==================== design 1
Design 1, the clock network:
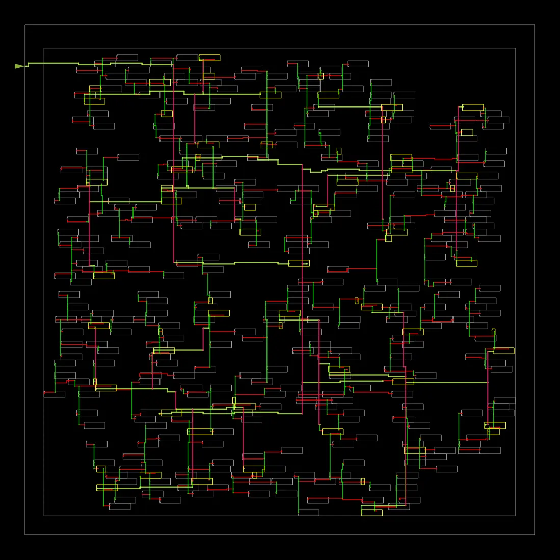

===== src/rtl/adc_sample_packer.sv =====
// adc_sample_packer: packs ADC frames into a dense MSB-first bit stream of memory words
//   adc_clkinp            clock, rising edge
//   iStateResetN          asynchronous active-low reset
//   iSampleValid/iSamples one frame per strobe, channel 0 in the MSBs
//   iSystemTrig           capture start on rising edge (IDLE/DONE only)
//   iRecLength            frames per record, latched on the trigger edge
//   iAbort                synchronous abort back to IDLE
//   oWREN/oWAddr/oADCData/oBYTEEN  memory write port
//   oBusy/oDataReady/oOverflow     record status
// Build option ADC_PACK_TESTPAT_EN: replace iSamples with a per-channel ramp pattern.
module adc_sample_packer #(
  parameter int N_CH = 8,
  parameter int SAMPLE_W = 12,
  parameter int MEM_W = 128,
  parameter int ADDR_W = 14
) (
  input  logic                     adc_clkinp,
  input  logic                     iStateResetN,
  input  logic                     iSampleValid,
  input  logic [N_CH*SAMPLE_W-1:0] iSamples,
  input  logic                     iSystemTrig,
  input  logic [15:0]              iRecLength,
  input  logic                     iAbort,
  output logic                     oWREN,
  output logic [ADDR_W-1:0]        oWAddr,
  output logic [MEM_W-1:0]         oADCData,
  output logic [MEM_W/8-1:0]       oBYTEEN,
  output logic                     oBusy,
  output logic                     oDataReady,
  output logic                     oOverflow
);
  localparam int FW = N_CH * SAMPLE_W;
  localparam int ACC_W = MEM_W + FW;
  localparam int CW = $clog2(ACC_W + 1);
  localparam int NB = MEM_W / 8;
  localparam logic [CW-1:0] MW = CW'(MEM_W);
  localparam logic [CW-1:0] FWC = CW'(FW);
  typedef enum logic [1:0] {IDLE, CAPTURE, FLUSH, DONE} state_t;
  state_t state;
  logic trig_q, trig_edge, last, full;
  logic [15:0] len, fcnt;
  logic [ACC_W-1:0] acc, cat, rest;
  logic [CW-1:0] abits, nbits, rem, tail_bytes;
  logic [ADDR_W:0] waddr;
  logic [FW-1:0] frame;
  logic [MEM_W-1:0] word, tail;
  logic [NB-1:0] tail_be;
`ifdef ADC_PACK_TESTPAT_EN
  always_comb begin
    frame = '0;
    for (int c = 0; c < N_CH; c++)
      frame[FW-1-c*SAMPLE_W -: SAMPLE_W] = SAMPLE_W'(32'(fcnt) * N_CH + c);
  end
`else
  assign frame = iSamples;
`endif
  // acc holds abits residual stream bits right-aligned, always fewer than MEM_W
  // outside CAPTURE; a new frame is appended below them and the oldest MEM_W
  // bits are peeled off the top once enough have accumulated.
  always_comb begin
    trig_edge = iSystemTrig & ~trig_q;
    last = (fcnt + 16'd1) == len;
    cat = (acc << FW) | ACC_W'(frame);
    nbits = abits + FWC;
    full = nbits >= MW;
    rem = nbits - MW;
    word = MEM_W'(cat >> rem);
    rest = cat & ~({ACC_W{1'b1}} << rem);
    tail = MEM_W'(acc) << (MW - abits);
    tail_bytes = (abits + CW'(7)) >> 3;
    tail_be = ~({NB{1'b1}} >> tail_bytes);
  end
  // waddr carries one extra bit so running past the last address is visible
  // as waddr[ADDR_W] instead of wrapping.
  always_ff @(posedge adc_clkinp or negedge iStateResetN)
    if (!iStateResetN) begin
      state <= IDLE;
      trig_q <= 1'b1;
      len <= '0;
      fcnt <= '0;
      acc <= '0;
      abits <= '0;
      waddr <= '0;
      oWREN <= 1'b0;
      oWAddr <= '0;
      oADCData <= '0;
      oBYTEEN <= '0;
      oBusy <= 1'b0;
      oDataReady <= 1'b0;
      oOverflow <= 1'b0;
    end else begin
      trig_q <= iSystemTrig;
      oWREN <= 1'b0;
      oBYTEEN <= '0;
      if (iAbort) begin
        state <= IDLE;
        acc <= '0;
        abits <= '0;
        oBusy <= 1'b0;
        oDataReady <= 1'b0;
        oOverflow <= 1'b0;
      end else case (state)
        IDLE, DONE: if (trig_edge) begin
          len <= iRecLength;
          fcnt <= '0;
          acc <= '0;
          abits <= '0;
          waddr <= '0;
          oWAddr <= '0;
          oDataReady <= 1'b0;
          oOverflow <= 1'b0;
          oBusy <= 1'b1;
          state <= (iRecLength == 16'd0) ? FLUSH : CAPTURE;
        end
        CAPTURE: if (iSampleValid) begin
          fcnt <= fcnt + 16'd1;
          if (last) state <= FLUSH;
          if (!full) begin
            acc <= cat;
            abits <= nbits;
          end else if (waddr[ADDR_W]) begin
            state <= DONE;
            oBusy <= 1'b0;
            oDataReady <= 1'b1;
            oOverflow <= 1'b1;
          end else begin
            oWREN <= 1'b1;
            oBYTEEN <= '1;
            oADCData <= word;
            oWAddr <= waddr[ADDR_W-1:0];
            waddr <= waddr + 1'b1;
            acc <= rest;
            abits <= rem;
          end
        end
        FLUSH: begin
          state <= DONE;
          oBusy <= 1'b0;
          oDataReady <= 1'b1;
          acc <= '0;
          abits <= '0;
          if (abits != '0) begin
            if (waddr[ADDR_W]) oOverflow <= 1'b1;
            else begin
              oWREN <= 1'b1;
              oBYTEEN <= tail_be;
              oADCData <= tail;
              oWAddr <= waddr[ADDR_W-1:0];
              waddr <= waddr + 1'b1;
            end
          end
        end
        default: state <= IDLE;
      endcase
    end
endmodule


===== config.mk =====
export PLATFORM = sky130hd
export DESIGN_NAME = adc_sample_packer
export DESIGN_NICKNAME = d
export VERILOG_FILES = /design/src/rtl/adc_sample_packer.sv
export SDC_FILE = /design/constraint.sdc
export NUM_CORES = 1
export LEC_CHECK = 0
export CORE_MARGIN = 8
export CORE_UTILIZATION = 45
export CTS_CLUSTER_SIZE = 28
export DETAILED_ROUTE_END_ITERATION = 16
export PLACE_DENSITY = 0.68
export SLEW_MARGIN = 10
export SYNTH_ARGS = -nofsm -noshare
export SYNTH_HDL_FRONTEND = slang
export SYNTH_SLANG_ARGS = --single-unit

===== constraint.sdc =====
create_clock -name adc_clkinp -period 5.2 [get_ports adc_clkinp]
set_input_delay 1.04 -clock adc_clkinp [delete_from_list [all_inputs] [get_ports adc_clkinp]]
set_output_delay 1.04 -clock adc_clkinp [all_outputs]
set_load 0.005 [all_outputs]

==================== design 2
**config.mk**
```make
export PLATFORM = sky130hd
export DESIGN_NAME = pc_unit
export DESIGN_NICKNAME = d
export VERILOG_FILES = /design/src/rtl/pc_pkg.sv /design/src/rtl/pc_ras.sv /design/src/rtl/pc_unit.sv
export SDC_FILE = /design/constraint.sdc
export NUM_CORES = 1
export LEC_CHECK = 0
export ABC_AREA = 0
export CORE_ASPECT_RATIO = 0.8
export CORE_MARGIN = 3
export CORE_UTILIZATION = 59
export CTS_BUF_LIST = sky130_fd_sc_hd__clkbuf_4 sky130_fd_sc_hd__clkbuf_8
export DETAILED_ROUTE_END_ITERATION = 8
export PLACE_DENSITY = 0.87
export SLEW_MARGIN = 20
export SYNTH_ARGS = -nofsm -noshare
export SYNTH_HDL_FRONTEND = slang
export SYNTH_SLANG_ARGS = --single-unit
```
**constraint.sdc**
```tcl
create_clock -name clk -period 13.9 [get_ports clk]
set_input_delay 3.475 -clock clk [delete_from_list [all_inputs] [get_ports clk]]
set_output_delay 3.475 -clock clk [all_outputs]
set_load 0.005 [all_outputs]
```
**src/rtl/pc_pkg.sv**
```systemverilog
// Shared constants for the program-counter unit: next-PC source encodings
// and the fixed instruction length used for sequential advance.
package pc_pkg;
  localparam logic [1:0] PC_SEL_SEQ    = 2'b00;
  localparam logic [1:0] PC_SEL_BRANCH = 2'b01;
  localparam logic [1:0] PC_SEL_JALR   = 2'b10;
  localparam logic [1:0] PC_SEL_TRAP   = 2'b11;
  localparam int unsigned ILEN_BYTES   = 4;
endpackage

```
**src/rtl/pc_ras.sv**
```systemverilog
// Circular return-address stack. The top pointer always names the newest
// entry; once full, a push overwrites the oldest slot.
module pc_ras #(
  parameter int XLEN      = 32,
  parameter int RAS_DEPTH = 4
) (
  input  logic            clk,
  input  logic            rst,
  input  logic            flush,
  input  logic            push,
  input  logic            pop,
  input  logic [XLEN-1:0] din,
  output logic [XLEN-1:0] top,
  output logic            empty,
  output logic            full
);
  localparam int PW = $clog2(RAS_DEPTH);
  localparam int CW = PW + 1;

  logic [RAS_DEPTH-1:0][XLEN-1:0] mem;
  logic [PW-1:0] ptr, ptr_nx, ptr_pv;
  logic [CW-1:0] cnt;

  assign ptr_nx = ptr + PW'(1);
  assign ptr_pv = ptr - PW'(1);
  assign empty  = (cnt == '0);
  assign full   = (cnt == CW'(RAS_DEPTH));
  assign top    = empty ? '0 : mem[ptr];

  always_ff @(posedge clk or posedge rst) begin
    if (rst) begin
      ptr <= '0;
      cnt <= '0;
      for (int i = 0; i < RAS_DEPTH; i++) mem[i] <= '0;
    end else if (flush) begin
      ptr <= '0;
      cnt <= '0;
    end else if (push && pop && !empty) begin
      mem[ptr] <= din;
    end else if (push) begin
      // Empty push+pop lands here too: it degenerates to a plain push.
      ptr         <= ptr_nx;
      mem[ptr_nx] <= din;
      if (!full) cnt <= cnt + CW'(1);
    end else if (pop && !empty) begin
      ptr <= ptr_pv;
      cnt <= cnt - CW'(1);
    end
  end
endmodule

```
**src/rtl/pc_unit.sv**
```systemverilog
// Program-counter unit: next-PC selection, misaligned-target redirect to the
// trap vector with EPC capture, and the return-address stack.
module pc_unit
  import pc_pkg::*;
#(
  parameter int              XLEN      = 32,
  parameter logic [XLEN-1:0] RESET_VEC = '0,
  parameter logic [XLEN-1:0] TRAP_VEC  = XLEN'(32'h0000_0100),
  parameter int              RAS_DEPTH = 4
) (
  input  logic            clk,
  input  logic            rst,
  input  logic            pc_write,
  input  logic [1:0]      pc_sel,
  input  logic [XLEN-1:0] target,
  input  logic            ras_push,
  input  logic            ras_pop,
  output logic [XLEN-1:0] pc,
  output logic [XLEN-1:0] pc_plus4,
  output logic [XLEN-1:0] epc,
  output logic            misaligned,
  output logic [XLEN-1:0] ras_top,
  output logic            ras_empty,
  output logic            ras_full
);
  logic [XLEN-1:0] cand;
  logic            is_trap, mis_tgt, redirect;

  assign pc_plus4 = pc + XLEN'(ILEN_BYTES);

  always_comb begin
    cand = pc_plus4;
    case (pc_sel)
      PC_SEL_BRANCH: cand = target;
      PC_SEL_JALR:   cand = {target[XLEN-1:1], 1'b0};
      PC_SEL_TRAP:   cand = TRAP_VEC;
      default:       cand = pc_plus4;
    endcase
  end

  assign is_trap  = (pc_sel == PC_SEL_TRAP);
  assign mis_tgt  = ((pc_sel == PC_SEL_BRANCH) || (pc_sel == PC_SEL_JALR)) &&
                    (cand[1:0] != 2'b00);
  assign redirect = is_trap || mis_tgt;

  always_ff @(posedge clk or posedge rst) begin
    if (rst) begin
      pc         <= RESET_VEC;
      epc        <= '0;
      misaligned <= 1'b0;
    end else begin
      misaligned <= pc_write && mis_tgt;
      if (pc_write) begin
        pc <= redirect ? TRAP_VEC : cand;
        if (redirect) epc <= pc;
      end
    end
  end

  // Any redirect flushes the stack and suppresses that cycle's push/pop.
  pc_ras #(.XLEN(XLEN), .RAS_DEPTH(RAS_DEPTH)) u_ras (
    .clk   (clk),
    .rst   (rst),
    .flush (pc_write && redirect),
    .push  (pc_write && !redirect && ras_push),
    .pop   (pc_write && !redirect && ras_pop),
    .din   (pc_plus4),
    .top   (ras_top),
    .empty (ras_empty),
    .full  (ras_full)
  );
endmodule

```
==================== design 3
$ cat src/rtl/cp_copyblock_scheduler_pkg.sv
// Shared COPYBLOCK command definitions and scheduler state encoding.
package cp_copyblock_scheduler_pkg;

  // MCU COPYMEMBLOCK command word layout (64-bit).
  localparam int unsigned MCU_COPYMEMBLOCKCMD_SRC_LSB  = 0;
  localparam int unsigned MCU_COPYMEMBLOCKCMD_SRC_MSB  = 23;
  localparam int unsigned MCU_COPYMEMBLOCKCMD_DST_LSB  = 24;
  localparam int unsigned MCU_COPYMEMBLOCKCMD_DST_MSB  = 47;
  localparam int unsigned MCU_COPYMEMBLOCKCMD_LEN_LSB  = 48;
  localparam int unsigned MCU_COPYMEMBLOCKCMD_LEN_MSB  = 62;
  localparam int unsigned MCU_COPYMEMBLOCK_TAG_BIT     = 63;

  typedef enum logic [1:0] {
    StIdle,
    StReq,
    StBarrier
  } sched_state_e;

endpackage

$ cat src/rtl/cp_cmd_fifo.sv
// Command FIFO: DEPTH x CMD_W, registered storage, flush clears all entries.
module cp_cmd_fifo #(
  parameter int unsigned CMD_W = 64,
  parameter int unsigned DEPTH = 4
) (
  input  logic             clk_i,
  input  logic             rst_ni,
  input  logic             push_i,
  input  logic [CMD_W-1:0] data_i,
  input  logic             pop_i,
  input  logic             flush_i,
  output logic             full_o,
  output logic             empty_o,
  output logic [CMD_W-1:0] head_o
);

  localparam int unsigned AW = $clog2(DEPTH);

  logic [CMD_W-1:0] mem_q [DEPTH];
  logic [AW:0]      wr_ptr_q, wr_ptr_d;
  logic [AW:0]      rd_ptr_q, rd_ptr_d;
  logic             do_push, do_pop;

  // Extra pointer MSB distinguishes full from empty.
  assign full_o  = (wr_ptr_q[AW] != rd_ptr_q[AW]) && (wr_ptr_q[AW-1:0] == rd_ptr_q[AW-1:0]);
  assign empty_o = (wr_ptr_q == rd_ptr_q);
  assign head_o  = mem_q[rd_ptr_q[AW-1:0]];

  assign do_push = push_i && !full_o && !flush_i;
  assign do_pop  = pop_i && !empty_o && !flush_i;

  always_comb begin
    wr_ptr_d = wr_ptr_q;
    rd_ptr_d = rd_ptr_q;
    if (flush_i) begin
      wr_ptr_d = '0;
      rd_ptr_d = '0;
    end else begin
      if (do_push) wr_ptr_d = wr_ptr_q + (AW + 1)'(1);
      if (do_pop)  rd_ptr_d = rd_ptr_q + (AW + 1)'(1);
    end
  end

  always_ff @(posedge clk_i or negedge rst_ni) begin
    if (!rst_ni) begin
      wr_ptr_q <= '0;
      rd_ptr_q <= '0;
    end else begin
      wr_ptr_q <= wr_ptr_d;
      rd_ptr_q <= rd_ptr_d;
    end
  end

  always_ff @(posedge clk_i) begin
    if (do_push) mem_q[wr_ptr_q[AW-1:0]] <= data_i;
  end

endmodule

$ cat src/rtl/cp_copyblock_scheduler.sv
// Issues queued COPYBLOCK commands to the MCU, limits outstanding copies and
// honours tagged commands as barriers that wait for all copies to finish.
module cp_copyblock_scheduler
  import cp_copyblock_scheduler_pkg::*;
#(
  parameter int unsigned CMD_W   = 64,
  parameter int unsigned DEPTH   = 4,
  parameter int unsigned MAX_OUT = 2
) (
  input  logic             Clock,
  input  logic             Reset,
  input  logic             iCmdValid,
  input  logic [CMD_W-1:0] iCmd,
  output logic             oCmdReady,
  output logic             oMcuReq,
  output logic [CMD_W-1:0] oMcuCmd,
  input  logic             iMcuAck,
  input  logic             iMcuDone,
  input  logic             iFlush,
  output logic             oIdle,
  output logic             oError
);

  localparam int unsigned OutW = $clog2(MAX_OUT + 1);
  localparam logic [OutW-1:0] MaxOut = OutW'(MAX_OUT);

  sched_state_e     state_q, state_d;
  logic [CMD_W-1:0] cmd_q, cmd_d;
  logic [OutW-1:0]  out_q, out_d;
  logic             err_q, err_d;
  logic             held_q, held_d;

  logic             fifo_full, fifo_empty;
  logic [CMD_W-1:0] fifo_head;
  logic             push, pop, ack_ok, dec;

  assign ack_ok = (state_q == StReq) && iMcuAck;
  assign push   = iCmdValid && oCmdReady && !iFlush;
  // Only pop if the presented entry still sits at the FIFO head (no flush since issue).
  assign pop    = ack_ok && held_q;
  assign dec    = iMcuDone && ((out_q != '0) || ack_ok);

  cp_cmd_fifo #(
    .CMD_W (CMD_W),
    .DEPTH (DEPTH)
  ) u_fifo (
    .clk_i   (Clock),
    .rst_ni  (Reset),
    .push_i  (push),
    .data_i  (iCmd),
    .pop_i   (pop),
    .flush_i (iFlush),
    .full_o  (fifo_full),
    .empty_o (fifo_empty),
    .head_o  (fifo_head)
  );

  always_comb begin
    state_d = state_q;
    cmd_d   = cmd_q;
    held_d  = held_q;
    case (state_q)
      StIdle: begin
        if (!fifo_empty && (out_q < MaxOut) && !iFlush) begin
          state_d = StReq;
          cmd_d   = fifo_head;
          held_d  = 1'b1;
        end
      end
      StReq: begin
        if (iFlush) held_d = 1'b0;
        if (iMcuAck) begin
          held_d  = 1'b0;
          state_d = cmd_q[MCU_COPYMEMBLOCK_TAG_BIT] ? StBarrier : StIdle;
        end
      end
      StBarrier: begin
        if (out_q == '0) state_d = StIdle;
      end
      default: state_d = StIdle;
    endcase
  end

  always_comb begin
    out_d = out_q;
    case ({ack_ok, dec})
      2'b10:   out_d = out_q + OutW'(1);
      2'b01:   out_d = out_q - OutW'(1);
      default: out_d = out_q;
    endcase
    err_d = err_q | (iMcuDone && (out_q == '0) && !ack_ok);
  end

  always_ff @(posedge Clock or negedge Reset) begin
    if (!Reset) begin
      state_q <= StIdle;
      cmd_q   <= '0;
      out_q   <= '0;
      err_q   <= 1'b0;
      held_q  <= 1'b0;
    end else begin
      state_q <= state_d;
      cmd_q   <= cmd_d;
      out_q   <= out_d;
      err_q   <= err_d;
      held_q  <= held_d;
    end
  end

  assign oCmdReady = !fifo_full;
  assign oMcuReq   = (state_q == StReq);
  assign oMcuCmd   = cmd_q;
  assign oIdle     = fifo_empty && (state_q != StReq) && (out_q == '0);
  assign oError    = err_q;

endmodule

$ cat config.mk
export PLATFORM = sky130hd
export DESIGN_NAME = cp_copyblock_scheduler
export DESIGN_NICKNAME = d
export VERILOG_FILES = /design/src/rtl/cp_copyblock_scheduler_pkg.sv /design/src/rtl/cp_cmd_fifo.sv /design/src/rtl/cp_copyblock_scheduler.sv
export SDC_FILE = /design/constraint.sdc
export NUM_CORES = 1
export LEC_CHECK = 0
export CAP_MARGIN = 10
export CORE_ASPECT_RATIO = 1.5
export CORE_MARGIN = 1.5
export CORE_UTILIZATION = 60
export CTS_CLUSTER_DIAMETER = 80
export DETAILED_ROUTE_END_ITERATION = 7
export PLACE_DENSITY = 0.85
export RECOVER_POWER = 25
export SYNTH_ARGS = -nofsm -noshare
export SYNTH_HDL_FRONTEND = slang
export SYNTH_SLANG_ARGS = --single-unit
$ cat constraint.sdc
create_clock -name Clock -period 10.15 [get_ports Clock]
set_clock_uncertainty 0.1 [all_clocks]
set_input_delay 2.03 -clock Clock [delete_from_list [all_inputs] [get_ports Clock]]
set_output_delay 2.03 -clock Clock [all_outputs]
set_load 0.01 [all_outputs]
Design 3, signal wires on met1:
Supply wires on this layer in grey.
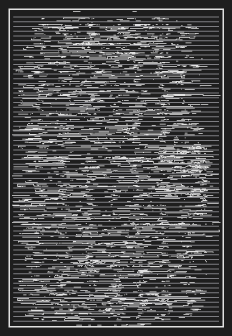
share of all routed wire: 38%
main direction: horizontal
wire length on this layer: 8630 um
nets with wire on the layer: 701

Design 3, signal wires on met2:
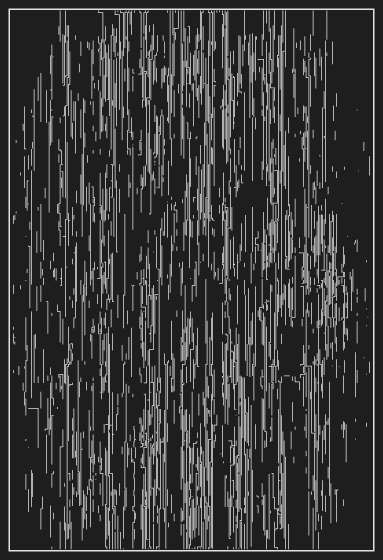
wire length on this layer: 12100 um
longest straight run: 97.6 um
nets with wire on the layer: 725
share of all routed wire: 53%
Post-Route WL: 22800 um
total number of vias: 5804
met2 usage: 0.371

==> reports/results.ini, design 3 <==
[cells_and_area]
nFlopsAndLatches=332
mostFrequentLayoutCell=edfxtp_1
finalNetCount=774
n_clock_buffer=42
layout-drive-gt1-share=0.266
n_fill_cell=1192

[detailed_routing]
drc=0
drt-vias-per-instance=5.84
maxUsedRoutingLayer=met4
wl_met3_um=1200
ant_nets=0

[pwr]
p_seq_mw=1.75
combPwrFrac=0.201
power_frac_clock=0.310

[setup_path]
rr_worst_depth=3
critPathTopFamily=flip-flops
r2r_setup_slack_ps=6570
critPathKind=register to output pin
crit_start=u_fifo.rd_ptr_q[1]
required_ps=8020
r2r-start=u_fifo.rd_ptr_q[1]

[die]
die_area_mm2=0.0220
rows=64

[global_route]
grt_pass1_wl_um=35900
use_met1=0.285

[timing]
slew_headroom=0.211
fin_ws_ps=5110
fin_crit_sh=0.496

[cts]
root_buffer=clkbuf_16

[status]
outcome=completed

[yosys]
synth_cell_type_count=37
syn_nets=624
netlist.area_leader.share=0.608
synth_adder_area_share=0.00594
largest_area_cell=edfxtp_1
topCombFamilyByArea=multiplexers
synthArstFlopShare=0.229
synthesis.instances=548
ys_ff=332

[hold_path]
min_to=oError

## design 3: metrics by stage
| stage | hold slack, ps | util | area, um2 | std cells |
|---|---|---|---|---|
| 2_1_floorplan | 364 | - | 12600 | 548 |
| 3_3_place_gp | 351 | 0.692 | 14200 | 930 |
| 3_5_place_dp | 368 | 0.692 | 14200 | 930 |
| 4_1_cts | 381 | 0.740 | 15200 | 986 |
| 5_1_grt | 396 | 0.741 | 15200 | 991 |
| 6_report | 381 | 0.741 | 15200 | 993 |
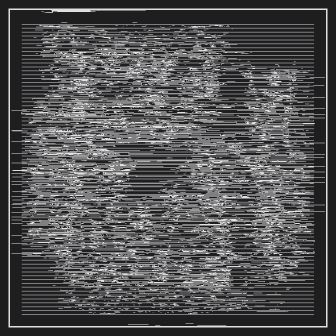
Design 1: signal wires on met1
Supply wires on this layer in grey.
share of all routed wire: 43%
longest straight run: 61.2 um
nets with wire on the layer: 2291
main direction: horizontal
wire length on this layer: 27.1 mm
Post-Route WL: 63000 um
total number of vias: 17700
met1 Usage GRT: 0.337

## Picture notes: 'the clock network' of design 1
clk_skew: 13.7 ps
Flops: 331

==> reports/results.ini, design 1 <==
[yosys]
synth.area.mux_share=0.133
yosys_most_used_dff=dfrtp_1
ys_ff=331
ys_warn_count=0
yosys.area_share.xor_xnor=0.0101
ys_cells=2254
top_cells_by_count=539 x nand2_1, 330 x dfrtp_1, 165 x clkbuf_1, 163 x mux2i_1, 154 x o21ai_0
synthesis.instances=2254
synth_adder_area_share=0.00588
syn_avg_cell_area_um2=8.50
synth_cell_type_count=63

[detailed_routing]
drtPass1Iterations=6
drt-vias-per-instance=5.97

[hold_path]
hp-class=register to register

[timing]
fin_crit_sh=0.775
setup-tns-final_ps=0
layout_min_cycle_time_ps=4030
fmaxAchievable_mhz=248

[setup_path]
rr_worst_depth=7
end_kind=register
critPathKind=register to register
crit_start=abits[5]
cp_slowest_stage_delay_ps=850

[place]
portBuffers=278
dp_slack_ps=1330

[cts]
post-cts-setup-buffers=0
holdBufCountCts=0
cts_buffers=40

[die]
die_y_um=222
die_w_um=222

[pwr]
p_sw_frac=0.388
p_seq_mw=3.46

[cells_and_area]
final_cells=2965
n_clock_buffer=57
seq_area_frac=0.353
n_fill_cell=3756
clkCellAreaFrac=0.0532
post-route-util=0.560
finalNetCount=2524
comb_share=0.430
buffers=314

[global_route]
antenna_found_initial=5

[job]
drv_cap=0

[status]
outcome=completed

[design 1: metal layers]
metal | wire length (um) | GRT usage | share of wire | vias up
li1 | - | - | - | 8284
met5 | 25 | 0 | 0.00040 | -
met3 | 5250 | 0.0611 | 0.083 | 140
met2 | 28800 | 0.387 | 0.46 | 745
met4 | 1830 | 0.0835 | 0.029 | 4
met1 | 27100 | 0.337 | 0.43 | 8531
Design 2, met3 routing:
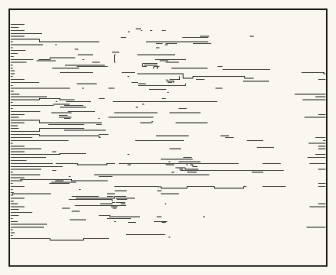
wire length on this layer: 2240 um
longest straight run: 56.1 um
share of all routed wire: 8.9%
main direction: horizontal

Design 2, met4 routing:
Bar = 50 um. Supply wires on this layer in grey.
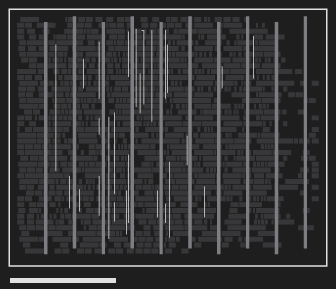
share of all routed wire: 2.5%
longest straight run: 59.2 um
nets with wire on the layer: 21
wire length on this layer: 630 um

==> reports/results.ini, design 2 <==
[timing]
setup-tns-final_ps=0
maxSlewViolCount=0

[global_route]
antenna_found_initial=1
grt_pass1_wl_um=40600
grt_use_met3=0.0868
grt_max_degree=126
met2_usage=0.443

[die]
floorplan.core_util=0.606
die_area_mm2=0.0178

[cts]
cts_tree=done

[yosys]
ys_warn_count=0
syn_avg_cell_area_um2=10.8
topCombFamilyByArea=AND-OR/OR-AND gates
syn_nets=939

[detailed_routing]
drt-vias-per-instance=6.07

[setup_path]
r2r_setup_slack_ps=11010
crit_cells=8
r2r-start=pc[0]

[cells_and_area]
bufAreaShareNonClock=0.152
final_cells=1251
postLayoutCellArea_mm2=0.0117
clkCellAreaFrac=0.0383

[pwr]
seqPwrFrac=0.432

[status]
outcome=completed

-- design 2: cells in the mapped netlist (all sizes together) (2+ instances only) --
cell type,instances
a22oi,6
inv,43
xor2,18
a21o,5
nand2,35
nor2b,36
nand3,13
and4,3
a41o,2
a31oi,2
or4,2
nor4,3
a211o,2
dfrtp,198
a41oi,4
and3,5
mux2,39
o221ai,4
nor3,10
buf,51
o21ai,28
ha,10
or2,2
a22o,5
nand4,10
o311ai,7
mux4,32
a221o,6
nor2,129
or3,4
a21oi,126
o2bb2ai,4
nor3b,2
xnor2,12
clkbuf,16
mux2i,5

==================== design 4
Design 4, the clock network:
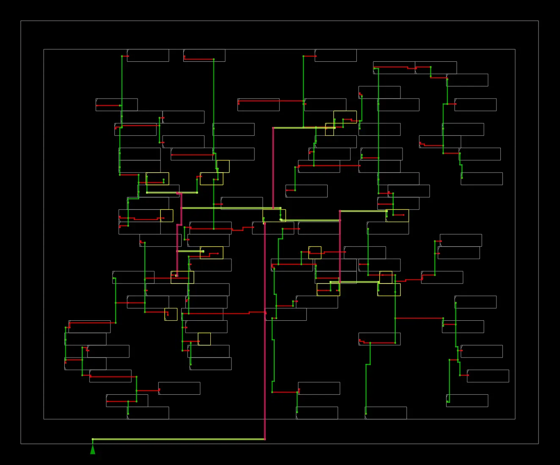

`config.mk`:
```
export PLATFORM = sky130hd
export DESIGN_NAME = llr_sm_tc_conv_pipe
export DESIGN_NICKNAME = d
export VERILOG_FILES = /design/src/rtl/dgldpc_conv_pkg.sv /design/src/rtl/llr_conv_lane.sv /design/src/rtl/llr_sm_tc_conv_pipe.sv
export SDC_FILE = /design/constraint.sdc
export NUM_CORES = 1
export LEC_CHECK = 0
export ABC_AREA = 1
export CAP_MARGIN = 20
export CORE_ASPECT_RATIO = 0.8
export CORE_MARGIN = 5
export CORE_UTILIZATION = 56
export CTS_BUF_LIST = sky130_fd_sc_hd__clkbuf_4 sky130_fd_sc_hd__clkbuf_8
export DETAILED_ROUTE_END_ITERATION = 10
export PLACE_DENSITY = 0.8
export SLEW_MARGIN = 20
export SYNTH_ARGS = -nofsm -noshare
export SYNTH_HDL_FRONTEND = slang
export SYNTH_SLANG_ARGS = --single-unit
```
`constraint.sdc`:
```
create_clock -name i_clk -period 2.6 [get_ports i_clk]
set_input_delay 0.26 -clock i_clk [delete_from_list [all_inputs] [get_ports i_clk]]
set_output_delay 0.26 -clock i_clk [all_outputs]
set_load 0.01 [all_outputs]
```
`src/rtl/dgldpc_conv_pkg.sv`:
```
// Shared types for the LLR sign-magnitude / two's-complement converter.
// The stage-1 record carries the per-lane intermediate form between the two pipeline stages.
package dgldpc_conv_pkg;

    localparam int LLR_W      = 6;
    localparam int CONV_LANES = 4;

    typedef enum logic {
        MODE_TC2SM = 1'b0,
        MODE_SM2TC = 1'b1
    } conv_mode_e;

    // oc is sized by LLR_W; lanes narrower than LLR_W use its low W bits
    typedef struct packed {
        logic [LLR_W-1:0] oc;
        logic             c;
        logic             z;
        logic             mn;
        conv_mode_e       mode;
    } conv_s1_t;

endpackage

```
`src/rtl/llr_conv_lane.sv`:
```
// One lane of the converter: purely combinational stage-1 (pre-conversion)
// and stage-2 (finish) functions; the registers between them live in the top.
module llr_conv_lane
    import dgldpc_conv_pkg::*;
#(
    parameter int W = LLR_W
) (
    input  logic [W-1:0] x,
    input  conv_mode_e   mode,
    output conv_s1_t     s1_d,
    input  conv_s1_t     s1_q,
    output logic [W-1:0] y,
    output logic         sat
);

    logic         s;
    logic [W-2:0] m;
    logic [W-2:0] mag;
    logic [W-1:0] oc;

    assign s   = x[W-1];
    assign m   = x[W-2:0];
    // low bits of a two's-complement negation depend only on the low input bits
    assign mag = s ? (~m + (W-1)'(1)) : m;
    assign oc  = s1_q.oc[W-1:0];

    always_comb begin
        s1_d      = '0;
        s1_d.mode = mode;
        if (mode == MODE_SM2TC) begin
            s1_d.oc = LLR_W'({s, m ^ {(W-1){s}}});
            s1_d.c  = s & (|m);
            s1_d.z  = s & ~(|m);
        end else begin
            s1_d.oc = LLR_W'({s, mag});
            s1_d.mn = (x == {1'b1, {(W-1){1'b0}}});
        end
    end

    always_comb begin
        y   = '0;
        sat = 1'b0;
        if (s1_q.mode == MODE_SM2TC) begin
            if (!s1_q.z) begin
                y = oc + {{(W-1){1'b0}}, s1_q.c};
            end
        end else if (s1_q.mn) begin
            y   = '1;
            sat = 1'b1;
        end else begin
            y = oc;
        end
    end

endmodule

```
`src/rtl/llr_sm_tc_conv_pipe.sv`:
```
// Multi-lane two-stage SM<->TC LLR converter with valid/ready on both sides,
// per-lane saturation flags and a saturating count of delivered saturations.
module llr_sm_tc_conv_pipe
    import dgldpc_conv_pkg::*;
#(
    parameter int W     = LLR_W,
    parameter int LANES = CONV_LANES,
    parameter int CNT_W = 16
) (
    input  logic               i_clk,
    input  logic               i_rst,
    input  logic               i_mode,
    input  logic               i_valid,
    output logic               o_ready,
    input  logic [LANES*W-1:0] i_data,
    output logic               o_valid,
    input  logic               i_ready,
    output logic [LANES*W-1:0] o_data,
    output logic [LANES-1:0]   o_sat,
    input  logic               i_clr_cnt,
    output logic [CNT_W-1:0]   o_sat_cnt
);

    logic               s1_valid;
    conv_s1_t           s1_q [LANES];
    conv_s1_t           s1_d [LANES];
    logic [LANES*W-1:0] y_d;
    logic [LANES-1:0]   sat_d;
    logic               s2_load;
    logic               out_fire;
    logic [CNT_W:0]     pop;
    logic [CNT_W:0]     sum;
    logic [CNT_W-1:0]   cnt_next;

    // stage 2 frees up when empty or draining; stage 1 moves on the same condition
    assign s2_load  = !o_valid || i_ready;
    assign o_ready  = !s1_valid || s2_load;
    assign out_fire = o_valid && i_ready;

    for (genvar gk = 0; gk < LANES; gk++) begin : g_lane
        llr_conv_lane #(.W(W)) u_lane (
            .x    (i_data[gk*W +: W]),
            .mode (conv_mode_e'(i_mode)),
            .s1_d (s1_d[gk]),
            .s1_q (s1_q[gk]),
            .y    (y_d[gk*W +: W]),
            .sat  (sat_d[gk])
        );
    end

    always_ff @(posedge i_clk or posedge i_rst) begin
        if (i_rst) begin
            s1_valid <= 1'b0;
            for (int k = 0; k < LANES; k++) begin
                s1_q[k] <= '0;
            end
        end else if (o_ready) begin
            s1_valid <= i_valid;
            if (i_valid) begin
                s1_q <= s1_d;
            end
        end
    end

    always_ff @(posedge i_clk or posedge i_rst) begin
        if (i_rst) begin
            o_valid <= 1'b0;
            o_data  <= '0;
            o_sat   <= '0;
        end else if (s2_load) begin
            o_valid <= s1_valid;
            if (s1_valid) begin
                o_data <= y_d;
                o_sat  <= sat_d;
            end
        end
    end

    always_comb begin
        pop = '0;
        for (int k = 0; k < LANES; k++) begin
            pop = pop + (CNT_W+1)'(o_sat[k]);
        end
        sum      = {1'b0, o_sat_cnt} + pop;
        cnt_next = sum[CNT_W] ? {CNT_W{1'b1}} : sum[CNT_W-1:0];
    end

    // clear takes priority over a simultaneous delivery
    always_ff @(posedge i_clk or posedge i_rst) begin
        if (i_rst) begin
            o_sat_cnt <= '0;
        end else if (i_clr_cnt) begin
            o_sat_cnt <= '0;
        end else if (out_fire) begin
            o_sat_cnt <= cnt_next;
        end
    end

endmodule

```
==================== design 5
`src/rtl/udp_writer.sv`:
```
// +------------------------------------------------------------------------+
// | udp_writer: frames a CAPACITY-byte snapshot as MAGIC|seq|payload|csum  |
// | and hands it out one byte per read strobe. Revision: 1.0               |
// +------------------------------------------------------------------------+
`default_nettype none

module udp_writer #(
  parameter int          CAPACITY = 6,
  parameter logic [15:0] MAGIC    = 16'hA55A,
  parameter int          TIMEOUT  = 1_250_000
) (
  input  logic                  clk,
  input  logic                  rstn,
  input  logic                  send,
  input  logic [CAPACITY*8-1:0] i_data,
  output logic                  trig,
  input  logic                  read_en,
  output logic [7:0]            o_data,
  output logic [15:0]           data_len,
  output logic                  busy,
  output logic                  done,
  output logic                  error
);

  localparam int c_len   = CAPACITY + 4;
  localparam int c_idx_w = $clog2(c_len);
  localparam int c_cnt_w = $clog2(TIMEOUT + 1);

  typedef enum logic [2:0] {
    S_IDLE = 3'd0,
    S_ARM  = 3'd1,
    S_WAIT = 3'd2,
    S_SEND = 3'd3,
    S_DONE = 3'd4
  } state_t;

  state_t                r_state;
  logic [CAPACITY*8-1:0] r_snap;
  logic [7:0]            r_csum;
  logic [7:0]            r_seq;
  logic                  r_pending;
  logic [c_idx_w-1:0]    r_idx;
  logic [c_cnt_w-1:0]    r_cnt;

  logic [7:0] w_sum;
  logic [7:0] w_byte;

  assign data_len = 16'(c_len);

  // Checksum covers seq and the live payload; it is latched together with the snapshot.
  always_comb begin
    w_sum = r_seq;
    for (int b = 0; b < CAPACITY; b++) begin
      w_sum = w_sum + i_data[b*8 +: 8];
    end
  end

  always_comb begin
    w_byte = r_csum;
    if (r_idx == c_idx_w'(0)) begin
      w_byte = MAGIC[15:8];
    end else if (r_idx == c_idx_w'(1)) begin
      w_byte = MAGIC[7:0];
    end else if (r_idx == c_idx_w'(2)) begin
      w_byte = r_seq;
    end else begin
      for (int b = 0; b < CAPACITY; b++) begin
        if (r_idx == c_idx_w'(b + 3)) begin
          w_byte = r_snap[(CAPACITY-1-b)*8 +: 8];
        end
      end
    end
  end

  always_ff @(posedge clk) begin
    if (!rstn) begin
      r_state   <= S_IDLE;
      r_snap    <= '0;
      r_csum    <= 8'h00;
      r_seq     <= 8'h00;
      r_pending <= 1'b0;
      r_idx     <= '0;
      r_cnt     <= '0;
      trig      <= 1'b0;
      o_data    <= 8'h00;
      busy      <= 1'b0;
      done      <= 1'b0;
      error     <= 1'b0;
    end else begin
      trig  <= 1'b0;
      done  <= 1'b0;
      error <= 1'b0;
      if (send && r_state != S_IDLE) begin
        r_pending <= 1'b1;
      end
      case (r_state)
        S_IDLE: begin
          if (read_en) error <= 1'b1;
          if (send || r_pending) begin
            r_state   <= S_ARM;
            r_pending <= 1'b0;
            trig      <= 1'b1;
            busy      <= 1'b1;
          end
        end
        S_ARM: begin
          if (read_en) error <= 1'b1;
          r_snap  <= i_data;
          r_csum  <= w_sum;
          r_idx   <= '0;
          r_cnt   <= '0;
          r_state <= S_WAIT;
        end
        S_WAIT: begin
          // The error pulse occupies the cycle where the count sits at TIMEOUT; busy drops after it.
          if (r_cnt == c_cnt_w'(TIMEOUT)) begin
            r_state <= S_IDLE;
            busy    <= 1'b0;
          end else if (read_en) begin
            o_data  <= w_byte;
            r_idx   <= r_idx + 1'b1;
            r_state <= S_SEND;
          end else begin
            r_cnt <= r_cnt + 1'b1;
            if (r_cnt == c_cnt_w'(TIMEOUT - 1)) error <= 1'b1;
          end
        end
        S_SEND: begin
          if (read_en) begin
            o_data <= w_byte;
            r_idx  <= r_idx + 1'b1;
            if (r_idx == c_idx_w'(c_len - 1)) begin
              r_state <= S_DONE;
              done    <= 1'b1;
            end
          end
        end
        S_DONE: begin
          if (read_en) error <= 1'b1;
          r_seq   <= r_seq + 8'h01;
          r_state <= S_IDLE;
          busy    <= 1'b0;
        end
        default: begin
          r_state <= S_IDLE;
          busy    <= 1'b0;
        end
      endcase
    end
  end

endmodule

`default_nettype wire

```
`config.mk`:
```
export PLATFORM = sky130hd
export DESIGN_NAME = udp_writer
export DESIGN_NICKNAME = d
export VERILOG_FILES = /design/src/rtl/udp_writer.sv
export SDC_FILE = /design/constraint.sdc
export NUM_CORES = 1
export LEC_CHECK = 0
export CAP_MARGIN = 20
export CORE_MARGIN = 2
export CORE_UTILIZATION = 25
export DETAILED_ROUTE_END_ITERATION = 12
export GPL_TIMING_DRIVEN = 0
export PLACE_DENSITY = 0.52
export SETUP_SLACK_MARGIN = 0.4
export SLEW_MARGIN = 20
export SYNTH_ARGS = -nofsm -noshare
export SYNTH_HDL_FRONTEND = slang
export SYNTH_SLANG_ARGS = --single-unit
```
`constraint.sdc`:
```
create_clock -name clk -period 13.1 [get_ports clk]
set_clock_uncertainty 0.2 [all_clocks]
set_input_delay 1.965 -clock clk [delete_from_list [all_inputs] [get_ports clk]]
set_output_delay 1.965 -clock clk [all_outputs]
set_load 0.1 [all_outputs]
```
==================== design 6
[src/rtl/ddr3_pkg.sv]
// Shared types and widths for the DDR3 write arbiter.
package ddr3_pkg;

  localparam int DDR3_ADDR_W = 27;
  localparam int DDR3_DATA_W = 256;
  localparam int DDR3_BCNT_W = 8;

  typedef enum logic {
    ST_IDLE  = 1'b0,
    ST_BURST = 1'b1
  } arb_state_e;

  // A burstcount of zero or beyond the largest legal burst is treated as one beat.
  function automatic logic [DDR3_BCNT_W-1:0] norm_burst(input logic [DDR3_BCNT_W-1:0] bc,
                                                        input int max_burst);
    if (bc == '0 || {24'd0, bc} > 32'(max_burst)) begin
      return DDR3_BCNT_W'(1);
    end
    return bc;
  endfunction

endpackage

[src/rtl/rr_select.sv]
// Combinational round-robin pick: lowest requesting index strictly above
// last_grant, wrapping around. Outputs are zero when nobody requests.
module rr_select #(
  parameter int NUM_PORTS = 2,
  localparam int IDX_W = $clog2(NUM_PORTS)
) (
  input  logic [NUM_PORTS-1:0] req,
  input  logic [IDX_W-1:0]     last_grant,
  output logic [NUM_PORTS-1:0] grant_onehot,
  output logic [IDX_W-1:0]     grant_idx
);

  int         cand;
  logic [IDX_W-1:0] cand_idx;
  logic       found;

  // Walk the ports starting just after the previous owner; first requester wins.
  always_comb begin
    grant_onehot = '0;
    grant_idx    = '0;
    found        = 1'b0;
    cand         = 0;
    cand_idx     = '0;
    for (int k = 1; k <= NUM_PORTS; k++) begin
      cand = int'(last_grant) + k;
      if (cand >= NUM_PORTS) begin
        cand = cand - NUM_PORTS;
      end
      cand_idx = IDX_W'(cand);
      if (!found && req[cand_idx]) begin
        found                  = 1'b1;
        grant_idx              = cand_idx;
        grant_onehot[cand_idx] = 1'b1;
      end
    end
  end

endmodule

[src/rtl/ddr3_write_arbiter.sv]
// Round-robin write arbiter feeding one DDR3 controller write port.
// A granted requester owns the controller for its whole burst; no preemption.
// Optional feature: define DDR3_ARB_STATS_EN to add per-port completed-burst
// counters on output burst_done_count.
module ddr3_write_arbiter
  import ddr3_pkg::*;
#(
  parameter int NUM_PORTS = 2,
  parameter int MAX_BURST = 8
) (
  input  logic                                   ddr3_clk,
  input  logic                                   ddr3_clk_reset_n,
  input  logic [NUM_PORTS-1:0][DDR3_ADDR_W-1:0]  port_address,
  input  logic [NUM_PORTS-1:0][DDR3_DATA_W-1:0]  port_write_data,
  input  logic [NUM_PORTS-1:0]                   port_write,
  input  logic [NUM_PORTS-1:0][DDR3_BCNT_W-1:0]  port_burstcount,
  output logic [NUM_PORTS-1:0]                   port_waitrequest,
  output logic [DDR3_ADDR_W-1:0]                 ddr3_write_address,
  output logic [DDR3_DATA_W-1:0]                 ddr3_write_data,
  output logic                                   ddr3_write,
  output logic [DDR3_BCNT_W-1:0]                 ddr3_burstcount,
  input  logic                                   ddr3_waitrequest,
  output logic [NUM_PORTS-1:0]                   grant_onehot
`ifdef DDR3_ARB_STATS_EN
  ,
  output logic [NUM_PORTS-1:0][15:0]             burst_done_count
`endif
);

  localparam int IDX_W = $clog2(NUM_PORTS);

  arb_state_e             state_q, state_d;
  logic [IDX_W-1:0]       grant_idx_q, grant_idx_d;
  logic [NUM_PORTS-1:0]   grant_onehot_q, grant_onehot_d;
  logic [IDX_W-1:0]       last_grant_q, last_grant_d;
  logic [DDR3_BCNT_W-1:0] beat_cnt_q, beat_cnt_d;
  logic [DDR3_BCNT_W-1:0] burst_len_q, burst_len_d;

  logic [NUM_PORTS-1:0]   sel_onehot;
  logic [IDX_W-1:0]       sel_idx;
  logic                   accept;
  logic                   last_beat;
  logic [DDR3_BCNT_W-1:0] cur_len;

  rr_select #(.NUM_PORTS(NUM_PORTS)) u_rr_select (
    .req          (port_write),
    .last_grant   (last_grant_q),
    .grant_onehot (sel_onehot),
    .grant_idx    (sel_idx)
  );

  // Controller-side mux: owner's signals pass straight through, zeros when idle.
  always_comb begin
    ddr3_write         = 1'b0;
    ddr3_write_address = '0;
    ddr3_write_data    = '0;
    ddr3_burstcount    = '0;
    if (state_q == ST_BURST) begin
      ddr3_write         = port_write[grant_idx_q];
      ddr3_write_address = port_address[grant_idx_q];
      ddr3_write_data    = port_write_data[grant_idx_q];
      ddr3_burstcount    = port_burstcount[grant_idx_q];
    end
  end

  assign accept    = ddr3_write && !ddr3_waitrequest;
  // Length comes live from the requester on beat 0, from the latch afterwards.
  assign cur_len   = (beat_cnt_q == '0) ? norm_burst(port_burstcount[grant_idx_q], MAX_BURST)
                                        : burst_len_q;
  assign last_beat = accept && (beat_cnt_q == cur_len - DDR3_BCNT_W'(1));

  // Only the owner sees the controller stall; everybody else is held off.
  for (genvar gi = 0; gi < NUM_PORTS; gi++) begin : g_wait
    assign port_waitrequest[gi] = grant_onehot_q[gi] ? ddr3_waitrequest : 1'b1;
  end

  assign grant_onehot = grant_onehot_q;

  // Next-state logic: arbitrate when idle, count accepted beats while bursting.
  always_comb begin
    state_d        = state_q;
    grant_idx_d    = grant_idx_q;
    grant_onehot_d = grant_onehot_q;
    last_grant_d   = last_grant_q;
    beat_cnt_d     = beat_cnt_q;
    burst_len_d    = burst_len_q;
    case (state_q)
      ST_IDLE: begin
        if (|port_write) begin
          state_d        = ST_BURST;
          grant_idx_d    = sel_idx;
          grant_onehot_d = sel_onehot;
          beat_cnt_d     = '0;
        end
      end
      ST_BURST: begin
        if (accept) begin
          if (beat_cnt_q == '0) begin
            burst_len_d = cur_len;
          end
          if (last_beat) begin
            state_d        = ST_IDLE;
            grant_onehot_d = '0;
            last_grant_d   = grant_idx_q;
            beat_cnt_d     = '0;
          end else begin
            beat_cnt_d = beat_cnt_q + DDR3_BCNT_W'(1);
          end
        end
      end
      default: state_d = ST_IDLE;
    endcase
  end

  // State registers; reset abandons any burst and makes port 0 the first winner.
  always_ff @(posedge ddr3_clk or negedge ddr3_clk_reset_n) begin
    if (!ddr3_clk_reset_n) begin
      state_q        <= ST_IDLE;
      grant_idx_q    <= '0;
      grant_onehot_q <= '0;
      last_grant_q   <= IDX_W'(NUM_PORTS - 1);
      beat_cnt_q     <= '0;
      burst_len_q    <= '0;
    end else begin
      state_q        <= state_d;
      grant_idx_q    <= grant_idx_d;
      grant_onehot_q <= grant_onehot_d;
      last_grant_q   <= last_grant_d;
      beat_cnt_q     <= beat_cnt_d;
      burst_len_q    <= burst_len_d;
    end
  end

`ifdef DDR3_ARB_STATS_EN
  for (genvar gi = 0; gi < NUM_PORTS; gi++) begin : g_stats
    logic [15:0] done_cnt_q, done_cnt_d;

    // Bump this port's counter on the final accepted beat of its burst; wraps.
    always_comb begin
      done_cnt_d = done_cnt_q;
      if (last_beat && grant_onehot_q[gi]) begin
        done_cnt_d = done_cnt_q + 16'd1;
      end
    end

    // Per-port completed-burst counter register.
    always_ff @(posedge ddr3_clk or negedge ddr3_clk_reset_n) begin
      if (!ddr3_clk_reset_n) begin
        done_cnt_q <= '0;
      end else begin
        done_cnt_q <= done_cnt_d;
      end
    end

    assign burst_done_count[gi] = done_cnt_q;
  end
`endif

endmodule

[config.mk]
export PLATFORM = sky130hd
export DESIGN_NAME = ddr3_write_arbiter
export DESIGN_NICKNAME = d
export VERILOG_FILES = /design/src/rtl/ddr3_pkg.sv /design/src/rtl/rr_select.sv /design/src/rtl/ddr3_write_arbiter.sv
export SDC_FILE = /design/constraint.sdc
export NUM_CORES = 1
export LEC_CHECK = 0
export ABC_AREA = 1
export CORE_AREA = 2 2 345 347
export CTS_BUF_LIST = sky130_fd_sc_hd__clkbuf_8
export DETAILED_ROUTE_END_ITERATION = 10
export DIE_AREA = 0 0 347 349
export GPL_TIMING_DRIVEN = 0
export PLACE_DENSITY = 0.3
export SLEW_MARGIN = 10
export SYNTH_ARGS = -nofsm -noshare
export SYNTH_HDL_FRONTEND = slang
export SYNTH_HIERARCHICAL = 1
export SYNTH_SLANG_ARGS = --single-unit
[constraint.sdc]
create_clock -name ddr3_clk -period 5.2 [get_ports ddr3_clk]
set_input_delay 1.56 -clock ddr3_clk [delete_from_list [all_inputs] [get_ports ddr3_clk]]
set_output_delay 1.56 -clock ddr3_clk [all_outputs]
set_load 0.005 [all_outputs]
==================== design 7
**src/rtl/pc_sequencer_if.sv**
```systemverilog
// Interface for pc_sequencer: redirect/control inputs and PC/status outputs.
// The slave modport is the sequencer. The master modport is the core side
// that drives redirects and consumes the fetch PC.
interface pc_sequencer_if;
    logic        stall;
    logic        halt;
    logic        resume;
    logic        branch_taken;
    logic [31:0] branch_imm;
    logic        jump;
    logic [31:0] jump_target;
    logic        jr;
    logic [31:0] jr_target;
    logic [31:0] pc;
    logic [31:0] pc_plus4;
    logic [3:0]  pc_top4;
    logic        halted;
    logic        addr_err;
    logic [31:0] epc;

    modport slave (
        input  stall, halt, resume, branch_taken, branch_imm,
               jump, jump_target, jr, jr_target,
        output pc, pc_plus4, pc_top4, halted, addr_err, epc
    );

    modport master (
        output stall, halt, resume, branch_taken, branch_imm,
               jump, jump_target, jr, jr_target,
        input  pc, pc_plus4, pc_top4, halted, addr_err, epc
    );
endinterface

```
**src/rtl/pc_sequencer.sv**
```systemverilog
// Program counter and next-PC selection for the single-cycle CPU.
// Handles stall hold, halt/resume and a trap on misaligned jump targets.
module pc_sequencer #(
    parameter logic [31:0] RESET_PC    = 32'h0000_0000,
    parameter logic [31:0] TRAP_VECTOR = 32'h0000_0080
) (
    input  logic          clk,
    input  logic          rst_n,
    pc_sequencer_if.slave bus
);

    typedef enum logic [1:0] {
        RUN  = 2'd0,
        HALT = 2'd1,
        TRAP = 2'd2
    } state_t;

    state_t      state_q, state_d;
    logic [31:0] pc_q, pc_d;
    logic [31:0] epc_q, epc_d;
    logic [31:0] pc_plus4;
    logic [31:0] branch_tgt;

    // Sequential adders, both wrap modulo 2^32.
    assign pc_plus4   = pc_q + 32'd4;
    assign branch_tgt = pc_plus4 + {bus.branch_imm[29:0], 2'b00};

    // State, PC and EPC registers.
    always_ff @(posedge clk or negedge rst_n) begin
        if (!rst_n) begin
            state_q <= RUN;
            pc_q    <= RESET_PC;
            epc_q   <= 32'h0;
        end else begin
            state_q <= state_d;
            pc_q    <= pc_d;
            epc_q   <= epc_d;
        end
    end

    // Next-state and next-PC selection.
    // The priority chain only looks at a target when its enable is set,
    // so unused target data never reaches the registers.
    always_comb begin
        state_d = state_q;
        pc_d    = pc_q;
        epc_d   = epc_q;
        case (state_q)
            RUN: begin
                if (bus.stall) begin
                    pc_d = pc_q;
                end else if (bus.halt) begin
                    state_d = HALT;
                end else if (bus.jr) begin
                    if (bus.jr_target[1:0] != 2'b00) begin
                        state_d = TRAP;
                        epc_d   = bus.jr_target;
                    end else begin
                        pc_d = bus.jr_target;
                    end
                end else if (bus.jump) begin
                    if (bus.jump_target[1:0] != 2'b00) begin
                        state_d = TRAP;
                        epc_d   = bus.jump_target;
                    end else begin
                        pc_d = bus.jump_target;
                    end
                end else if (bus.branch_taken) begin
                    pc_d = branch_tgt;
                end else begin
                    pc_d = pc_plus4;
                end
            end
            HALT: begin
                if (bus.resume && !bus.stall) begin
                    state_d = RUN;
                    pc_d    = pc_plus4;
                end
            end
            TRAP: begin
                if (bus.resume && !bus.stall) begin
                    state_d = RUN;
                    pc_d    = TRAP_VECTOR;
                end
            end
            default: begin
                state_d = RUN;
            end
        endcase
    end

    // Outputs come from registers or pure functions of the PC only.
    assign bus.pc       = pc_q;
    assign bus.pc_plus4 = pc_plus4;
    assign bus.pc_top4  = pc_plus4[31:28];
    assign bus.halted   = (state_q == HALT);
    assign bus.addr_err = (state_q == TRAP);
    assign bus.epc      = epc_q;

endmodule

```
**src/flat_wrapper.sv**
```systemverilog
// flat-port wrapper written by rule: the top's interface ports become plain ports
module pc_sequencer_flat 
#(
    parameter logic [31:0] RESET_PC    = 32'h0000_0000,
    parameter logic [31:0] TRAP_VECTOR = 32'h0000_0080
)
  (clk, rst_n, bus_stall, bus_halt, bus_resume, bus_branch_taken, bus_branch_imm, bus_jump, bus_jump_target, bus_jr, bus_jr_target, bus_pc, bus_pc_plus4, bus_pc_top4, bus_halted, bus_addr_err, bus_epc);
  pc_sequencer_if bus_i ();
  input  logic clk;
  input  logic rst_n;
  input wire logic [$bits(bus_i.stall)-1:0] bus_stall;
  input wire logic [$bits(bus_i.halt)-1:0] bus_halt;
  input wire logic [$bits(bus_i.resume)-1:0] bus_resume;
  input wire logic [$bits(bus_i.branch_taken)-1:0] bus_branch_taken;
  input wire logic [$bits(bus_i.branch_imm)-1:0] bus_branch_imm;
  input wire logic [$bits(bus_i.jump)-1:0] bus_jump;
  input wire logic [$bits(bus_i.jump_target)-1:0] bus_jump_target;
  input wire logic [$bits(bus_i.jr)-1:0] bus_jr;
  input wire logic [$bits(bus_i.jr_target)-1:0] bus_jr_target;
  output wire logic [$bits(bus_i.pc)-1:0] bus_pc;
  output wire logic [$bits(bus_i.pc_plus4)-1:0] bus_pc_plus4;
  output wire logic [$bits(bus_i.pc_top4)-1:0] bus_pc_top4;
  output wire logic [$bits(bus_i.halted)-1:0] bus_halted;
  output wire logic [$bits(bus_i.addr_err)-1:0] bus_addr_err;
  output wire logic [$bits(bus_i.epc)-1:0] bus_epc;
  assign bus_i.stall = bus_stall;
  assign bus_i.halt = bus_halt;
  assign bus_i.resume = bus_resume;
  assign bus_i.branch_taken = bus_branch_taken;
  assign bus_i.branch_imm = bus_branch_imm;
  assign bus_i.jump = bus_jump;
  assign bus_i.jump_target = bus_jump_target;
  assign bus_i.jr = bus_jr;
  assign bus_i.jr_target = bus_jr_target;
  assign bus_pc = bus_i.pc;
  assign bus_pc_plus4 = bus_i.pc_plus4;
  assign bus_pc_top4 = bus_i.pc_top4;
  assign bus_halted = bus_i.halted;
  assign bus_addr_err = bus_i.addr_err;
  assign bus_epc = bus_i.epc;
  pc_sequencer #(.RESET_PC(RESET_PC), .TRAP_VECTOR(TRAP_VECTOR)) u_core (.clk(clk), .rst_n(rst_n), .bus(bus_i));
endmodule
```
**config.mk**
```make
export PLATFORM = sky130hd
export DESIGN_NAME = pc_sequencer_flat
export DESIGN_NICKNAME = d
export VERILOG_FILES = /design/src/rtl/pc_sequencer_if.sv /design/src/rtl/pc_sequencer.sv /design/src/flat_wrapper.sv
export SDC_FILE = /design/constraint.sdc
export NUM_CORES = 1
export LEC_CHECK = 0
export ABC_AREA = 1
export CORE_ASPECT_RATIO = 1.1
export CORE_MARGIN = 2
export CORE_UTILIZATION = 52
export DETAILED_ROUTE_END_ITERATION = 10
export GPL_TIMING_DRIVEN = 0
export PLACE_DENSITY = 0.85
export SLEW_MARGIN = 20
export SYNTH_ARGS = -nofsm -noshare
export SYNTH_HDL_FRONTEND = slang
export SYNTH_SLANG_ARGS = --single-unit
```
**constraint.sdc**
```tcl
create_clock -name clk -period 7.07 [get_ports clk]
set_input_delay 1.414 -clock clk [delete_from_list [all_inputs] [get_ports clk]]
set_output_delay 1.414 -clock clk [all_outputs]
set_load 0.02 [all_outputs]
```
Design 5, met4 routing:
Bar = 50 um. Supply wires on this layer in grey.
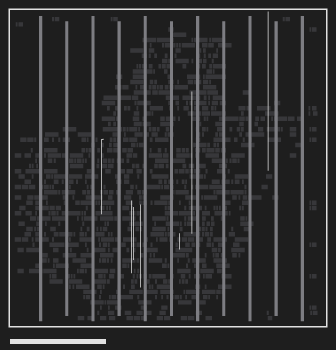
nets with wire on the layer: 5
share of all routed wire: 1.7%
longest straight run: 82.3 um

==> reports/results.ini, design 5 <==
[yosys]
syn_avg_cell_area_um2=8.40
synth.area.mux_share=0.0172
enable_flop_cells=0
synth_cell_type_count=65
synthesis.instances=760
yosys_area_mm2=0.00639
top_cells_by_count=129 x nand2_1, 105 x dfxtp_1, 78 x inv_1, 51 x a21boi_0, 42 x nor2_1
ys_sh_aoi=0.174
synth_area_mm2=0.00639
yosysMostFrequentCell=nand2_1
yosys.area_share.xor_xnor=0.0515
synth_adder_area_share=0.132
largest_area_cell=dfxtp_1

[cells_and_area]
comb_area_mm2=0.00376
n_all_inverters=78
top_regs=r_snap x48, r_cnt x21
dominant-cell-class=combinational gates
nFlopsAndLatches=105
regArea_mm2=0.00210
final_cells=1183
n_antenna_cell=0
mostFrequentLayoutCell=nand2_1
seq_area_frac=0.270
bufAreaShareNonClock=0.117
regMostFlops=r_snap
finalNetCount=948

[die]
die_y_um=164
tapCellCount=330
die_w_um=164
ioPinCount=80
rows=58

[detailed_routing]
route.met2.wl_um=8150
wl_met3_um=1100
maxUsedRoutingLayer=met4
drtIter0Drc=438
drt-vias-per-instance=4.48
wl_met1_um=9250
ant_nets=0
via_count=5305

[cts]
clockBufferDepth=2
cts_tree=done
cts.clk_slew.worst_paths_ps=80
post-cts-setup-buffers=0

[timing]
fin_crit_sh=0.465
fmaxAchievable_mhz=164
maxSlewViolCount=0
slew_headroom=0.316
fin_ws_ps=7010
finalHoldViolCount=0
worstMarginPinSlew_ps=1020

[setup_path]
worstPathMaxFanout=3
cp_slowest_cell=fa_1
r2r_end=o_data[2]
end_kind=register
critPathMostFrequentCell=fa_1

[global_route]
grt_max_degree=18
grt_use_met3=0.0260
grt_usage=0.144

[place]
placed_area_mm2=0.00748
dp.final_hpwl_um=14800
dp_cells=1167

[pwr]
internal-power_mw=0.639
p_sw_frac=0.357
p_switching_mw=0.356
leakage_nw=3.09
largestPowerGroup=registers
pg_comb_mw=0.350

[status]
outcome=completed

[hold_path]
min_to=r_snap[27]

-- design 5: how the worst max path moves through the flow --
| stage | startpoint | end | slack, ps | cells after the start |
|---|---|---|---|---|
| after detailed placement | i_data[26] | r_csum[7] | 6670 | 14 |
| after floorplan | i_data[2] | r_csum[7] | 7540 | 13 |
| after global routing | i_data[26] | r_csum[7] | 6890 | 14 |
| after global placement | i_data[26] | r_csum[7] | 6680 | 14 |
| final | i_data[2] | r_csum[7] | 7010 | 14 |
| after CTS | i_data[26] | r_csum[7] | 7040 | 14 |
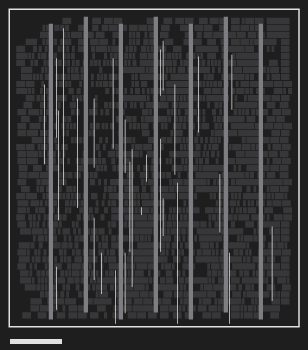
Design 7: met4 routing
Bar = 20 um. Supply wires on this layer in grey.
share of all routed wire: 3.2%
wire length on this layer: 800 um
main direction: vertical
total number of vias: 7857
Post-Route WL: 25000 um

Design 7, met3 routing:
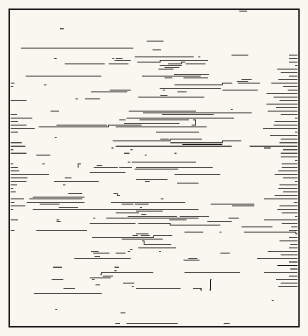
wire length on this layer: 2220 um
longest straight run: 63.9 um
main direction: horizontal
met3 Use GR: 0.0672

==> reports/results.ini, design 7 <==
[status]
outcome=completed

[pwr]
p_total_mw=4.64
largestPowerGroup=combinational cells
p_switching_mw=2.41
peakVddDrop_mv=0.299
internal-power_mw=2.22

[job]
drv_cap=0
warnings=38

[yosys]
ys_ff=66
topCombFamilyByArea=simple AND/OR/NAND/NOR gates
enable_flop_cells=0
ys_seq_frac=0.249
ys_sh_aoi=0.161
synthesis.instances=1014
synth_adder_area_share=0.0803
yosys.area_share.simple=0.352
top_cells_by_count=263 x nand2_1, 143 x nor2_1, 100 x inv_1, 66 x dfrtp_1, 63 x a21oi_1
synth_cell_type_count=50
syn_nets=1160

[cts]
cts.clk_slew.worst_paths_ps=60
holdBufCountCts=0
post-cts-setup-buffers=0
postCtsResizedCells=0
clockBufferDepth=2
cts-htree-levels=3
root_buffer=clkbuf_16

[detailed_routing]
ant_nets=0
drtIter0Drc=652
wl_met1_um=9610
wl_met3_um=2220

[setup_path]
required_ps=5660
endpoint=bus_pc_plus4[20]
worstPathMaxFanout=6
crit_start=u_core.bus.pc[2]
end_kind=output pin
cp_data_arrival_time_ps=2890

[cells_and_area]
n_antenna_cell=0
buffers=238
post-route-util=0.735
n_fill_cell=1017
lay_top_cells=263 x nand2_1, 200 x clkdlybuf4s50_1, 143 x nor2_1, 100 x inv_1, 66 x dfrtp_1
syn2layout_area_growth_pct=38.8
final_cells=1389
bufAreaShareNonClock=0.240
clkCellAreaFrac=0.0373
finalNetCount=1373
n_all_inverters=109

[hold_path]
hp-class=register to register
hold_depth=2

[die]
floorplan.core_util=0.530
ioPinCount=206
core_area_mm2=0.0125

[global_route]
grt_usage=0.361

[place]
dp_slack_ps=3040

[timing]
setup-tns-final_ps=0
hold_slack_ps=485
rsz0062_at_grt=no
worstMarginPinSlew_ps=685
skew_ps=5.81
fin_crit_sh=0.609
layout_min_cycle_time_ps=4310
fmaxAchievable_mhz=232
fin_ws_ps=2760

[design 7: per-layer routing]
metal,track usage,up-vias
met1,0.432,3646
met5,0,-
met4,0.127,0
met2,0.652,378
li1,-,3771
met3,0.0672,62
[design 7: state kept, by name (all words and copies together) (netlist names)]
signal          flops
u_core.state_q      2
u_core.bus.pc      32
u_core.bus.epc     32
[design 7: critical path: stages (launching register included)]
cell             delay, ps
dfrtp_1                450
ha_1                   300
nand4_1                210
nor2_2                 200
nand3b_2               130
nor2_2                 160
xor2_1                 390
inv_1                  140
clkdlybuf4s50_1        580
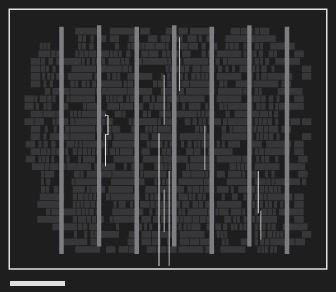
Design 4: met4 routing
Bar = 20 um. Supply wires on this layer in grey.
wire length on this layer: 194 um
main direction: vertical
Post-Route WL: 12000 um
total number of vias: 4457

Design 4, met3 routing:
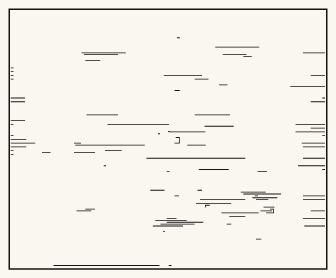
share of all routed wire: 5.2%
wire length on this layer: 625 um

## Picture notes: 'the clock network' of design 4
clk_buf instances: 12
Num Clock Sinks: 83
Flops: 83

==> reports/results.ini, design 4 <==
[status]
outcome=completed

[die]
ioPinCount=76
die_w_um=114
die_y_um=93.3
die_area_mm2=0.0107
floorplan.core_util=0.573

[yosys]
yosysMostFrequentCell=nand2_1
synth_cell_type_count=36
ys_seq_frac=0.427
synthTopCellsByArea=dfrtp_1 43%, nand2_1 13%, nand3_1 5.8%, ha_1 5.4%, nor2_1 4.6%
top_cells_by_count=165 x nand2_1, 83 x dfrtp_1, 59 x nor2_1, 56 x nand3_1, 52 x inv_1
ys_sh_aoi=0.130
syn_avg_cell_area_um2=7.85
largest_area_cell=dfrtp_1
netlist.area_leader.share=0.427
yosys_most_used_dff=dfrtp_1

[job]
warnings=26

[global_route]
grt_max_degree=34
grt_usage=0.232
grt_pass1_vias=4337
grt_use_met3=0.0349

[cells_and_area]
comb_cells=456
bufAreaShareNonClock=0.144
clkCellAreaFrac=0.0293

[timing]
fmaxAchievable_mhz=404
worstMarginPinSlew_ps=632
layout_min_cycle_time_ps=2480

[pwr]
internal-power_mw=2.58
p_switching_mw=1.37
leakage_nw=2.85
p_total_mw=3.96

[setup_path]
cp_data_arrival_time_ps=2760
end_kind=register
r2r_end=o_sat_cnt[2]
r2r-start=o_sat[0]
critPathBufInv=2
cp_slowest_cell=fa_1
rr_worst_depth=11
worstPathCellList=fa_1, inv_1, fa_2, inv_2, fa_2, nand3_4, nor2_8, nand3_4, nor2_8, o21ai_2, nand2_1

[cts]
cts_buffers=9
cts_tree=done
cts-htree-levels=3
holdBufCountCts=0

[detailed_routing]
drt-vias-per-instance=5.47
drtPass1Iterations=5

[place]
dp_slack_ps=23.9

==> design 4: stage by stage <==
stage	instance area [um2]	utilization
4_1_cts	5900	0.695
5_1_grt	5940	0.700
3_5_place_dp	5730	0.675
2_1_floorplan	4860	-
6_report	5940	0.700
3_3_place_gp	5730	0.675
==> design 4: sequential cells by signal, summed over array words and instances, names as in the netlist <==
register and flops:
o_sat 4, s1_valid 1, o_data 24, o_sat_cnt 16, o_valid 1, s1_q 37
==> design 4: repair_timing <==
action	in CTS	in global routing
buffers inserted	0	4
resized	0	6
endpoints found under the setup margin	0	16
Design 6, signal wires on met2:
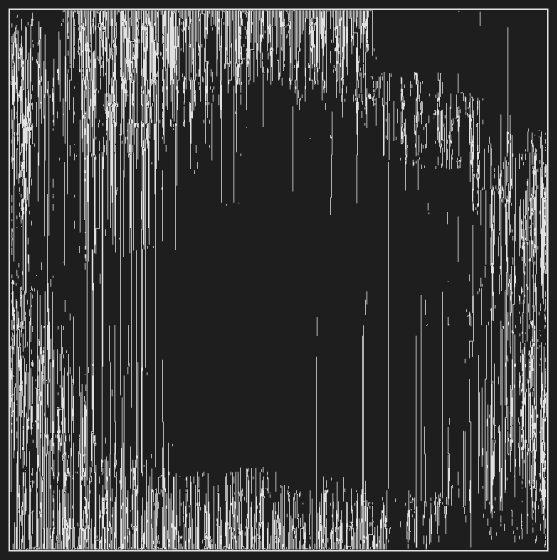
wire length on this layer: 42.2 mm
main direction: vertical
nets with wire on the layer: 2121
longest straight run: 222 um
share of all routed wire: 50%

==> reports/results.ini, design 6 <==
[cts]
postCtsResizedCells=12
root_buffer=clkbuf_8
cts_buffers=3
clkSinkCount=21
cts-htree-levels=1
clockBufferDepth=2
cts.clk_slew.worst_paths_ps=100
cts_tree=done
worstSkewPairLatency_ps=270

[global_route]
grt_use_met3=0.0585
grt_usage=0.132
grt_max_degree=22
met2_usage=0.237
use_met1=0.143
grt_pass1_wl_um=108000

[cells_and_area]
seq_area_frac=0.0321
bufAreaShareNonClock=0.563
comb_area_mm2=0.00452
clkCellAreaFrac=0.00297
dominant-cell-class=non-clock buffers
layout-drive-gt1-share=0.0232
n_fill_cell=13700
finalNetCount=2659
regArea_um2=527

[timing]
slew_headroom=0.251
finalHoldViolCount=0
maxSlewViolCount=0
setup_viol=0
layout_min_cycle_time_ps=4980
worstMarginPinSlew_ps=1120
fin_ws_ps=224

[die]
rows=126
core_area_mm2=0.117
die_y_um=349
die_area_mm2=0.121
floorplan.core_util=0.0473

[yosys]
syn_nets=1772
syn_avg_cell_area_um2=4.70
ys_cells=1182
ys_ff=21
ys_warn_count=6
yosysMostFrequentCell=nor2_1
largest_area_cell=nor2_1
synthArstFlopShare=1.00
synth_area_mm2=0.00556
netlist.area_leader.share=0.404

[pwr]
pwr.group.clock_mw=0.120
p_seq_mw=0.262
p_sw_frac=0.538
combPwrFrac=0.946

[hold_path]
hp-class=register to register
worstHoldStart=burst_len_q[0]

[setup_path]
worstPathMaxFanout=10
end_kind=output pin
rr_worst_depth=17
r2r_setup_slack_ps=1980

[place]
placed_area_mm2=0.0163
dp_cells=3600
dp_slack_ps=-59.8

[detailed_routing]
drc=0
drt-vias-per-instance=3.09
via_count=11200
wl_met3_um=8740
drtPass1Iterations=5
wl_met1_um=32200
ant_nets=0
wl_per_cell_um=23.4

[status]
outcome=completed

[job]
drv_cap=0

==> design 6: registers in the layout (all words and copies together) (netlist names) <==
register,count
grant_idx_q,1
grant_onehot,2
last_grant_q,1
burst_len_q,8
beat_cnt_q,8
state_q,1
==> design 6: critical path, cell delays in order, from the launching register on <==
cell and delay, ps:
dfrtp_1 390, buf_6 140, inv_4 80, buf_6 220
clkbuf_1 550, clkbuf_2 530, nor2_1 100, nor2_1 470
clkdlybuf4s50_1 610


==> layout pictures side by side <==
Signal wires on met1.
Supply wires on this layer in grey.
picture 1
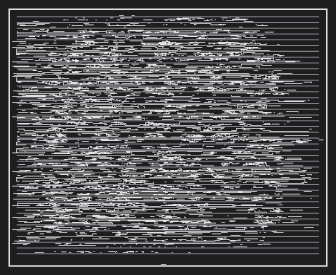
picture 2
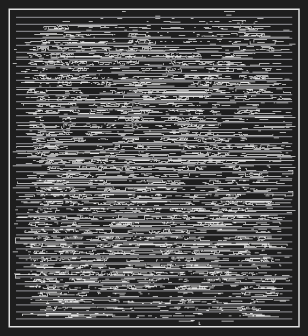
picture 3
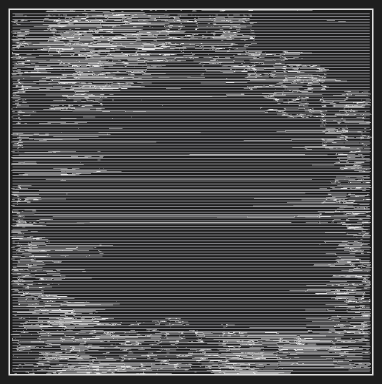
picture 4
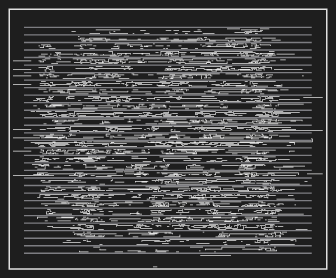
picture 5
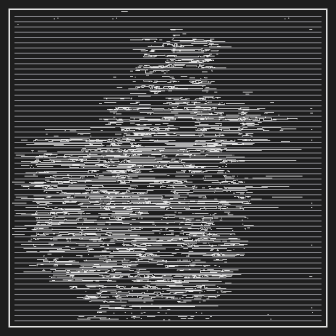
- design 6 = picture 3
- design 2 = picture 1
- design 5 = picture 5
- design 7 = picture 2
- design 4 = picture 4

Key to picture 1:
nets with wire on the layer: 955
main direction: horizontal
share of all routed wire: 42%


==> notes/layouts.md <==
Pictures saved along the way, in no particular order.

Signal wires on met2.
panel A
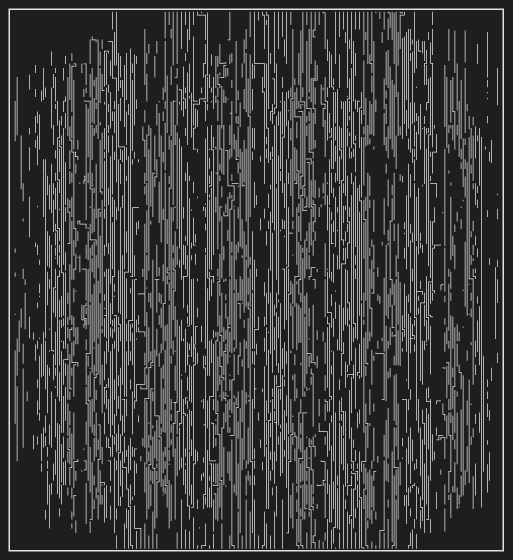
panel B
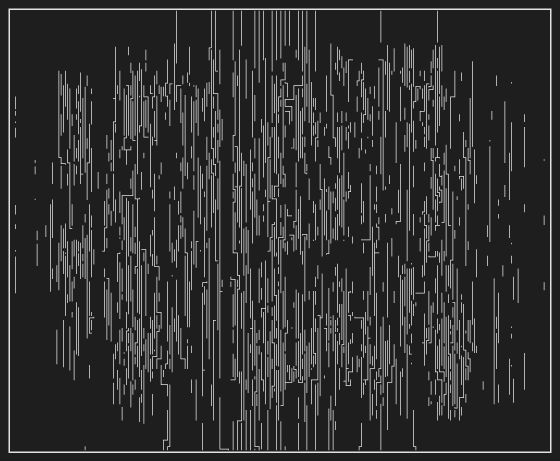
panel C
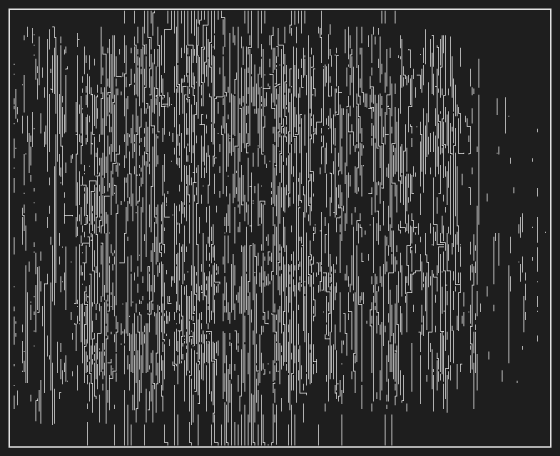
panel D
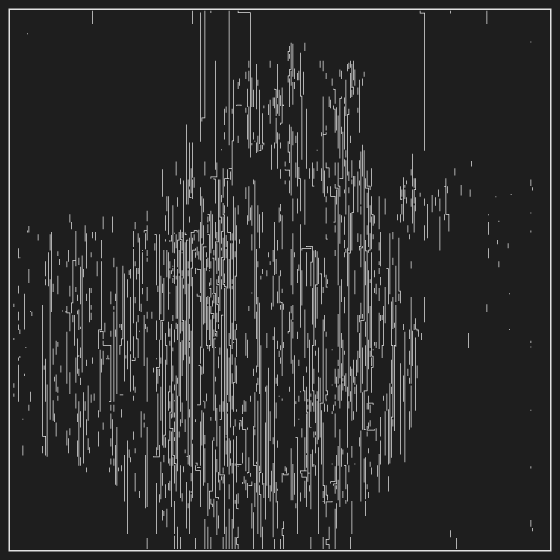
panel E
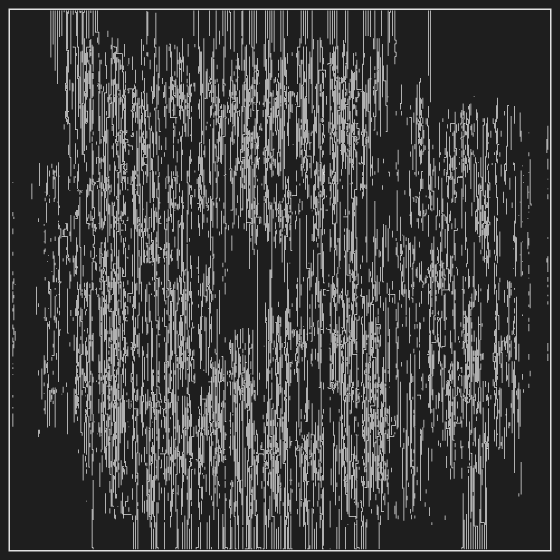
- design 2 = panel C
- design 1 = panel E
- design 4 = panel B
- design 5 = panel D
- design 7 = panel A

